==================== updown_mod_cntr
==> updown_mod_cntr/layer_met1.png <==
Bar = 20 um. Supply wires on this layer in gray.
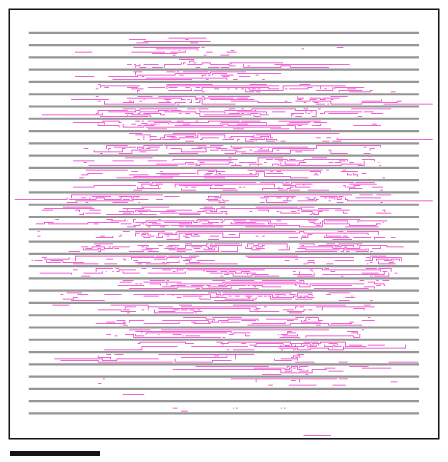

--- src/rtl/updown_mod_cntr.sv ---
// Loadable up/down counter over the range [0, lim] with wrap or saturate at the ends.
// It also produces terminal-count pulses and a sticky range-error flag.
module updown_mod_cntr #(
  parameter int unsigned      WIDTH    = 16,
  parameter bit               SATURATE = 1'b0,
  parameter logic [WIDTH-1:0] RST_VAL  = '0
) (
  input  logic             clk,
  input  logic             rst_n,
  input  logic             clr,
  input  logic             ld,
  input  logic [WIDTH-1:0] din,
  input  logic             inc,
  input  logic             dec,
  input  logic [WIDTH-1:0] lim,
  input  logic             err_clr,
  output logic [WIDTH-1:0] dout,
  output logic             zero,
  output logic             at_lim,
  output logic             tc_dn,
  output logic             tc_up,
  output logic             err
);

  function automatic logic [WIDTH-1:0] range_up(input logic [WIDTH-1:0] cnt,
                                                input logic [WIDTH-1:0] top);
    if (cnt < top) return cnt + 1'b1;
    return SATURATE ? cnt : '0;
  endfunction

  // A count loaded above lim still steps down normally.
  function automatic logic [WIDTH-1:0] range_dn(input logic [WIDTH-1:0] cnt,
                                                input logic [WIDTH-1:0] top);
    if (cnt != '0) return cnt - 1'b1;
    return SATURATE ? '0 : top;
  endfunction

  logic [WIDTH-1:0] cnt_nxt;
  logic             up_nxt;
  logic             dn_nxt;
  logic             err_set;

  always_comb begin
    cnt_nxt = dout;
    up_nxt  = 1'b0;
    dn_nxt  = 1'b0;
    err_set = 1'b0;
    if (clr) begin
      cnt_nxt = '0;
    end else if (ld) begin
      cnt_nxt = din;
    end else if (inc && !dec) begin
      cnt_nxt = range_up(dout, lim);
      err_set = (dout >= lim);
      up_nxt  = (dout < lim) && (cnt_nxt == lim);
    end else if (dec && !inc) begin
      cnt_nxt = range_dn(dout, lim);
      err_set = (dout == '0);
      dn_nxt  = (dout != '0) && (cnt_nxt == '0);
    end
  end

  always_ff @(posedge clk or negedge rst_n) begin
    if (!rst_n) begin
      dout  <= RST_VAL;
      tc_up <= 1'b0;
      tc_dn <= 1'b0;
      err   <= 1'b0;
    end else begin
      dout  <= cnt_nxt;
      tc_up <= up_nxt;
      tc_dn <= dn_nxt;
      err   <= err_set | (err & ~err_clr);
    end
  end

  assign zero   = (dout == '0);
  assign at_lim = (dout >= lim);

endmodule

--- config.mk ---
export PLATFORM = sky130hd
export DESIGN_NAME = updown_mod_cntr
export DESIGN_NICKNAME = d
export VERILOG_FILES = /design/src/rtl/updown_mod_cntr.sv
export SDC_FILE = /design/constraint.sdc
export NUM_CORES = 1
export LEC_CHECK = 0
export CORE_MARGIN = 4
export CORE_UTILIZATION = 37
export CTS_CLUSTER_DIAMETER = 120
export DETAILED_ROUTE_END_ITERATION = 6
export DONT_BUFFER_PORTS = 1
export SKIP_CTS_REPAIR_TIMING = 1
export SYNTH_ARGS = -nofsm -noshare
export SYNTH_HDL_FRONTEND = slang
export SYNTH_SLANG_ARGS = --single-unit
--- constraint.sdc ---
create_clock -name clk -period 3.1 [get_ports clk]
set_clock_uncertainty 0.2 [all_clocks]
set_input_delay 0.62 -clock clk [delete_from_list [all_inputs] [get_ports clk]]
set_output_delay 0.62 -clock clk [all_outputs]
set_load 0.01 [all_outputs]
==================== resilient_stage_seq
### src/rtl/resilient_stage_seq.sv
// Clocked sequencer for one timing-resilient stage: 4-phase left/right handshakes around a main/shadow latch pair.
// Define RESILIENT_ERR_COUNT_EN to build the saturating recovery counter on err_cnt; otherwise err_cnt reads 0.
module resilient_stage_seq #(
    parameter int WINDOW_CYCLES  = 2,
    parameter int RECOVER_CYCLES = 1,
    parameter int EVAL_TIMEOUT   = 4,
    parameter int CNT_W          = 8
) (
    input  logic             clk,
    input  logic             rst,
    input  logic             Lreq,
    output logic             Lack,
    output logic             Rreq,
    input  logic             Rack,
    input  logic             Err1,
    input  logic             Err0,
    output logic             latch_en,
    output logic             sample,
    output logic             shadow_sel,
    output logic             busy,
    output logic             err_flag,
    input  logic             err_clr,
    output logic [CNT_W-1:0] err_cnt
);

    typedef enum logic [2:0] {
        IDLE,
        CAPTURE,
        WINDOW,
        EVAL,
        RECOVER,
        OUT_REQ,
        OUT_RTZ
    } state_t;

    localparam logic [3:0] WIN_LOAD = 4'(WINDOW_CYCLES - 1);
    localparam logic [3:0] TMO_LOAD = 4'(EVAL_TIMEOUT - 1);
    localparam logic [3:0] REC_LOAD = 4'(RECOVER_CYCLES - 1);

    state_t     state_q, state_d;
    logic [3:0] cnt_q, cnt_d;
    logic       lreq_q;
    logic       lack_q, lack_d;
    logic       rreq_q, rreq_d;
    logic       latch_en_q, latch_en_d;
    logic       sample_q, sample_d;
    logic       shadow_sel_q, shadow_sel_d;
    logic       busy_q, busy_d;
    logic       err_flag_q, err_flag_d;

    always_comb begin
        state_d    = state_q;
        cnt_d      = cnt_q;
        err_flag_d = err_flag_q;

        // One shared down-counter times the window, the EVAL timeout and the recovery.
        unique case (state_q)
            IDLE: begin
                if (Lreq && lreq_q && !lack_q) begin
                    state_d = CAPTURE;
                end
            end
            CAPTURE: begin
                state_d = WINDOW;
                cnt_d   = WIN_LOAD;
            end
            WINDOW: begin
                if (cnt_q == 4'd0) begin
                    state_d = EVAL;
                    cnt_d   = TMO_LOAD;
                end else begin
                    cnt_d = cnt_q - 1'b1;
                end
            end
            EVAL: begin
                unique case ({Err1, Err0})
                    2'b01: state_d = OUT_REQ;
                    2'b10: begin
                        state_d = RECOVER;
                        cnt_d   = REC_LOAD;
                    end
                    2'b11: begin
                        state_d    = RECOVER;
                        cnt_d      = REC_LOAD;
                        err_flag_d = 1'b1;
                    end
                    default: begin
                        if (cnt_q == 4'd0) begin
                            state_d    = RECOVER;
                            cnt_d      = REC_LOAD;
                            err_flag_d = 1'b1;
                        end else begin
                            cnt_d = cnt_q - 1'b1;
                        end
                    end
                endcase
            end
            RECOVER: begin
                if (cnt_q == 4'd0) begin
                    state_d = OUT_REQ;
                end else begin
                    cnt_d = cnt_q - 1'b1;
                end
            end
            OUT_REQ: begin
                if (Rack) begin
                    state_d = OUT_RTZ;
                end
            end
            OUT_RTZ: begin
                if (!Rack) begin
                    state_d = IDLE;
                end
            end
            default: state_d = IDLE;
        endcase

        if (err_clr) begin
            err_flag_d = 1'b0;
        end

        lack_d = lack_q;
        if (state_q == IDLE && state_d == CAPTURE) begin
            lack_d = 1'b1;
        end else if (!Lreq) begin
            lack_d = 1'b0;
        end

        latch_en_d   = (state_d == CAPTURE) || (state_d == RECOVER && cnt_d == 4'd0);
        sample_d     = (state_d == EVAL);
        shadow_sel_d = (state_d == RECOVER);
        rreq_d       = (state_d == OUT_REQ);
        busy_d       = (state_d != IDLE);
    end

    always_ff @(posedge clk or negedge rst) begin
        if (!rst) begin
            state_q      <= IDLE;
            cnt_q        <= 4'd0;
            lreq_q       <= 1'b0;
            lack_q       <= 1'b0;
            rreq_q       <= 1'b0;
            latch_en_q   <= 1'b0;
            sample_q     <= 1'b0;
            shadow_sel_q <= 1'b0;
            busy_q       <= 1'b0;
            err_flag_q   <= 1'b0;
        end else begin
            state_q      <= state_d;
            cnt_q        <= cnt_d;
            lreq_q       <= Lreq;
            lack_q       <= lack_d;
            rreq_q       <= rreq_d;
            latch_en_q   <= latch_en_d;
            sample_q     <= sample_d;
            shadow_sel_q <= shadow_sel_d;
            busy_q       <= busy_d;
            err_flag_q   <= err_flag_d;
        end
    end

    assign Lack       = lack_q;
    assign Rreq       = rreq_q;
    assign latch_en   = latch_en_q;
    assign sample     = sample_q;
    assign shadow_sel = shadow_sel_q;
    assign busy       = busy_q;
    assign err_flag   = err_flag_q;

`ifdef RESILIENT_ERR_COUNT_EN
    logic [CNT_W-1:0] err_cnt_q, err_cnt_d;
    logic             rec_entry;

    always_comb begin
        rec_entry = (state_d == RECOVER) && (state_q != RECOVER);
        err_cnt_d = err_cnt_q;
        if (err_clr) begin
            err_cnt_d = '0;
        end else if (rec_entry && err_cnt_q != {CNT_W{1'b1}}) begin
            err_cnt_d = err_cnt_q + 1'b1;
        end
    end

    always_ff @(posedge clk or negedge rst) begin
        if (!rst) begin
            err_cnt_q <= '0;
        end else begin
            err_cnt_q <= err_cnt_d;
        end
    end

    assign err_cnt = err_cnt_q;
`else
    assign err_cnt = '0;
`endif

endmodule

### config.mk
export PLATFORM = sky130hd
export DESIGN_NAME = resilient_stage_seq
export DESIGN_NICKNAME = d
export VERILOG_FILES = /design/src/rtl/resilient_stage_seq.sv
export SDC_FILE = /design/constraint.sdc
export NUM_CORES = 1
export LEC_CHECK = 0
export ABC_AREA = 1
export CAP_MARGIN = 20
export CORE_MARGIN = 2
export CORE_UTILIZATION = 60
export DETAILED_ROUTE_END_ITERATION = 12
export DONT_BUFFER_PORTS = 1
export PLACE_DENSITY = 0.87
export SLEW_MARGIN = 20
export SYNTH_ARGS = -nofsm -noshare
export SYNTH_HDL_FRONTEND = slang
export SYNTH_SLANG_ARGS = --single-unit
### constraint.sdc
create_clock -name clk -period 4.45 [get_ports clk]
set_input_delay 1.1125 -clock clk [delete_from_list [all_inputs] [get_ports clk]]
set_output_delay 1.1125 -clock clk [all_outputs]
set_load 0.1 [all_outputs]

## Gallery

Routing congestion map.
shot_01.png
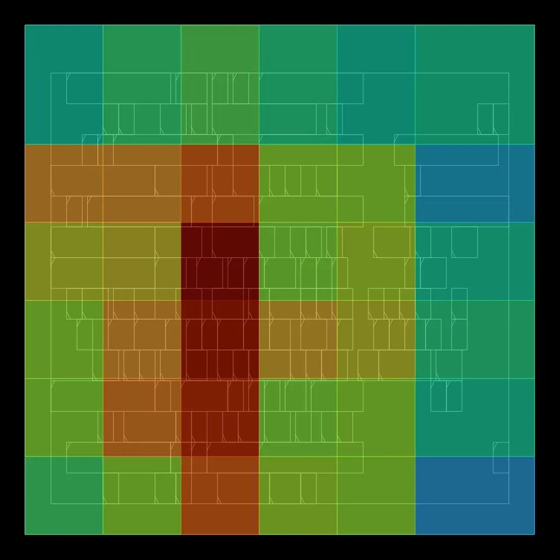
shot_02.png
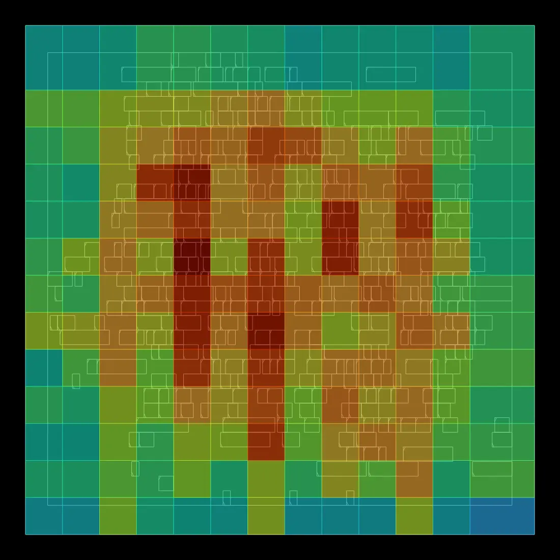
shot_02.png comes from updown_mod_cntr.
shot_01.png comes from resilient_stage_seq.
- highest utilization: shot_01.png
- most wire per cell: shot_02.png

==> resilient_stage_seq/power_grid.png <==
Pins as bars on the die edge.
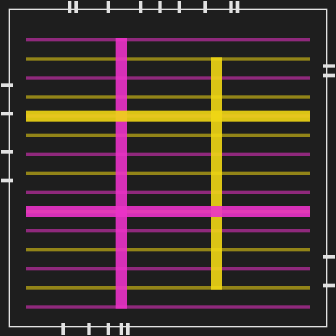
Key: VSS = magenta; VDD = yellow
22 signal pins sit on the boundary. 2 straps on met5. The core has 14 rows.
die height: 45.05 um
total core area: 1541 um^2

==> summary.txt, resilient_stage_seq <==
Here are the numbers from the latest Yosys + OpenROAD run.

TritonCTS built the clock tree. By count the netlist is led by 26 x sky130_fd_sc_hd__nand2_1, 17 x sky130_fd_sc_hd__nor2_1, 15 x sky130_fd_sc_hd__dfrtp_1, 12 x sky130_fd_sc_hd__inv_1, 9 x sky130_fd_sc_hd__nand3_1. In the detailed route, the total length drawn on met3 is 112 um. The number of buffers inserted to repair setup after CTS came out at 0. The summed area of non-filler cells in the final layout came out at between 1000 and 1500 um^2. STA classifies the critical path startpoint as a flip-flop. The leftover overflow at the end of global routing came out at 0.

The flow ran to the end, and the final reports show no timing, DRC or antenna violations. The post-synthesis instance area came out at 1011 um^2. Of all nets on the critical path, the largest fanout is 3. The cell-internal power is approximately 350 uW. Per the area breakdown, the dominant cell category is logic gates. The final clock period utilization by the worst path is a little over half. The count of clock buffers in the final design is 3. The data required time at the worst endpoint came out at 3.34 ns. The flip-flop count of the largest register, all copies and words added came out at 4. Entering global routing, the biggest net connects 16 pins.

The detail-routed via count per cell is 5.554. The leakage power came out at around 0.57 nW. The final critical-path setup slack is ~2.1 ns. For this design, Yosys synthesis ends with a cell count of 130. The iteration count recorded for the first detailed-route pass is 5.

The share of total power dissipated in sequential elements is 43.4%. The sequential cell area fraction in the yosys report is 37.13%. 22 I/O pins were placed. In this run, synthesis inferred 0 flip-flops with an integrated enable. The total via count after detailed routing came out at between 800 and 900. The latest clock arrival within the worst-skew pair came out at 0.30 ns. The antenna diode count is 0. Setup repair after global routing left no endpoint under its margin. The top power group is combinational cells. The cell area power density came out at 842.5 nW/um^2.

In the floorplan report the effective utilization is between 60% and 70%. The worst setup path is of the flip-flop to output port kind.
==> updown_mod_cntr/detail.png <==
Bar = 10 um. Region (51, 4) to (91, 44) um. Cells in gray, sequential cells in the stronger gray; small squares are vias.
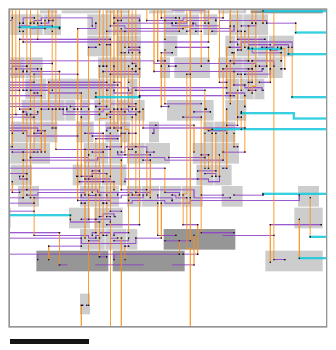
Key: metal 1 = purple; metal 3 = cyan; metal 2 = orange
83 logic cells have their middle in the window. Most frequent: xnor2_1 (8), buf_4 (8), inv_1 (7). Sequential cells in the window: 3. Netlist names of flops here include `dout` (3).

## Picture notes: updown_mod_cntr/layer_met1.png
The layer carries 4,300 um of wire. The longest straight run is 37.7 um.
met1 track utilization from global routing: 29.44%
wirelength, routed: 10.01 mm
Via Count: 2,962

==> summary.txt, updown_mod_cntr <==
Here are the numbers from the latest Yosys + OpenROAD run.

The end of the critical path is at_lim. The power report attributes to the combinational group a share of 54.5%. The via count of the first global-routing pass came out at approximately 2,900. The flip-flop count of the largest register, all copies and words added came out at 16.

The instance count after placement with tap cells included is ~490. The number of buffer and inverter instances along the worst setup path is 0. More flip-flops sit in one register than any other, and that register is dout. The clock period minus final worst setup slack is ~3.0 ns. The tightest min-delay check is of the input port to flip-flop type. For this run, the leading register cell type out of synthesis is sky130_fd_sc_hd__dfrtp_1. The launch point of the worst min-delay path is recorded as clr. The cell area power density is 327.0 nW/um^2. Ranked by power, first place goes to combinational cells. The maximum clock frequency is 0.3292 GHz.

The most numerous logic cell after layout is sky130_fd_sc_hd__buf_4. The placement row count is 31. The category of cells accounting for the largest share of critical-path delay is simple AND/OR/NAND/NOR gates. The worst setup path is captured at an output port.

The met3 wirelength from detailed routing came out at 953 um. The core area came out at around 7300 um^2. The flow ran to the end, and the final reports show no timing, DRC or antenna violations. Timing analysis after detailed placement gives a worst setup slack of -0.06034 ns. Once detailed placement completed, the half-perimeter wirelength came to 7.933 mm. The width of the die came out at 94.82 um. Per the area breakdown, the dominant cell category is logic gates. The area occupied by registers is 478.0 um^2. For flop-to-flop paths, the worst setup slack is approximately 0.12 ns. Per the synthesis report, the AND-OR/OR-AND share of the synthesized area is 23.91%. The tool flagged a number of max-cap violations equal to 0.

In this run, the number of DRC markers left after iteration 0 of detailed routing was ~260. By area, the combinational part of the netlist is dominated by simple AND/OR/NAND/NOR gates. The power dissipated in sequential cells is 288 uW.

==================== kernel_scan_controller
==> kernel_scan_controller/logic_types.png <==
Bar = 20 um.
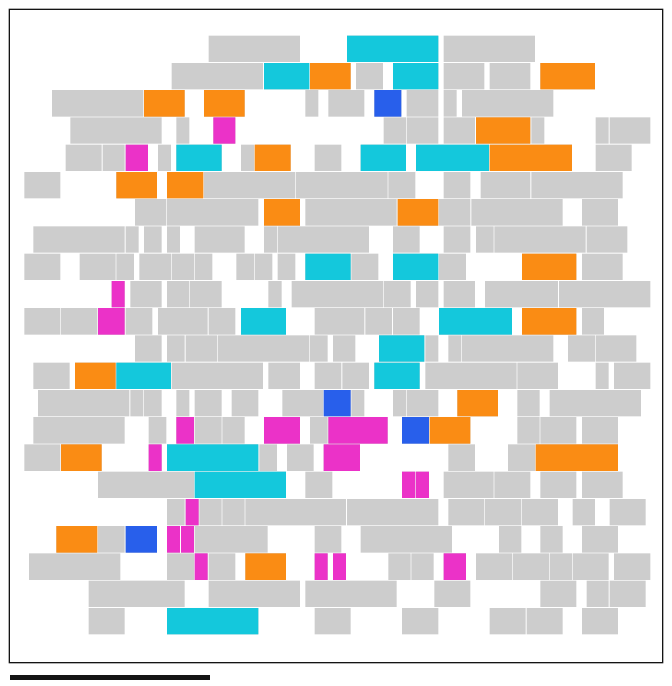

**src/rtl/kernel_scan_controller.sv**
```systemverilog
// rtl/kernel_scan_controller.sv - 3x3 kernel scan over an 8x8 frame, one tap per cycle
// Issues zero-padded neighbour reads in raster order and re-times each tap onto the read-data cycle.
module kernel_scan_controller #(
  parameter int DATA_W = 8
) (
  input  logic              clk,
  input  logic              rst,
  input  logic              start,
  input  logic              abort,
  output logic              mem_rd_en,
  output logic [2:0]        mem_addr_width,
  output logic [2:0]        mem_addr_depth,
  input  logic [DATA_W-1:0] mem_rd_data,
  output logic              tap_valid,
  output logic [DATA_W-1:0] tap_data,
  output logic [3:0]        tap_idx,
  output logic              tap_pad,
  output logic [2:0]        center_width,
  output logic [2:0]        center_depth,
  output logic              win_last,
  output logic              busy,
  output logic              done
);

  typedef enum logic [1:0] {IDLE, ISSUE, DRAIN} state_e;

  state_e      state_q, state_d;
  logic [2:0]  cw_q, cw_d, cd_q, cd_d;
  logic [3:0]  tap_q, tap_d;
  logic [2:0]  aw_q, aw_d, ad_q, ad_d;
  logic        tv_q, tv_d, tpad_q, tpad_d, tlast_q, tlast_d;
  logic [3:0]  tidx_q, tidx_d;
  logic [2:0]  tcw_q, tcw_d, tcd_q, tcd_d;

  logic signed [3:0] off_w, off_d, nb_w, nb_d;
  logic              inb;
  logic              issue;

  always_comb begin
    off_w = 4'sd1;
    off_d = 4'sd1;
    case (tap_q)
      4'd0, 4'd3, 4'd6: off_w = -4'sd1;
      4'd1, 4'd4, 4'd7: off_w = 4'sd0;
      default:          off_w = 4'sd1;
    endcase
    case (tap_q)
      4'd0, 4'd1, 4'd2: off_d = -4'sd1;
      4'd3, 4'd4, 4'd5: off_d = 4'sd0;
      default:          off_d = 4'sd1;
    endcase
  end

  // 4-bit signed sum: -1 and 8 both land with bit 3 set, so one bit flags out-of-frame.
  assign nb_w  = $signed({1'b0, cw_q}) + off_w;
  assign nb_d  = $signed({1'b0, cd_q}) + off_d;
  assign inb   = ~nb_w[3] & ~nb_d[3];
  assign issue = (state_q == ISSUE) & ~abort;

  assign mem_rd_en      = issue & inb;
  assign mem_addr_width = mem_rd_en ? nb_w[2:0] : aw_q;
  assign mem_addr_depth = mem_rd_en ? nb_d[2:0] : ad_q;
  assign aw_d           = mem_addr_width;
  assign ad_d           = mem_addr_depth;

  always_comb begin
    state_d = state_q;
    cw_d    = cw_q;
    cd_d    = cd_q;
    tap_d   = tap_q;
    tv_d    = 1'b0;
    tidx_d  = tidx_q;
    tpad_d  = tpad_q;
    tcw_d   = tcw_q;
    tcd_d   = tcd_q;
    tlast_d = tlast_q;
    case (state_q)
      IDLE: begin
        if (start && !abort) begin
          state_d = ISSUE;
          cw_d    = 3'd0;
          cd_d    = 3'd0;
          tap_d   = 4'd0;
        end
      end
      ISSUE: begin
        if (abort) begin
          state_d = IDLE;
        end else begin
          tv_d    = 1'b1;
          tidx_d  = tap_q;
          tpad_d  = ~inb;
          tcw_d   = cw_q;
          tcd_d   = cd_q;
          tlast_d = (tap_q == 4'd8);
          if (tap_q == 4'd8) begin
            tap_d = 4'd0;
            if (cw_q == 3'd7 && cd_q == 3'd7) begin
              state_d = DRAIN;
            end else begin
              cw_d = cw_q + 3'd1;
              if (cw_q == 3'd7) cd_d = cd_q + 3'd1;
            end
          end else begin
            tap_d = tap_q + 4'd1;
          end
        end
      end
      DRAIN:   state_d = IDLE;
      default: state_d = IDLE;
    endcase
  end

  always_ff @(posedge clk or posedge rst) begin
    if (rst) begin
      state_q <= IDLE;
      cw_q    <= 3'd0;
      cd_q    <= 3'd0;
      tap_q   <= 4'd0;
      aw_q    <= 3'd0;
      ad_q    <= 3'd0;
      tv_q    <= 1'b0;
      tidx_q  <= 4'd0;
      tpad_q  <= 1'b0;
      tcw_q   <= 3'd0;
      tcd_q   <= 3'd0;
      tlast_q <= 1'b0;
    end else begin
      state_q <= state_d;
      cw_q    <= cw_d;
      cd_q    <= cd_d;
      tap_q   <= tap_d;
      aw_q    <= aw_d;
      ad_q    <= ad_d;
      tv_q    <= tv_d;
      tidx_q  <= tidx_d;
      tpad_q  <= tpad_d;
      tcw_q   <= tcw_d;
      tcd_q   <= tcd_d;
      tlast_q <= tlast_d;
    end
  end

  assign tap_valid    = tv_q;
  assign tap_data     = (tv_q && !tpad_q) ? mem_rd_data : '0;
  assign tap_pad      = tv_q & tpad_q;
  assign win_last     = tv_q & tlast_q;
  assign tap_idx      = tidx_q;
  assign center_width = tcw_q;
  assign center_depth = tcd_q;
  assign busy         = (state_q != IDLE);
  assign done         = (state_q == DRAIN) & ~abort;

endmodule

```
**config.mk**
```make
export PLATFORM = sky130hd
export DESIGN_NAME = kernel_scan_controller
export DESIGN_NICKNAME = d
export VERILOG_FILES = /design/src/rtl/kernel_scan_controller.sv
export SDC_FILE = /design/constraint.sdc
export NUM_CORES = 1
export LEC_CHECK = 0
export CAP_MARGIN = 15
export CORE_UTILIZATION = 44
export DETAILED_ROUTE_END_ITERATION = 7
export PLACE_DENSITY_LB_ADDON = 0.1
export SETUP_SLACK_MARGIN = 0.05
export SYNTH_ARGS = -nofsm -noshare
export SYNTH_HDL_FRONTEND = slang
export SYNTH_SLANG_ARGS = --single-unit
```
**constraint.sdc**
```tcl
create_clock -name clk -period 2.85 [get_ports clk]
set_input_delay 0.57 -clock clk [delete_from_list [all_inputs] [get_ports clk]]
set_output_delay 0.57 -clock clk [all_outputs]
set_load 0.02 [all_outputs]
```
==================== regfile_issue_scheduler_flat
`config.mk`:
```
export PLATFORM = sky130hd
export DESIGN_NAME = regfile_issue_scheduler_flat
export DESIGN_NICKNAME = d
export VERILOG_FILES = /design/src/rtl/regfile_issue_scheduler_if.sv /design/src/rtl/regfile_issue_scheduler.sv /design/src/flat_wrapper.sv
export SDC_FILE = /design/constraint.sdc
export NUM_CORES = 1
export LEC_CHECK = 0
export ABC_AREA = 1
export CORE_MARGIN = 2
export CORE_UTILIZATION = 42
export CTS_CLUSTER_DIAMETER = 200
export DETAILED_ROUTE_END_ITERATION = 8
export GPL_ROUTABILITY_DRIVEN = 1
export PLACE_DENSITY_LB_ADDON = 0.12
export SLEW_MARGIN = 20
export SYNTH_ARGS = -nofsm -noshare
export SYNTH_HDL_FRONTEND = slang
export SYNTH_SLANG_ARGS = --single-unit
```
`constraint.sdc`:
```
create_clock -name clk -period 5 [get_ports clk]
set_clock_uncertainty 0.1 [all_clocks]
set_input_delay 1 -clock clk [delete_from_list [all_inputs] [get_ports clk]]
set_output_delay 1 -clock clk [all_outputs]
set_load 0.03 [all_outputs]
```
`src/rtl/regfile_issue_scheduler_if.sv`:
```
// Issue / write-back bundle between the VLIW decoder, execution units and the dual-port regfile.
// master = decoder/execution/regfile side, slave = regfile_issue_scheduler.
interface regfile_issue_scheduler_if #(
    parameter int DATA_W  = 32,
    parameter int RADDR_W = 3
);
    localparam int NREGS = 2 ** RADDR_W;

    logic               issue_valid;
    logic               issue_ready;
    logic [RADDR_W-1:0] mem_rn;
    logic [RADDR_W-1:0] mem_rd;
    logic               mem_load;
    logic [RADDR_W-1:0] alu_rn;
    logic [RADDR_W-1:0] alu_rm;
    logic [RADDR_W-1:0] alu_rd;
    logic               alu_wr;
    logic               mem_fire;
    logic               alu_fire;
    logic               alu_res_valid;
    logic [RADDR_W-1:0] alu_res_rd;
    logic [DATA_W-1:0]  alu_res_data;
    logic               ld_ret_valid;
    logic [RADDR_W-1:0] ld_ret_rd;
    logic [DATA_W-1:0]  ld_ret_data;
    logic               mem_regWrite;
    logic [RADDR_W-1:0] mem_wrd;
    logic [DATA_W-1:0]  mem_writeData;
    logic               alu_regWrite;
    logic [RADDR_W-1:0] alu_wrd;
    logic [DATA_W-1:0]  alu_writeData;
    logic               drain_req;
    logic               drain_done;
    logic [NREGS-1:0]   busy_bits;

    modport master (
        output issue_valid, mem_rn, mem_rd, mem_load, alu_rn, alu_rm, alu_rd, alu_wr,
        output alu_res_valid, alu_res_rd, alu_res_data, ld_ret_valid, ld_ret_rd, ld_ret_data,
        output drain_req,
        input  issue_ready, mem_fire, alu_fire, mem_regWrite, mem_wrd, mem_writeData,
        input  alu_regWrite, alu_wrd, alu_writeData, drain_done, busy_bits
    );

    modport slave (
        input  issue_valid, mem_rn, mem_rd, mem_load, alu_rn, alu_rm, alu_rd, alu_wr,
        input  alu_res_valid, alu_res_rd, alu_res_data, ld_ret_valid, ld_ret_rd, ld_ret_data,
        input  drain_req,
        output issue_ready, mem_fire, alu_fire, mem_regWrite, mem_wrd, mem_writeData,
        output alu_regWrite, alu_wrd, alu_writeData, drain_done, busy_bits
    );
endinterface

```
`src/rtl/regfile_issue_scheduler.sv`:
```
// Load scoreboard, RAW/WAW issue stall, same-rd bundle split and registered dual-port write-back.
// Optional macro REGSCHED_WB_BYPASS_EN: a returning load clears its hazard in the same cycle.
//
// state    | meaning
// ---------+---------------------------------------------------------------
// ST_RUN   | normal issue, bundles accepted when hazard-free
// ST_SPLIT | mem half of a same-rd bundle sent, alu half waits for the load
// ST_DRAIN | issue frozen until drain_req drops; drain_done when no loads
module regfile_issue_scheduler #(
    parameter int DATA_W    = 32,
    parameter int RADDR_W   = 3,
    parameter int MAX_LOADS = 4
) (
    input logic                       clk,
    input logic                       reset,
    regfile_issue_scheduler_if.slave  bus
);
    localparam int NREGS = 2 ** RADDR_W;
    localparam logic [NREGS-1:0] ONE = {{(NREGS-1){1'b0}}, 1'b1};

    typedef enum logic [1:0] {ST_RUN, ST_SPLIT, ST_DRAIN} state_t;

    state_t             r_state;
    logic [NREGS-1:0]   r_busy;
    logic [3:0]         r_count;
    logic [RADDR_W-1:0] r_split_rd;
    logic               r_mem_we;
    logic [RADDR_W-1:0] r_mem_wrd;
    logic [DATA_W-1:0]  r_mem_data;
    logic               r_alu_we;
    logic [RADDR_W-1:0] r_alu_wrd;
    logic [DATA_W-1:0]  r_alu_data;

    logic [NREGS-1:0]   w_ret_onehot;
    logic [NREGS-1:0]   w_set_onehot;
    logic [NREGS-1:0]   w_busy_chk;
    logic               w_full;
    logic               w_hazard;
    logic               w_fire;
    logic               w_fire_load;
    logic               w_split;
    logic               w_split_go;
    logic               w_alu_kill;

    assign w_ret_onehot = bus.ld_ret_valid ? (ONE << bus.ld_ret_rd) : '0;
    assign w_set_onehot = w_fire_load ? (ONE << bus.mem_rd) : '0;

`ifdef REGSCHED_WB_BYPASS_EN
    assign w_busy_chk = r_busy & ~w_ret_onehot;
`else
    assign w_busy_chk = r_busy;
`endif

    assign w_full   = (r_count == 4'(MAX_LOADS));
    assign w_hazard = w_busy_chk[bus.mem_rn] | w_busy_chk[bus.alu_rn] | w_busy_chk[bus.alu_rm]
                    | (bus.mem_load & w_busy_chk[bus.mem_rd])
                    | (bus.alu_wr & w_busy_chk[bus.alu_rd])
                    | (bus.mem_load & w_full);

    // reset gates the handshake so a mid-cycle reset kills issue immediately
    assign w_fire      = reset & (r_state == ST_RUN) & bus.issue_valid & ~w_hazard & ~bus.drain_req;
    assign w_fire_load = w_fire & bus.mem_load;
    assign w_split     = w_fire & bus.mem_load & bus.alu_wr & (bus.mem_rd == bus.alu_rd);
    // the split wait uses the registered scoreboard so the alu half lands after the load data
    assign w_split_go  = (r_state == ST_SPLIT) & ~r_busy[r_split_rd];
    assign w_alu_kill  = bus.ld_ret_valid & (bus.ld_ret_rd == bus.alu_res_rd);

    assign bus.issue_ready   = w_fire;
    assign bus.mem_fire      = w_fire;
    assign bus.alu_fire      = (w_fire & bus.alu_wr & ~w_split) | w_split_go;
    assign bus.drain_done    = (r_state == ST_DRAIN) & bus.drain_req & (r_count == 4'd0);
    assign bus.busy_bits     = r_busy;
    assign bus.mem_regWrite  = r_mem_we;
    assign bus.mem_wrd       = r_mem_wrd;
    assign bus.mem_writeData = r_mem_data;
    assign bus.alu_regWrite  = r_alu_we;
    assign bus.alu_wrd       = r_alu_wrd;
    assign bus.alu_writeData = r_alu_data;

    always_ff @(posedge clk or negedge reset) begin
        if (!reset) begin
            r_state    <= ST_RUN;
            r_split_rd <= '0;
        end else begin
            case (r_state)
                ST_RUN: begin
                    if (w_split) begin
                        r_state    <= ST_SPLIT;
                        r_split_rd <= bus.alu_rd;
                    end else if (bus.drain_req && !w_fire) begin
                        r_state <= ST_DRAIN;
                    end
                end
                ST_SPLIT: begin
                    if (w_split_go) r_state <= ST_RUN;
                end
                ST_DRAIN: begin
                    if (!bus.drain_req) r_state <= ST_RUN;
                end
                default: r_state <= ST_RUN;
            endcase
        end
    end

    // set wins over clear when a load re-targets the register returning this edge
    always_ff @(posedge clk or negedge reset) begin
        if (!reset) begin
            r_busy  <= '0;
            r_count <= '0;
        end else begin
            r_busy <= (r_busy & ~w_ret_onehot) | w_set_onehot;
            case ({w_fire_load, bus.ld_ret_valid})
                2'b10:   r_count <= r_count + 4'd1;
                2'b01:   if (r_count != 4'd0) r_count <= r_count - 4'd1;
                default: r_count <= r_count;
            endcase
        end
    end

    always_ff @(posedge clk or negedge reset) begin
        if (!reset) begin
            r_mem_we   <= 1'b0;
            r_mem_wrd  <= '0;
            r_mem_data <= '0;
            r_alu_we   <= 1'b0;
            r_alu_wrd  <= '0;
            r_alu_data <= '0;
        end else begin
            r_mem_we   <= bus.ld_ret_valid;
            r_mem_wrd  <= bus.ld_ret_rd;
            r_mem_data <= bus.ld_ret_data;
            r_alu_we   <= bus.alu_res_valid & ~w_alu_kill;
            r_alu_wrd  <= bus.alu_res_rd;
            r_alu_data <= bus.alu_res_data;
        end
    end
endmodule

```
`src/flat_wrapper.sv`:
```
// flat-port wrapper written by rule: the top's interface ports become plain ports
module regfile_issue_scheduler_flat 
#(
    parameter int DATA_W    = 32,
    parameter int RADDR_W   = 3,
    parameter int MAX_LOADS = 4
)
  (clk, reset, bus_issue_valid, bus_mem_rn, bus_mem_rd, bus_mem_load, bus_alu_rn, bus_alu_rm, bus_alu_rd, bus_alu_wr, bus_alu_res_valid, bus_alu_res_rd, bus_alu_res_data, bus_ld_ret_valid, bus_ld_ret_rd, bus_ld_ret_data, bus_drain_req, bus_issue_ready, bus_mem_fire, bus_alu_fire, bus_mem_regWrite, bus_mem_wrd, bus_mem_writeData, bus_alu_regWrite, bus_alu_wrd, bus_alu_writeData, bus_drain_done, bus_busy_bits);
  regfile_issue_scheduler_if #(.DATA_W(DATA_W), .RADDR_W(RADDR_W)) bus_i ();
  input logic clk;
  input logic reset;
  input wire logic [$bits(bus_i.issue_valid)-1:0] bus_issue_valid;
  input wire logic [$bits(bus_i.mem_rn)-1:0] bus_mem_rn;
  input wire logic [$bits(bus_i.mem_rd)-1:0] bus_mem_rd;
  input wire logic [$bits(bus_i.mem_load)-1:0] bus_mem_load;
  input wire logic [$bits(bus_i.alu_rn)-1:0] bus_alu_rn;
  input wire logic [$bits(bus_i.alu_rm)-1:0] bus_alu_rm;
  input wire logic [$bits(bus_i.alu_rd)-1:0] bus_alu_rd;
  input wire logic [$bits(bus_i.alu_wr)-1:0] bus_alu_wr;
  input wire logic [$bits(bus_i.alu_res_valid)-1:0] bus_alu_res_valid;
  input wire logic [$bits(bus_i.alu_res_rd)-1:0] bus_alu_res_rd;
  input wire logic [$bits(bus_i.alu_res_data)-1:0] bus_alu_res_data;
  input wire logic [$bits(bus_i.ld_ret_valid)-1:0] bus_ld_ret_valid;
  input wire logic [$bits(bus_i.ld_ret_rd)-1:0] bus_ld_ret_rd;
  input wire logic [$bits(bus_i.ld_ret_data)-1:0] bus_ld_ret_data;
  input wire logic [$bits(bus_i.drain_req)-1:0] bus_drain_req;
  output wire logic [$bits(bus_i.issue_ready)-1:0] bus_issue_ready;
  output wire logic [$bits(bus_i.mem_fire)-1:0] bus_mem_fire;
  output wire logic [$bits(bus_i.alu_fire)-1:0] bus_alu_fire;
  output wire logic [$bits(bus_i.mem_regWrite)-1:0] bus_mem_regWrite;
  output wire logic [$bits(bus_i.mem_wrd)-1:0] bus_mem_wrd;
  output wire logic [$bits(bus_i.mem_writeData)-1:0] bus_mem_writeData;
  output wire logic [$bits(bus_i.alu_regWrite)-1:0] bus_alu_regWrite;
  output wire logic [$bits(bus_i.alu_wrd)-1:0] bus_alu_wrd;
  output wire logic [$bits(bus_i.alu_writeData)-1:0] bus_alu_writeData;
  output wire logic [$bits(bus_i.drain_done)-1:0] bus_drain_done;
  output wire logic [$bits(bus_i.busy_bits)-1:0] bus_busy_bits;
  assign bus_i.issue_valid = bus_issue_valid;
  assign bus_i.mem_rn = bus_mem_rn;
  assign bus_i.mem_rd = bus_mem_rd;
  assign bus_i.mem_load = bus_mem_load;
  assign bus_i.alu_rn = bus_alu_rn;
  assign bus_i.alu_rm = bus_alu_rm;
  assign bus_i.alu_rd = bus_alu_rd;
  assign bus_i.alu_wr = bus_alu_wr;
  assign bus_i.alu_res_valid = bus_alu_res_valid;
  assign bus_i.alu_res_rd = bus_alu_res_rd;
  assign bus_i.alu_res_data = bus_alu_res_data;
  assign bus_i.ld_ret_valid = bus_ld_ret_valid;
  assign bus_i.ld_ret_rd = bus_ld_ret_rd;
  assign bus_i.ld_ret_data = bus_ld_ret_data;
  assign bus_i.drain_req = bus_drain_req;
  assign bus_issue_ready = bus_i.issue_ready;
  assign bus_mem_fire = bus_i.mem_fire;
  assign bus_alu_fire = bus_i.alu_fire;
  assign bus_mem_regWrite = bus_i.mem_regWrite;
  assign bus_mem_wrd = bus_i.mem_wrd;
  assign bus_mem_writeData = bus_i.mem_writeData;
  assign bus_alu_regWrite = bus_i.alu_regWrite;
  assign bus_alu_wrd = bus_i.alu_wrd;
  assign bus_alu_writeData = bus_i.alu_writeData;
  assign bus_drain_done = bus_i.drain_done;
  assign bus_busy_bits = bus_i.busy_bits;
  regfile_issue_scheduler #(.DATA_W(DATA_W), .RADDR_W(RADDR_W), .MAX_LOADS(MAX_LOADS)) u_core (.clk(clk), .reset(reset), .bus(bus_i));
endmodule
```
==> regfile_issue_scheduler_flat/logic_types.png <==
Bar = 20 um.
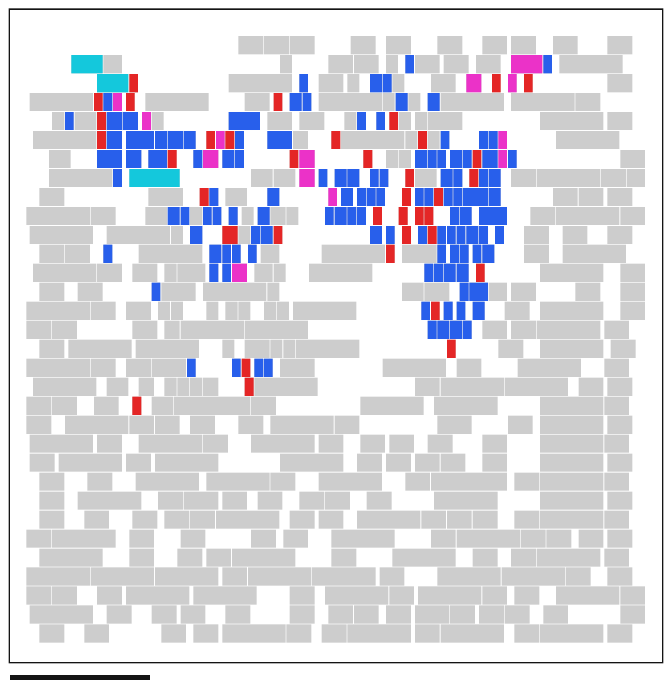
Key: NOR gates = magenta [cells 13, most used nor2_1]; NAND gates = blue [cells 117, most used nand2_1]; inverters = red [cells 37, most used inv_1]; adder and majority cells = cyan [cells 3, most used ha_1]
final cell count without fillers: 604
leading cell type in the layout, fill and taps excluded: sky130_fd_sc_hd__clkdlybuf4s50_1

==> regfile_issue_scheduler_flat/congestion.png <==
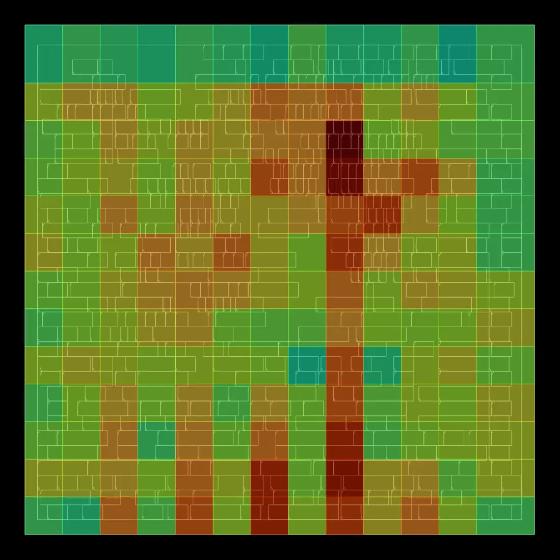
layer carrying the most global-route usage: met2
GR Util met2: 38.31%
total routing resource utilization after global routing: 22.50%

==> summary.txt, regfile_issue_scheduler_flat <==
Here are the numbers from the latest Yosys + OpenROAD run.

The endpoint type of the worst setup path is an output port. The mux share of post-synthesis cell area is 0%. The main area contributors are sky130_fd_sc_hd__dfrtp_1 66%, sky130_fd_sc_hd__nand2_1 8.0%, sky130_fd_sc_hd__nand3_1 4.6%. The detailed-router iteration count before antenna repair came out at 4. The type of the tightest min-delay check is flip-flop to flip-flop. The met1 track demand over resource is a little over a quarter. Synthesis produced a netlist whose cell count is 314. The endpoint of the worst hold path is u_core.r_count[0].

The area fraction of clock buffers and clock inverters came out at 4.234%. The run finished with clean final reports. The count of different cell masters after synthesis is 35. The overall power of the completed layout came out at between 1.5 and 2 mW.

The number of input and output port buffers inserted came out at between 150 and 200. Max fanout on the critical path was recorded as 8. The via count of the first global-routing pass came out at 2,957.

The cell occurring most often along the worst timing path is sky130_fd_sc_hd__nand2_1. The DRC violation total after the first TritonRoute iteration is 167. The reported net switching power came out at 500.5 uW.

The clock period minus final worst setup slack came out at 4.544 ns. OpenSTA lists the critical path startpoint as bus_mem_rd[1]. The synthesized area per cell came out at 10.70 um^2.

The instance count after placement with tap cells included is 588. The sequential cell area fraction in the yosys report came out at 66.29%. The synthesis report names the predominant flop master as sky130_fd_sc_hd__dfrtp_1. TritonCTS built the clock tree. Signal routing reaches up to met4. The core utilization before placement is a little over two fifths. The power dissipated in sequential cells is 794 uW. The non-clock buffer share of cell area is 32.49%.

The maximum clock frequency is between 0.2 and 0.25 GHz. The worst-case reg-to-reg path depth is 18. The initial antenna violation count was 0. The simple-gate share of the synthesized area is 18.81%. The finished cells cover 5438 um^2.

Multi-input logic gates represent a cell area share of 17.37%. The clock-net power came out at 562 uW.
==> kernel_scan_controller/layer_met3.png <==
Bar = 20 um.
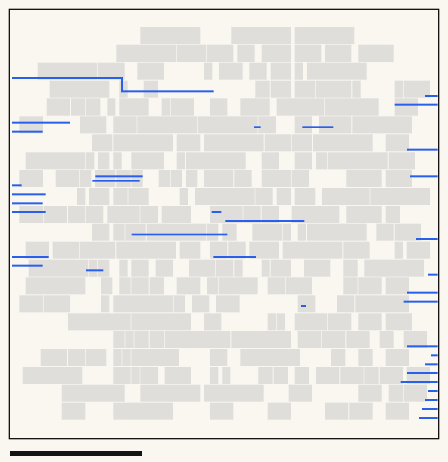
31 nets have wire on it. The layer carries 178 um of wire.
met3 track demand over resource: 4.577%
wirelength, routed: 3.974 mm
Via Count: 1,391

About kernel_scan_controller/logic_types.png:
Key: adder and majority cells = cyan [cells 16, most used ha_1]; NOR gates = magenta [cells 18, most used nor2_1]; AND-OR and OR-AND gates = blue [cells 4, most used a21o_1]; multiplexers = orange [cells 20, most used mux2_2]
leading cell type in the layout, fill and taps excluded: sky130_fd_sc_hd__clkdlybuf4s50_1
final cell count without fillers: 279

==> summary.txt, kernel_scan_controller <==
Here are the numbers from the latest Yosys + OpenROAD run.

The run finished, with violations left. The final reports fail on negative setup slack. The post-synthesis instance area came out at between 1500 and 2000 um^2. The simple-gate share of the synthesized area is around 16%.

On the critical path, the stage with the largest delay is an instance of sky130_fd_sc_hd__dfrtp_2. The sequential share of power came out at 26.2%. The origin of the critical flop-to-flop path is tap_q[0]. The endpoint of the worst hold path is tlast_q. The category of cells accounting for the largest share of critical-path delay is simple AND/OR/NAND/NOR gates. The area of the chip is 4235 um^2. The final critical-path setup slack is -0.7232 ns.

In this run the count of I/O pins placed on the die edge is 42. The slack of the worst reg-to-reg path is between 0.1 and 0.15 ns. Setup repair after global routing could not meet its margin everywhere. The library cells used most frequently in the layout, excluding fill and tap cells, are 34 x sky130_fd_sc_hd__clkdlybuf4s50_1, 29 x sky130_fd_sc_hd__dfrtp_1, 26 x sky130_fd_sc_hd__buf_4.

The number of cells reported by Yosys stat comes to 159. The count of clock buffers in the final design is 6. Across the whole layout, storage elements make up 29.35% of the cell area. Among the non-sequential cells, simple AND/OR/NAND/NOR gates take the most area. The total half-perimeter wirelength after legalization and detailed placement came out at 3.145 mm.

The worst relative slew slack is 68.95%. The worst-case reg-to-reg path depth came out at 11. The final setup violation count came out at 7. The latest clock arrival within the worst-skew pair is roughly 0.28 ns. The startpoint identified for the worst hold timing path is tlast_q. The count of different cell masters after synthesis came out at 36.

==================== serial_adder
==> serial_adder/layer_met1.png <==
Bar = 20 um. Supply wires on this layer in gray.
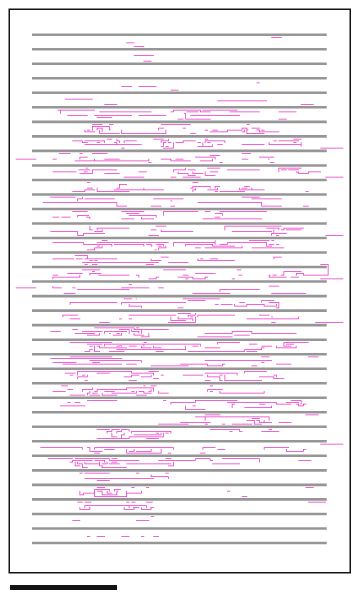

--- src/rtl/serial_adder_pkg.sv ---
// ============================================================================
// serial_adder_pkg : shared FSM state type and sizing helpers for serial_adder
// Revision: 1.0
// ============================================================================
`default_nettype none

package serial_adder_pkg;

  typedef enum logic [1:0] {
    ST_IDLE = 2'd0,
    ST_RUN  = 2'd1,
    ST_DONE = 2'd2
  } state_t;

  localparam int MAX_WIDTH = 64;

  // Counter must be able to hold WIDTH itself, one past the last bit index.
  function automatic int cnt_width(input int w);
    return $clog2(w + 1);
  endfunction

endpackage

`default_nettype wire

--- src/rtl/serial_adder_fa_cell.sv ---
// ============================================================================
// fa_cell : combinational 1-bit full adder used as the serial adder's ALU
// Revision: 1.0
// ============================================================================
`default_nettype none

module fa_cell (
  input  logic a,
  input  logic b,
  input  logic ci,
  output logic s,
  output logic co
);

  assign s  = a ^ b ^ ci;
  assign co = (a & b) | (ci & (a ^ b));

endmodule

`default_nettype wire

--- src/rtl/serial_adder.sv ---
// ============================================================================
// serial_adder : bit-serial WIDTH-bit adder/subtractor, LSB first, one bit/clk
// Revision: 1.0
// ============================================================================
`default_nettype none

module serial_adder
  import serial_adder_pkg::*;
#(
  parameter int WIDTH = 8
) (
  input  logic             clk,
  input  logic             rst_n,
  input  logic             start,
  input  logic [WIDTH-1:0] a,
  input  logic [WIDTH-1:0] b,
  input  logic             cin,
  input  logic             sub,
  output logic             busy,
  output logic             done,
  output logic [WIDTH-1:0] sum,
  output logic             cout,
  output logic             ovf
);

  localparam int            CW       = cnt_width(WIDTH);
  localparam logic [CW-1:0] LAST_BIT = CW'(WIDTH - 1);

  if (WIDTH < 2 || WIDTH > MAX_WIDTH) begin : g_width_illegal
    $error("serial_adder: WIDTH out of range 2..64");
  end

  state_t           r_state;
  state_t           w_state_nxt;
  logic [WIDTH-1:0] r_a_sh;
  logic [WIDTH-1:0] r_b_sh;
  logic [WIDTH-2:0] r_res;
  logic [WIDTH-1:0] w_res_nxt;
  logic             r_carry;
  logic [CW-1:0]    r_cnt;
  logic             r_busy;
  logic             r_done;
  logic [WIDTH-1:0] r_sum;
  logic             r_cout;
  logic             r_ovf;
  logic             w_s;
  logic             w_c;
  logic             w_last;
  logic             w_accept;

  fa_cell u_fa (
    .a  (r_a_sh[0]),
    .b  (r_b_sh[0]),
    .ci (r_carry),
    .s  (w_s),
    .co (w_c)
  );

  // Only the upper WIDTH-1 result bits need storage; the final bit comes
  // straight from the adder on the completing edge.
  assign w_res_nxt = {w_s, r_res};
  assign w_last    = (r_cnt == LAST_BIT);
  assign w_accept  = start && ((r_state == ST_IDLE) || (r_state == ST_DONE));

  always_comb begin
    w_state_nxt = r_state;
    case (r_state)
      ST_IDLE: if (start) w_state_nxt = ST_RUN;
      ST_RUN:  if (w_last) w_state_nxt = ST_DONE;
      ST_DONE: w_state_nxt = start ? ST_RUN : ST_IDLE;
      default: w_state_nxt = ST_IDLE;
    endcase
  end

  always_ff @(posedge clk or negedge rst_n) begin
    if (!rst_n) begin
      r_state <= ST_IDLE;
    end else begin
      r_state <= w_state_nxt;
    end
  end

  always_ff @(posedge clk or negedge rst_n) begin
    if (!rst_n) begin
      r_a_sh  <= '0;
      r_b_sh  <= '0;
      r_res   <= '0;
      r_carry <= 1'b0;
      r_cnt   <= '0;
      r_busy  <= 1'b0;
      r_done  <= 1'b0;
      r_sum   <= '0;
      r_cout  <= 1'b0;
      r_ovf   <= 1'b0;
    end else begin
      r_busy <= (w_state_nxt == ST_RUN);
      r_done <= (r_state == ST_RUN) && w_last;
      if (w_accept) begin
        r_a_sh  <= a;
        r_b_sh  <= sub ? ~b : b;
        r_carry <= sub ? 1'b1 : cin;
        r_cnt   <= '0;
      end else if (r_state == ST_RUN) begin
        r_a_sh  <= r_a_sh >> 1;
        r_b_sh  <= r_b_sh >> 1;
        r_res   <= w_res_nxt[WIDTH-1:1];
        r_carry <= w_c;
        r_cnt   <= r_cnt + 1'b1;
        // On the MSB cycle r_carry is the carry into bit WIDTH-1.
        if (w_last) begin
          r_sum  <= w_res_nxt;
          r_cout <= w_c;
          r_ovf  <= r_carry ^ w_c;
        end
      end
    end
  end

  assign busy = r_busy;
  assign done = r_done;
  assign sum  = r_sum;
  assign cout = r_cout;
  assign ovf  = r_ovf;

endmodule

`default_nettype wire

--- config.mk ---
export PLATFORM = sky130hd
export DESIGN_NAME = serial_adder
export DESIGN_NICKNAME = d
export VERILOG_FILES = /design/src/rtl/serial_adder_pkg.sv /design/src/rtl/serial_adder_fa_cell.sv /design/src/rtl/serial_adder.sv
export SDC_FILE = /design/constraint.sdc
export NUM_CORES = 1
export LEC_CHECK = 0
export ABC_AREA = 1
export CORE_ASPECT_RATIO = 1.75
export CORE_MARGIN = 4
export CORE_UTILIZATION = 38
export CTS_BUF_LIST = sky130_fd_sc_hd__clkbuf_4
export CTS_CLUSTER_DIAMETER = 80
export DETAILED_ROUTE_END_ITERATION = 10
export PLACE_DENSITY = 0.62
export SKIP_CTS_REPAIR_TIMING = 1
export SLEW_MARGIN = 0
export SYNTH_ARGS = -nofsm -noshare
export SYNTH_HDL_FRONTEND = slang
export SYNTH_SLANG_ARGS = --single-unit
--- constraint.sdc ---
create_clock -name clk -period 1.65 [get_ports clk]
set_input_delay 0.2475 -clock clk [delete_from_list [all_inputs] [get_ports clk]]
set_output_delay 0.2475 -clock clk [all_outputs]
set_load 0.02 [all_outputs]
==================== serial_addsub
$ cat src/rtl/serial_addsub.sv
// serial_addsub
//   Bit-serial add/subtract unit. A single full-adder slice processes one bit
//   per clock, LSB first. Operands are captured on a start pulse in IDLE. The
//   result appears with a one-cycle done pulse WIDTH+1 cycles after start.
//   Subtraction is performed as a + ~b + ~cin. For sub, cout = 1 means no
//   borrow.
//
//   Optional feature macro: SERIAL_ADDSUB_OVF_EN
//     When defined, the ovf output exists. It carries the signed overflow of
//     the last operation.
//
// Ports
//   clk    in   rising-edge clock
//   rst_n  in   asynchronous active-low reset
//   start  in   operation request, sampled only in IDLE
//   sub    in   0 = add, 1 = subtract (captured with start)
//   a, b   in   WIDTH-bit operands (captured with start)
//   cin    in   carry-in / borrow-in (captured with start)
//   busy   out  high while the serial computation runs
//   done   out  one-cycle pulse when the result becomes valid
//   s      out  WIDTH-bit result, held until the next accepted start
//   cout   out  carry out of the MSB slice
//   ovf    out  signed overflow (SERIAL_ADDSUB_OVF_EN only)

module serial_addsub #(
  parameter int unsigned WIDTH = 4
) (
  input  logic             clk,
  input  logic             rst_n,
  input  logic             start,
  input  logic             sub,
  input  logic [WIDTH-1:0] a,
  input  logic [WIDTH-1:0] b,
  input  logic             cin,
  output logic             busy,
  output logic             done,
  output logic [WIDTH-1:0] s,
  output logic             cout
`ifdef SERIAL_ADDSUB_OVF_EN
  ,
  output logic             ovf
`endif
);

  localparam int unsigned CW = $clog2(WIDTH);

  typedef enum logic [1:0] {
    IDLE = 2'd0,
    RUN  = 2'd1,
    DONE = 2'd2
  } state_t;

  state_t state, state_nx;

  logic [WIDTH-1:0] ar;
  logic [WIDTH-1:0] br;
  // Only WIDTH-1 sum bits need storing; the final bit joins them at DONE entry.
  logic [WIDTH-2:0] rr;
  logic [WIDTH-1:0] rr_nx;
  logic             c;
  logic [CW-1:0]    cnt;

  logic             sum_bit;
  logic             carry_nx;
  logic             last;

  // Full-adder slice on the current LSBs plus the running carry.
  always_comb begin
    sum_bit  = ar[0] ^ br[0] ^ c;
    carry_nx = (ar[0] & br[0]) | (ar[0] & c) | (br[0] & c);
    rr_nx    = {sum_bit, rr};
    last     = (cnt == CW'(WIDTH - 1));
  end

  always_comb begin
    state_nx = state;
    case (state)
      IDLE:    if (start) state_nx = RUN;
      RUN:     if (last)  state_nx = DONE;
      DONE:    state_nx = IDLE;
      default: state_nx = IDLE;
    endcase
  end

  always_ff @(posedge clk or negedge rst_n) begin
    if (!rst_n) begin
      state <= IDLE;
    end else begin
      state <= state_nx;
    end
  end

  assign busy = (state == RUN);
  assign done = (state == DONE);

  always_ff @(posedge clk or negedge rst_n) begin
    if (!rst_n) begin
      ar   <= '0;
      br   <= '0;
      rr   <= '0;
      c    <= 1'b0;
      cnt  <= '0;
      s    <= '0;
      cout <= 1'b0;
`ifdef SERIAL_ADDSUB_OVF_EN
      ovf  <= 1'b0;
`endif
    end else begin
      case (state)
        IDLE: begin
          if (start) begin
            ar  <= a;
            // Subtraction: invert b and the borrow so the slice only ever adds.
            br  <= b ^ {WIDTH{sub}};
            c   <= cin ^ sub;
            cnt <= '0;
          end
        end
        RUN: begin
          ar  <= {1'b0, ar[WIDTH-1:1]};
          br  <= {1'b0, br[WIDTH-1:1]};
          rr  <= rr_nx[WIDTH-1:1];
          c   <= carry_nx;
          cnt <= cnt + CW'(1);
          if (last) begin
            s    <= rr_nx;
            cout <= carry_nx;
`ifdef SERIAL_ADDSUB_OVF_EN
            // c is the carry into the MSB slice on this last RUN edge.
            ovf  <= c ^ carry_nx;
`endif
          end
        end
        default: ;
      endcase
    end
  end

endmodule
$ cat config.mk
export PLATFORM = sky130hd
export DESIGN_NAME = serial_addsub
export DESIGN_NICKNAME = d
export VERILOG_FILES = /design/src/rtl/serial_addsub.sv
export SDC_FILE = /design/constraint.sdc
export NUM_CORES = 1
export LEC_CHECK = 0
export CAP_MARGIN = 20
export CORE_MARGIN = 2
export CORE_UTILIZATION = 45
export CTS_BUF_LIST = sky130_fd_sc_hd__clkbuf_8
export CTS_CLUSTER_DIAMETER = 40
export DETAILED_ROUTE_END_ITERATION = 8
export MAX_ROUTING_LAYER = met4
export PLACE_DENSITY = 0.77
export SLEW_MARGIN = 10
export SYNTH_ARGS = -nofsm -noshare
export SYNTH_HDL_FRONTEND = slang
export SYNTH_SLANG_ARGS = --single-unit
$ cat constraint.sdc
create_clock -name clk -period 2.1 [get_ports clk]
set_input_delay 0.42 -clock clk [delete_from_list [all_inputs] [get_ports clk]]
set_output_delay 0.42 -clock clk [all_outputs]
set_load 0.03 [all_outputs]
==================== ex_stage
===== src/rtl/ex_stage.sv =====
// Execute stage: ALU/address result, Z/N flags, branch/jump resolution and the
// EX/MEM pipeline register, with wrong-path squashing after a taken redirect.
//
// state  | meaning
// -------+------------------------------------------------------------------
// RUN    | normal issue; a taken branch/jump redirects fetch
// SQUASH | wrong-path shadow; valid instructions become bubbles, count drops
module ex_stage #(
    parameter int DW     = 32,
    parameter int RW     = 6,
    parameter int SHADOW = 2
) (
    input  logic          clk,
    input  logic          rst_n,
    input  logic          stall,
    input  logic          valid_in,
    input  logic          branch,
    input  logic          brn_sel,
    input  logic          jump,
    input  logic          jumpMem,
    input  logic          memRead,
    input  logic          memToReg,
    input  logic          memWrite,
    input  logic          aluSrc,
    input  logic          regWrt,
    input  logic          svpc,
    input  logic          add,
    input  logic          sub,
    input  logic          inc,
    input  logic          neg,
    input  logic [DW-1:0] immGen,
    input  logic [RW-1:0] rd,
    input  logic [DW-1:0] rs1,
    input  logic [DW-1:0] rs2,
    input  logic [DW-1:0] PC,
    output logic [DW-1:0] alu_result,
    output logic [DW-1:0] store_data,
    output logic [RW-1:0] rd_out,
    output logic          memRead_out,
    output logic          memWrite_out,
    output logic          memToReg_out,
    output logic          regWrt_out,
    output logic          jumpMem_out,
    output logic          flag_z,
    output logic          flag_n,
    output logic          redirect,
    output logic [DW-1:0] redirect_pc
);

    localparam int CW = (SHADOW < 1) ? 1 : $clog2(SHADOW + 1);
    localparam logic [CW-1:0] SHADOW_C = CW'(SHADOW);

    typedef enum logic {
        ST_RUN    = 1'b0,
        ST_SQUASH = 1'b1
    } state_t;

    state_t        r_state;
    state_t        w_state_nxt;
    logic [CW-1:0] r_cnt;
    logic [CW-1:0] w_cnt_nxt;

    logic [DW-1:0] r_alu_result;
    logic [DW-1:0] r_store_data;
    logic [RW-1:0] r_rd;
    logic          r_mem_read;
    logic          r_mem_write;
    logic          r_mem_to_reg;
    logic          r_reg_wrt;
    logic          r_jump_mem;
    logic          r_flag_z;
    logic          r_flag_n;
    logic          r_redirect;
    logic [DW-1:0] r_redirect_pc;

    logic [DW-1:0] w_opb;
    logic [DW-1:0] w_result;
    logic          w_live;
    logic          w_alu_op;
    logic          w_cond;
    logic          w_taken;
    logic          w_ctl_en;

    assign w_live   = valid_in & (r_state == ST_RUN);
    assign w_opb    = aluSrc ? immGen : rs2;
    assign w_alu_op = add | sub | inc | neg;
    // Branches test the flags already registered, not this cycle's result.
    assign w_cond   = brn_sel ? r_flag_n : r_flag_z;
    assign w_taken  = w_live & (jump | (branch & w_cond));
    assign w_ctl_en = w_live & ~branch & ~jump;

    always_comb begin
        w_result = rs1;
        if (svpc) begin
            w_result = PC + immGen;
        end else if (add) begin
            w_result = rs1 + w_opb;
        end else if (sub) begin
            w_result = rs1 - w_opb;
        end else if (inc) begin
            w_result = rs1 + immGen;
        end else if (neg) begin
            w_result = '0 - rs1;
        end
    end

    always_ff @(posedge clk or negedge rst_n) begin
        if (!rst_n) begin
            r_state <= ST_RUN;
            r_cnt   <= '0;
        end else begin
            r_state <= w_state_nxt;
            r_cnt   <= w_cnt_nxt;
        end
    end

    always_comb begin
        w_state_nxt = r_state;
        w_cnt_nxt   = r_cnt;
        if (!stall) begin
            case (r_state)
                ST_RUN: begin
                    if (w_taken && (SHADOW > 0)) begin
                        w_state_nxt = ST_SQUASH;
                        w_cnt_nxt   = SHADOW_C;
                    end
                end
                ST_SQUASH: begin
                    // Only real instructions consume the shadow; bubbles pass free.
                    if (valid_in) begin
                        w_cnt_nxt = r_cnt - 1'b1;
                        if (r_cnt <= CW'(1)) begin
                            w_cnt_nxt   = '0;
                            w_state_nxt = ST_RUN;
                        end
                    end
                end
                default: begin
                    w_state_nxt = ST_RUN;
                    w_cnt_nxt   = '0;
                end
            endcase
        end
    end

    always_ff @(posedge clk or negedge rst_n) begin
        if (!rst_n) begin
            r_alu_result  <= '0;
            r_store_data  <= '0;
            r_rd          <= '0;
            r_mem_read    <= 1'b0;
            r_mem_write   <= 1'b0;
            r_mem_to_reg  <= 1'b0;
            r_reg_wrt     <= 1'b0;
            r_jump_mem    <= 1'b0;
            r_flag_z      <= 1'b0;
            r_flag_n      <= 1'b0;
            r_redirect    <= 1'b0;
            r_redirect_pc <= '0;
        end else if (stall) begin
            r_redirect <= 1'b0;
        end else begin
            r_alu_result <= w_result;
            r_store_data <= rs2;
            r_rd         <= rd;
            r_mem_read   <= w_ctl_en & memRead;
            r_mem_write  <= w_ctl_en & memWrite;
            r_mem_to_reg <= w_ctl_en & memToReg;
            r_reg_wrt    <= w_ctl_en & regWrt;
            r_jump_mem   <= w_live & jumpMem & ~jump;
            if (w_live && w_alu_op) begin
                r_flag_z <= (w_result == '0);
                r_flag_n <= w_result[DW-1];
            end
            r_redirect <= w_taken;
            if (w_taken) begin
                r_redirect_pc <= rs1;
            end
        end
    end

    assign alu_result   = r_alu_result;
    assign store_data   = r_store_data;
    assign rd_out       = r_rd;
    assign memRead_out  = r_mem_read;
    assign memWrite_out = r_mem_write;
    assign memToReg_out = r_mem_to_reg;
    assign regWrt_out   = r_reg_wrt;
    assign jumpMem_out  = r_jump_mem;
    assign flag_z       = r_flag_z;
    assign flag_n       = r_flag_n;
    assign redirect     = r_redirect;
    assign redirect_pc  = r_redirect_pc;

endmodule


===== config.mk =====
export PLATFORM = sky130hd
export DESIGN_NAME = ex_stage
export DESIGN_NICKNAME = d
export VERILOG_FILES = /design/src/rtl/ex_stage.sv
export SDC_FILE = /design/constraint.sdc
export NUM_CORES = 1
export LEC_CHECK = 0
export ABC_CLOCK_PERIOD_IN_PS = 5320
export CORE_ASPECT_RATIO = 1.5
export CORE_UTILIZATION = 30
export CTS_BUF_LIST = sky130_fd_sc_hd__clkbuf_8 sky130_fd_sc_hd__clkbuf_16
export CTS_CLUSTER_SIZE = 24
export DETAILED_ROUTE_END_ITERATION = 8
export PLACE_DENSITY_LB_ADDON = 0.3
export SYNTH_ARGS = -nofsm -noshare
export SYNTH_HDL_FRONTEND = slang
export SYNTH_SLANG_ARGS = --single-unit

===== constraint.sdc =====
create_clock -name clk -period 5.32 [get_ports clk]
set_input_delay 1.596 -clock clk [delete_from_list [all_inputs] [get_ports clk]]
set_output_delay 1.596 -clock clk [all_outputs]
set_load 0.1 [all_outputs]

==================== decade_carry_accumulator
===== src/rtl/decade_pkg.sv =====
// decade_pkg: definitions shared by the decade carry accumulator and its digit cells.
//   DECADE_MAX / DECADE_MIN : upper and lower legal values of the upstream 1..10 counter.
//   bcd_digit_t             : one packed BCD digit.
package decade_pkg;

  localparam logic [3:0] DECADE_MAX = 4'd10;
  localparam logic [3:0] DECADE_MIN = 4'd1;

  typedef logic [3:0] bcd_digit_t;

endpackage


===== src/rtl/decade_carry_accumulator_bcd_digit.sv =====
// bcd_digit: a single BCD counter digit for the ripple chain.
//   clk       in  : clock
//   reset     in  : synchronous, active-high reset; clears the digit
//   inc_in    in  : increment this digit on the next edge
//   digit     out : current digit value, 0..9
//   carry_out out : this increment rolls 9 -> 0; drives the next digit's inc_in
module bcd_digit
  import decade_pkg::*;
(
  input  logic       clk,
  input  logic       reset,
  input  logic       inc_in,
  output bcd_digit_t digit,
  output logic       carry_out
);

  bcd_digit_t r_digit;

  always_ff @(posedge clk) begin
    if (reset) begin
      r_digit <= '0;
    end else if (inc_in) begin
      r_digit <= (r_digit == 4'd9) ? 4'd0 : r_digit + 4'd1;
    end
  end

  assign digit     = r_digit;
  assign carry_out = inc_in && (r_digit == 4'd9);

endmodule


===== src/rtl/decade_carry_accumulator.sv =====
// decade_carry_accumulator: watches an upstream 1..10 decade counter, pulses
// carry once per 10 -> 1 wrap, counts wraps in a DIGITS-wide packed BCD
// counter, and offers a snapshot of that count to a slower reader.
//
// Handshake: snap_req is accepted when snap_valid is low, or when snap_valid
// is high and snap_ack is high in the same cycle. Acceptance loads snap_data
// with the pre-edge bcd and raises snap_valid; snap_ack without an accepted
// request drops snap_valid. A request while snap_valid=1 and snap_ack=0 is
// ignored and snap_data holds.
//
// Ports:
//   clk, reset            : clock, synchronous active-high reset
//   q_in[3:0], q_valid    : upstream count and its qualifier
//   carry                 : one-cycle pulse per detected wrap
//   bcd[4*DIGITS-1:0]     : live wrap count, digit 0 in [3:0]
//   overflow              : sticky, set when bcd rolls all-9s -> all-0s
//   snap_req, snap_ack    : snapshot request / consume
//   snap_valid, snap_data : captured count and its qualifier
//   seq_err               : sticky upstream sequence error
//                           (only when DECADE_CARRY_ACC_SEQ_CHECK_EN is defined)
module decade_carry_accumulator
  import decade_pkg::*;
#(
  parameter int DIGITS = 3
) (
  input  logic                clk,
  input  logic                reset,
  input  logic [3:0]          q_in,
  input  logic                q_valid,
  output logic                carry,
  output logic [4*DIGITS-1:0] bcd,
  output logic                overflow,
  input  logic                snap_req,
  input  logic                snap_ack,
  output logic                snap_valid,
  output logic [4*DIGITS-1:0] snap_data
`ifdef DECADE_CARRY_ACC_SEQ_CHECK_EN
  ,
  output logic                seq_err
`endif
);

  logic [3:0]          r_prev_q;
  logic                r_prev_vld;
  logic                r_carry;
  logic                r_overflow;
  logic                r_snap_valid;
  logic [4*DIGITS-1:0] r_snap_data;

  logic                w_wrap;
  logic                w_snap_accept;
  logic [DIGITS:0]     w_inc;
  logic [4*DIGITS-1:0] w_bcd;

  // A wrap needs two consecutive valid samples, 10 then 1; any other step to 1
  // is an upstream restart and must not count.
  assign w_wrap = q_valid && r_prev_vld && (r_prev_q == DECADE_MAX) && (q_in == DECADE_MIN);

  assign w_snap_accept = snap_req && (!r_snap_valid || snap_ack);

  // Ripple chain: each digit increments when every lower digit is rolling over.
  assign w_inc[0] = w_wrap;

  for (genvar gi = 0; gi < DIGITS; gi++) begin : g_digit
    bcd_digit u_digit (
      .clk       (clk),
      .reset     (reset),
      .inc_in    (w_inc[gi]),
      .digit     (w_bcd[4*gi +: 4]),
      .carry_out (w_inc[gi+1])
    );
  end

  always_ff @(posedge clk) begin
    if (reset) begin
      r_prev_q     <= '0;
      r_prev_vld   <= 1'b0;
      r_carry      <= 1'b0;
      r_overflow   <= 1'b0;
      r_snap_valid <= 1'b0;
      r_snap_data  <= '0;
    end else begin
      if (q_valid) begin
        r_prev_q   <= q_in;
        r_prev_vld <= 1'b1;
      end else begin
        r_prev_vld <= 1'b0;
      end
      r_carry    <= w_wrap;
      // Top digit's carry_out is the whole counter rolling from all-9s.
      r_overflow <= r_overflow | w_inc[DIGITS];
      if (w_snap_accept) begin
        r_snap_data  <= w_bcd;
        r_snap_valid <= 1'b1;
      end else if (snap_ack) begin
        r_snap_valid <= 1'b0;
      end
    end
  end

  assign carry      = r_carry;
  assign bcd        = w_bcd;
  assign overflow   = r_overflow;
  assign snap_valid = r_snap_valid;
  assign snap_data  = r_snap_data;

`ifdef DECADE_CARRY_ACC_SEQ_CHECK_EN
  logic r_seq_err;
  logic w_out_of_range;
  logic w_legal_step;

  assign w_out_of_range = (q_in == 4'd0) || (q_in > DECADE_MAX);
  // Legal successors: 1 from anything (wrap or restart), or prev+1 below 10.
  assign w_legal_step = (q_in == DECADE_MIN) ||
                        ((r_prev_q >= DECADE_MIN) && (r_prev_q < DECADE_MAX) &&
                         (q_in == r_prev_q + 4'd1));

  always_ff @(posedge clk) begin
    if (reset) begin
      r_seq_err <= 1'b0;
    end else if (q_valid && (w_out_of_range || (r_prev_vld && !w_legal_step))) begin
      r_seq_err <= 1'b1;
    end
  end

  assign seq_err = r_seq_err;
`endif

endmodule


===== config.mk =====
export PLATFORM = sky130hd
export DESIGN_NAME = decade_carry_accumulator
export DESIGN_NICKNAME = d
export VERILOG_FILES = /design/src/rtl/decade_pkg.sv /design/src/rtl/decade_carry_accumulator_bcd_digit.sv /design/src/rtl/decade_carry_accumulator.sv
export SDC_FILE = /design/constraint.sdc
export NUM_CORES = 1
export LEC_CHECK = 0
export ABC_AREA = 1
export CORE_ASPECT_RATIO = 1.75
export CORE_MARGIN = 5
export CORE_UTILIZATION = 47
export DETAILED_ROUTE_END_ITERATION = 12
export PLACE_DENSITY = 0.75
export SETUP_SLACK_MARGIN = 0.4
export SLEW_MARGIN = 20
export SYNTH_ARGS = -nofsm -noshare
export SYNTH_HDL_FRONTEND = slang
export SYNTH_SLANG_ARGS = --single-unit

===== constraint.sdc =====
create_clock -name clk -period 1.49 [get_ports clk]
set_input_delay 0.2235 -clock clk [delete_from_list [all_inputs] [get_ports clk]]
set_output_delay 0.2235 -clock clk [all_outputs]
set_load 0.02 [all_outputs]


==> screenshots <==
M3 wires.
Plate I
Bar = 20 um.
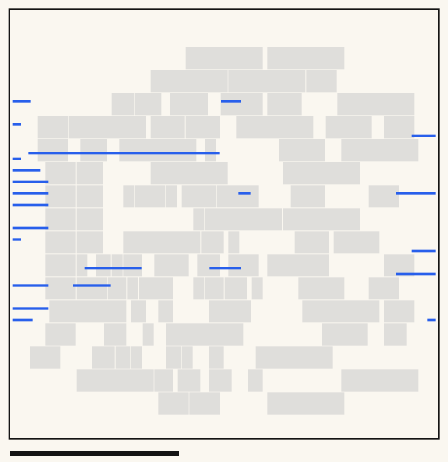
Plate II
Bar = 50 um.
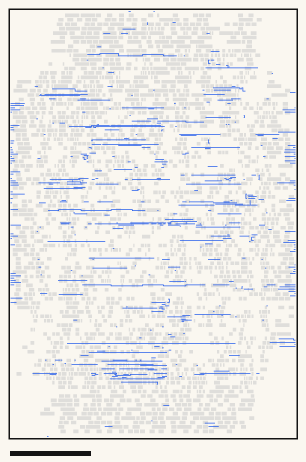
Plate III
Bar = 20 um.
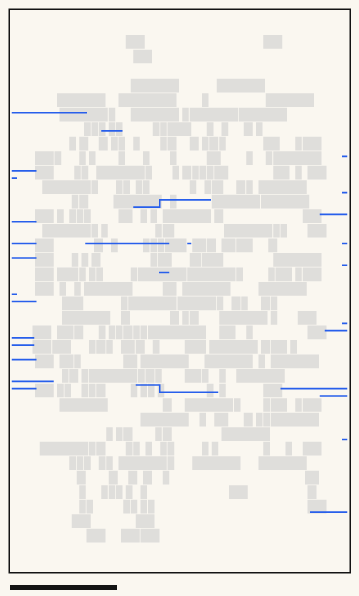
Plate IV
Bar = 20 um.
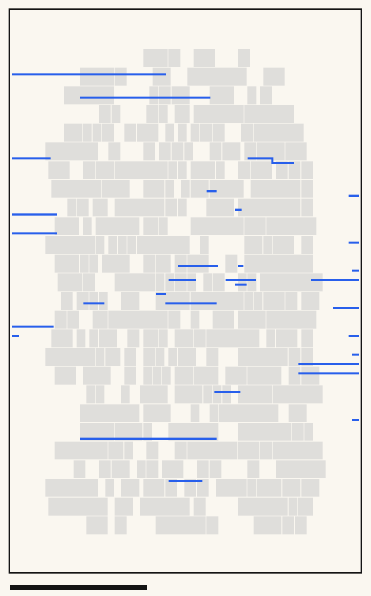
The one with the smallest die is Plate I.
The one with the largest die is Plate II.
- decade_carry_accumulator = Plate IV
- ex_stage = Plate II
- serial_adder = Plate III
- serial_addsub = Plate I

==> decade_carry_accumulator/layer_met1.png <==
Bar = 20 um. Supply wires on this layer in gray.
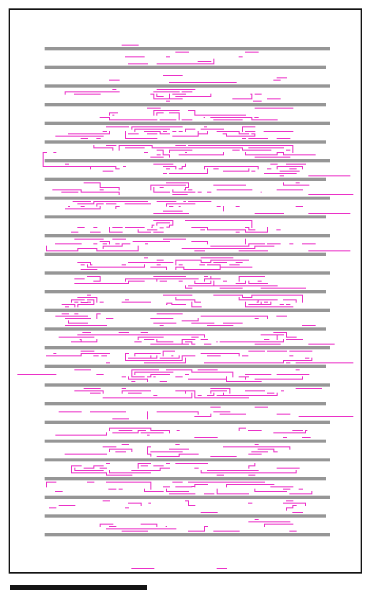
The longest straight run is 18.4 um. The layer carries 1,530 um of wire. The wires run mostly horizontal. The layer holds 37% of the routed length.
Via Count: 1,502
met1 track utilization from global routing: 18.17%
wirelength, routed: 4.124 mm

==> decade_carry_accumulator/congestion.png <==
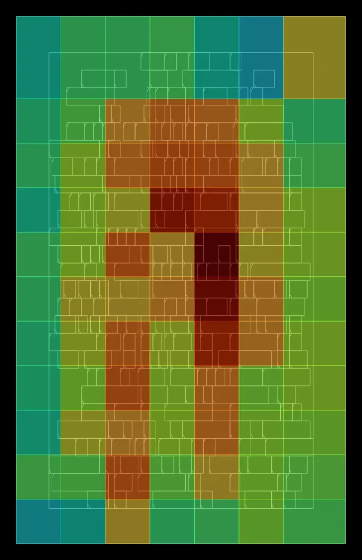
total routing resource utilization after global routing: 19.78%
routed wire length per instance: 15.11 um
layer carrying the most global-route usage: met2

==> summary.txt, decade_carry_accumulator <==
Here are the numbers from the latest Yosys + OpenROAD run.

The run finished with clean final reports. The top fanout value on the critical path came out at 6. The worst setup path is captured at a flip-flop. The arrival time of the worst setup path is around 1.5 ns. Looking at the area split, the leading class of cells is logic gates. The leakage power is around 0.90 nW. The violation tally recorded at the end of detailed-routing iteration 0 is 34. The compound-cell area share of the yosys netlist is between 15 and 20%. Looking at the cell usage after synthesis, the top flip-flop cell is sky130_fd_sc_hd__dfxtp_1. After clock tree synthesis, the setup repair step added 4 buffers. The part of the total power dissipated in the clock network is 37.4%. The placement row count came out at 26. The cell area power density is 867.9 nW/um^2. Traced cell by cell, the critical path runs through inv_4 > nor2_4 > nand2_4 > nor3_4 > nand3_2 > a21oi_2.

The register bit total from synthesis came out at 32. The slack of the worst reg-to-reg path came out at roughly 0.22 ns. After its last routability iteration, the placer logged a weighted congestion of 0.8085. The hold buffer count at cts is 0. The number of maximum-capacitance violations recorded for the run is 0. The summed area of non-filler cells in the final layout is 2115 um^2. The flow reports power dissipated in sequential cells as 897 uW.

In this run the full chip footprint comes out at 4172 um^2. In this run switching power makes up roughly a quarter of total power. The worst relative slew slack came out at 78.86%.

Setup repair after global routing could not meet its margin everywhere. Per the detail_route log, met2 wirelength is 2.339 mm. The clock-pin transition on the worst setup and hold timing paths came out at about 0.070 ns.

The number of placed instances, taps included, is approximately 250. The die is 51.02 um wide. Dividing the detail-routed via count by the number of cells gives about 5.5. For this configuration, the core starts out at a cell density of 47.80%. Max-slew check failures listed in the final report amount to 0. Looking at the critical path, the single cell with the biggest stage delay is sky130_fd_sc_hd__dfxtp_4. The category of cells accounting for the largest share of critical-path delay is simple AND/OR/NAND/NOR gates.

The net count of the finished layout is 253. The critical path start-end classification is flip-flop to flip-flop. Multi-input logic gates represent a cell area share of 35.62%. Signal routing reaches up to met4.
==> serial_addsub/congestion.png <==
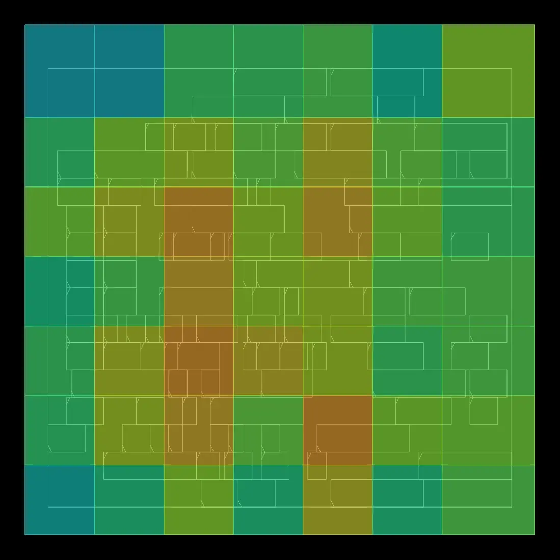
met1 track utilization from global routing: 19.58%
total routing resource utilization after global routing: 14.98%
GR Util met2: 22.81%

==> summary.txt, serial_addsub <==
Here are the numbers from the latest Yosys + OpenROAD run.

The largest cell class by area is flip-flops and latches. The met3 wirelength from detailed routing is 86 um. The largest registers in the layout are ar: 4 flops, br: 4 flops, s: 4 flops. Per the cell usage report, the commonest logic cell in the layout is sky130_fd_sc_hd__dfrtp_1. Hold-check failures listed in the final report amount to 0. The logs give a warning total of 26. The number of cell instances after yosys synthesis came out at 77.

The biggest area consumer among synthesized cells is sky130_fd_sc_hd__dfrtp_1. The xor/xnor share of the synthesized area came out at around 4.5%. Before placement the cells fill 48.75% of the core. The total half-perimeter wirelength after legalization and detailed placement is 1.261 mm. The origin of the critical flop-to-flop path is state[0].

The finished layout holds roughly 130 standard cells, fillers aside. Per the OpenROAD power report, leakage power amounts to 0.5692 nW. The area of the chip is 2557 um^2.

The net count of the finished layout is 115. The non-clock buffer share of cell area is ~17%. The number of buffers inserted to repair setup after CTS came out at 0. The latest clock arrival within the worst-skew pair is between 0.2 and 0.3 ns. The slack of the worst reg-to-reg path came out at 0.65 ns. The cell-internal power came out at approximately 1.1 mW. Counting flops and latches in the post-synthesis netlist gives 21.

The post-CTS resize count came out at 0. Logic depth along the worst register-to-register path is recorded as 5. The number of cells on the critical path is 2. The clock-pin transition on the worst setup and hold timing paths is 0.08 ns.

In the final layout, multi-input gates take up 33.16% of the cell area. The count of different cell masters after synthesis is 27. The routed wirelength on the met1 layer is recorded as 787 um. The total via count after detailed routing came out at 650. The flow ran to the end, and the final reports show no timing, DRC or antenna violations.
==> serial_adder/detail.png <==
Bar = 10 um. Region (24, 6) to (64, 46) um. Cells in gray, sequential cells in the stronger gray; small squares are vias.
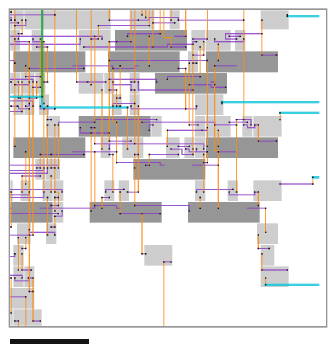
Key: metal 3 = cyan; metal 2 = orange; metal 1 = purple; metal 4 = green
69 logic cells have their middle in the window. Sequential cells in the window: 12. Most frequent: nand2_1 (28), dfrtp_1 (12), clkdlybuf4s50_1 (7). Netlist names of flops here include `r_b_sh` (3), `r_res` (3), `sum` (3).

Notes on serial_adder/layer_met1.png above:
The layer holds 44% of the routed length. 273 nets have wire on it. The layer carries 1,730 um of wire. The wires run mostly horizontal. The longest straight run is 17.9 um.
Via Count: 1,631
met1 track utilization from global routing: 15.09%
wirelength, routed: 3.909 mm

==> summary.txt, serial_adder <==
Here are the numbers from the latest Yosys + OpenROAD run.

The register share of the cell area came out at between 40% and 50%. Yosys mapped the design onto 22 distinct sky130hd cell types. The clock buffer count from CTS came out at 5. The flow ran to the end, and the final reports show no timing, DRC or antenna violations. The most frequently used library cell after synthesis is sky130_fd_sc_hd__nand2_1. For the worst reg-to-reg path, the endpoint reported by OpenROAD is sum[6]. Per the detail_route log, the uppermost layer with routed signals is met4.

Counting every net in the synthesized netlist gives 275. The analysis attributes to cell leakage a power of around 1.3 nW. The number of non-clock inverters in the layout came out at 31. The number of combinational gates with multiple inputs is around 170. Per the OpenROAD floorplan log, the area of the die is about 6700 um^2. The area fraction of clock buffers and clock inverters came out at 4.038%. The final timing summary puts the cycle share of the worst path at a little over nine tenths.

The area growth from synthesis to layout is 22.17%. The detailed-routed wire length on met2 came out at just under 2 mm. Global routing used 2.772% of the available met3 tracks. The number of max-slew violations in the final report is 0. The setup total negative slack came out at 0 ns.

Per the post-route antenna check, the number of violating nets is 0. The synthesized netlist cell count is between 200 and 300. The core area is 5255 um^2. The power dissipated in sequential cells came out at ~1.8 mW. The synth_stat.txt file lists the number of cells as 252. The tree is rooted in a sky130_fd_sc_hd__clkbuf_4.
==> ex_stage/logic_types.png <==
Bar = 50 um.
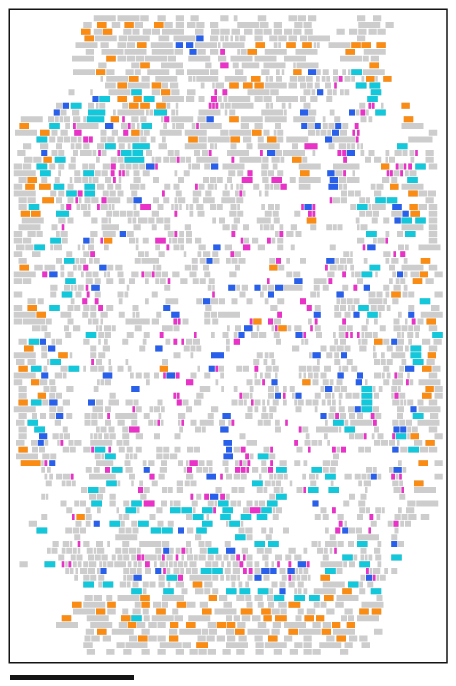
Key: NOR gates = magenta [cells 217, most used nor2_1, where widely spread]; AND-OR and OR-AND gates = blue [cells 116, most used a21o_1, where widely spread]; multiplexers = orange [cells 133, most used mux2_2, where widely spread]; adder and majority cells = cyan [cells 134, most used ha_1, where widely spread]
leading cell type in the layout, fill and taps excluded: sky130_fd_sc_hd__buf_4
fraction of standard cell area in multi-input logic: 48.28%
final cell count without fillers: 3,022

==> summary.txt, ex_stage <==
Here are the numbers from the latest Yosys + OpenROAD run.

The flow ran to the end, and the final reports show no timing, DRC or antenna violations. The reported net switching power came out at 3.637 mW. Traced cell by cell, the critical path runs through clkdlybuf4s50_1 > mux2i_2 > ha_1 > buf_4 > nor3_2 > nand2_1 > o2111a_1 > o41a_1 > o21a_4 > o21ai_2 > mux2_2 > a211o_1 > a2111o_1 > or3_1 > o21ai_1. In this run the tightest slew margin relative to its limit is 18.99%. In the final report, the number of pins over their slew limit comes to 0. The global route stage reports its total congestion overflow as 0. The layout report gives the register share of total cell area as 13.01%. The number of buffer and inverter instances along the worst setup path is 2. The synthesis stats list as the most numerous cell sky130_fd_sc_hd__nand2_1. The power dissipated in sequential cells came out at 1.21 mW. The vertical extent of the die came out at between 200 and 300 um. Per the cell usage report, the commonest logic cells after layout are 549 x sky130_fd_sc_hd__buf_4, 255 x sky130_fd_sc_hd__clkdlybuf4s50_1, 137 x sky130_fd_sc_hd__nand2_1. The overall power of the completed layout is 7.071 mW. According to the cell report, flip-flops and latches in the layout number 113. The setup total negative slack is 0 ns. In the layout the tool counted multi-input logic cells amounting to between 1,000 and 1,500. The total half-perimeter wirelength after legalization and detailed placement is roughly 63 mm.

The met3 wirelength from detailed routing came out at 2.737 mm. For the worst min-delay path, the startpoint reported by OpenROAD is r_cnt[0]. After the first detailed-routing iteration, the DRC count stood at ~960.

The master of the slowest instance on the critical path is sky130_fd_sc_hd__clkdlybuf4s50_1. The worst register-to-register path begins at r_state. The final timing summary puts the cycle share of the worst path at 96.93%. The highest-utilization routing layer at the global route stage is met2.

The routed wire length is 74.91 mm. The cell-internal power came out at 3.434 mW. The die is 176.0 um wide. Counting the buffers created by CTS gives 17.

The yosys-reported design area after synthesis came out at around 14,000 um^2. The met2 track utilization from global routing came out at 61.17%. Following the worst setup path forward leads to its endpoint at flag_z.


## Gallery

M3 wires.
panel A
Bar = 20 um.
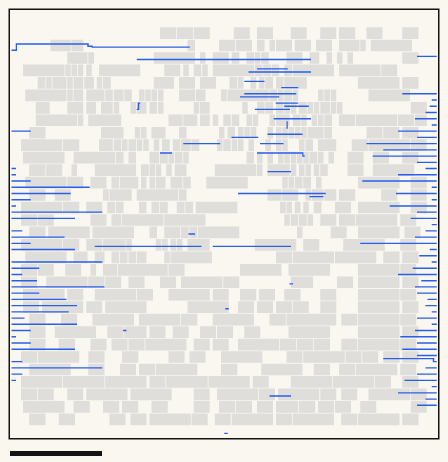
panel B
Bar = 10 um.
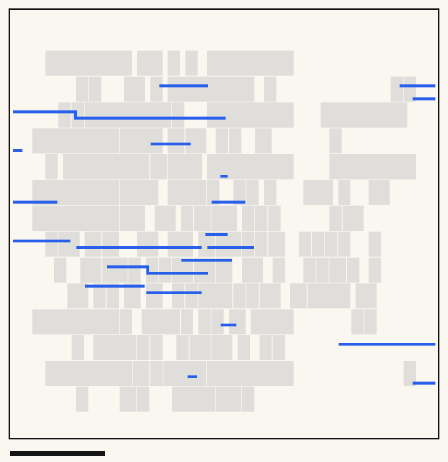
panel C
Bar = 20 um.
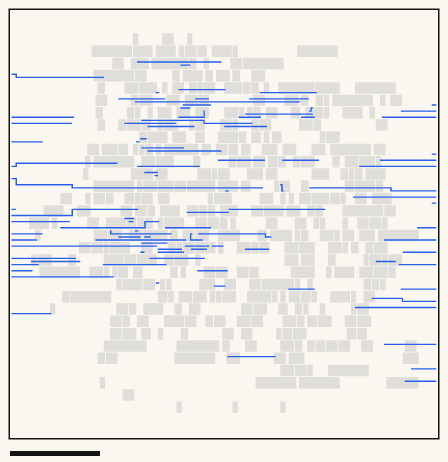
- panel A = regfile_issue_scheduler_flat
- panel B = resilient_stage_seq
- panel C = updown_mod_cntr


==> layout pictures side by side <==
Signal wires on met1.
image #1
Bar = 20 um. Supply wires on this layer in gray.
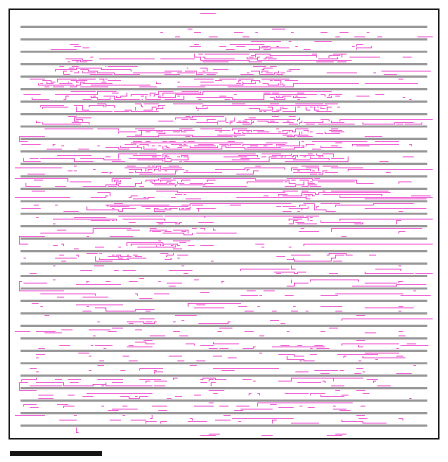
image #2
Bar = 20 um. Supply wires on this layer in gray.
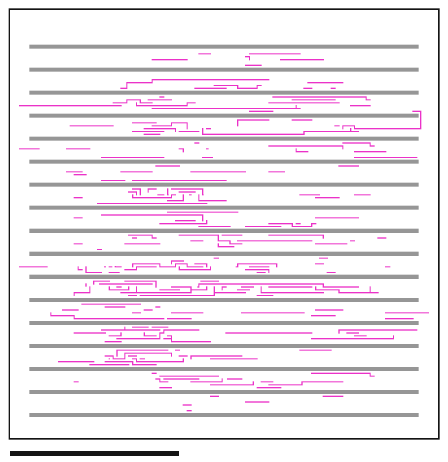
image #3
Bar = 50 um. Supply wires on this layer in gray.
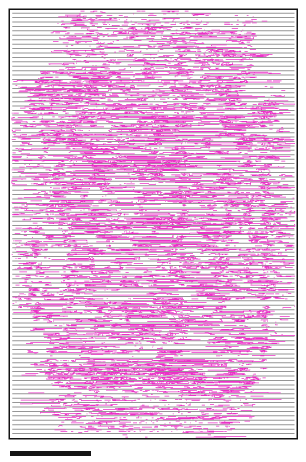
image #4
Bar = 10 um. Supply wires on this layer in gray.
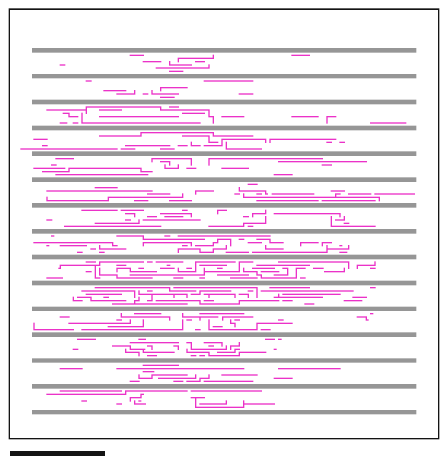
image #5
Bar = 20 um. Supply wires on this layer in gray.
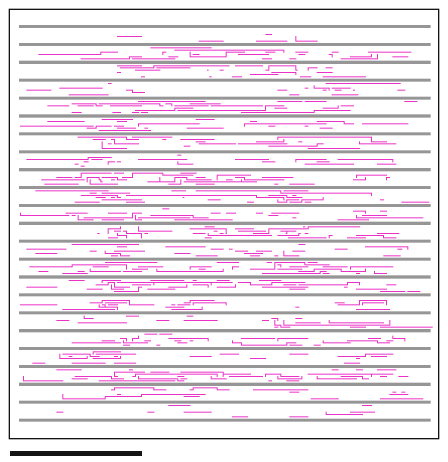
- regfile_issue_scheduler_flat = image #1
- resilient_stage_seq = image #4
- kernel_scan_controller = image #5
- ex_stage = image #3
- serial_addsub = image #2

Key to image #1:
The longest straight run is 30.4 um. 515 nets have wire on it. The layer carries 3,520 um of wire.

Power and IR drop assume default switching activity.
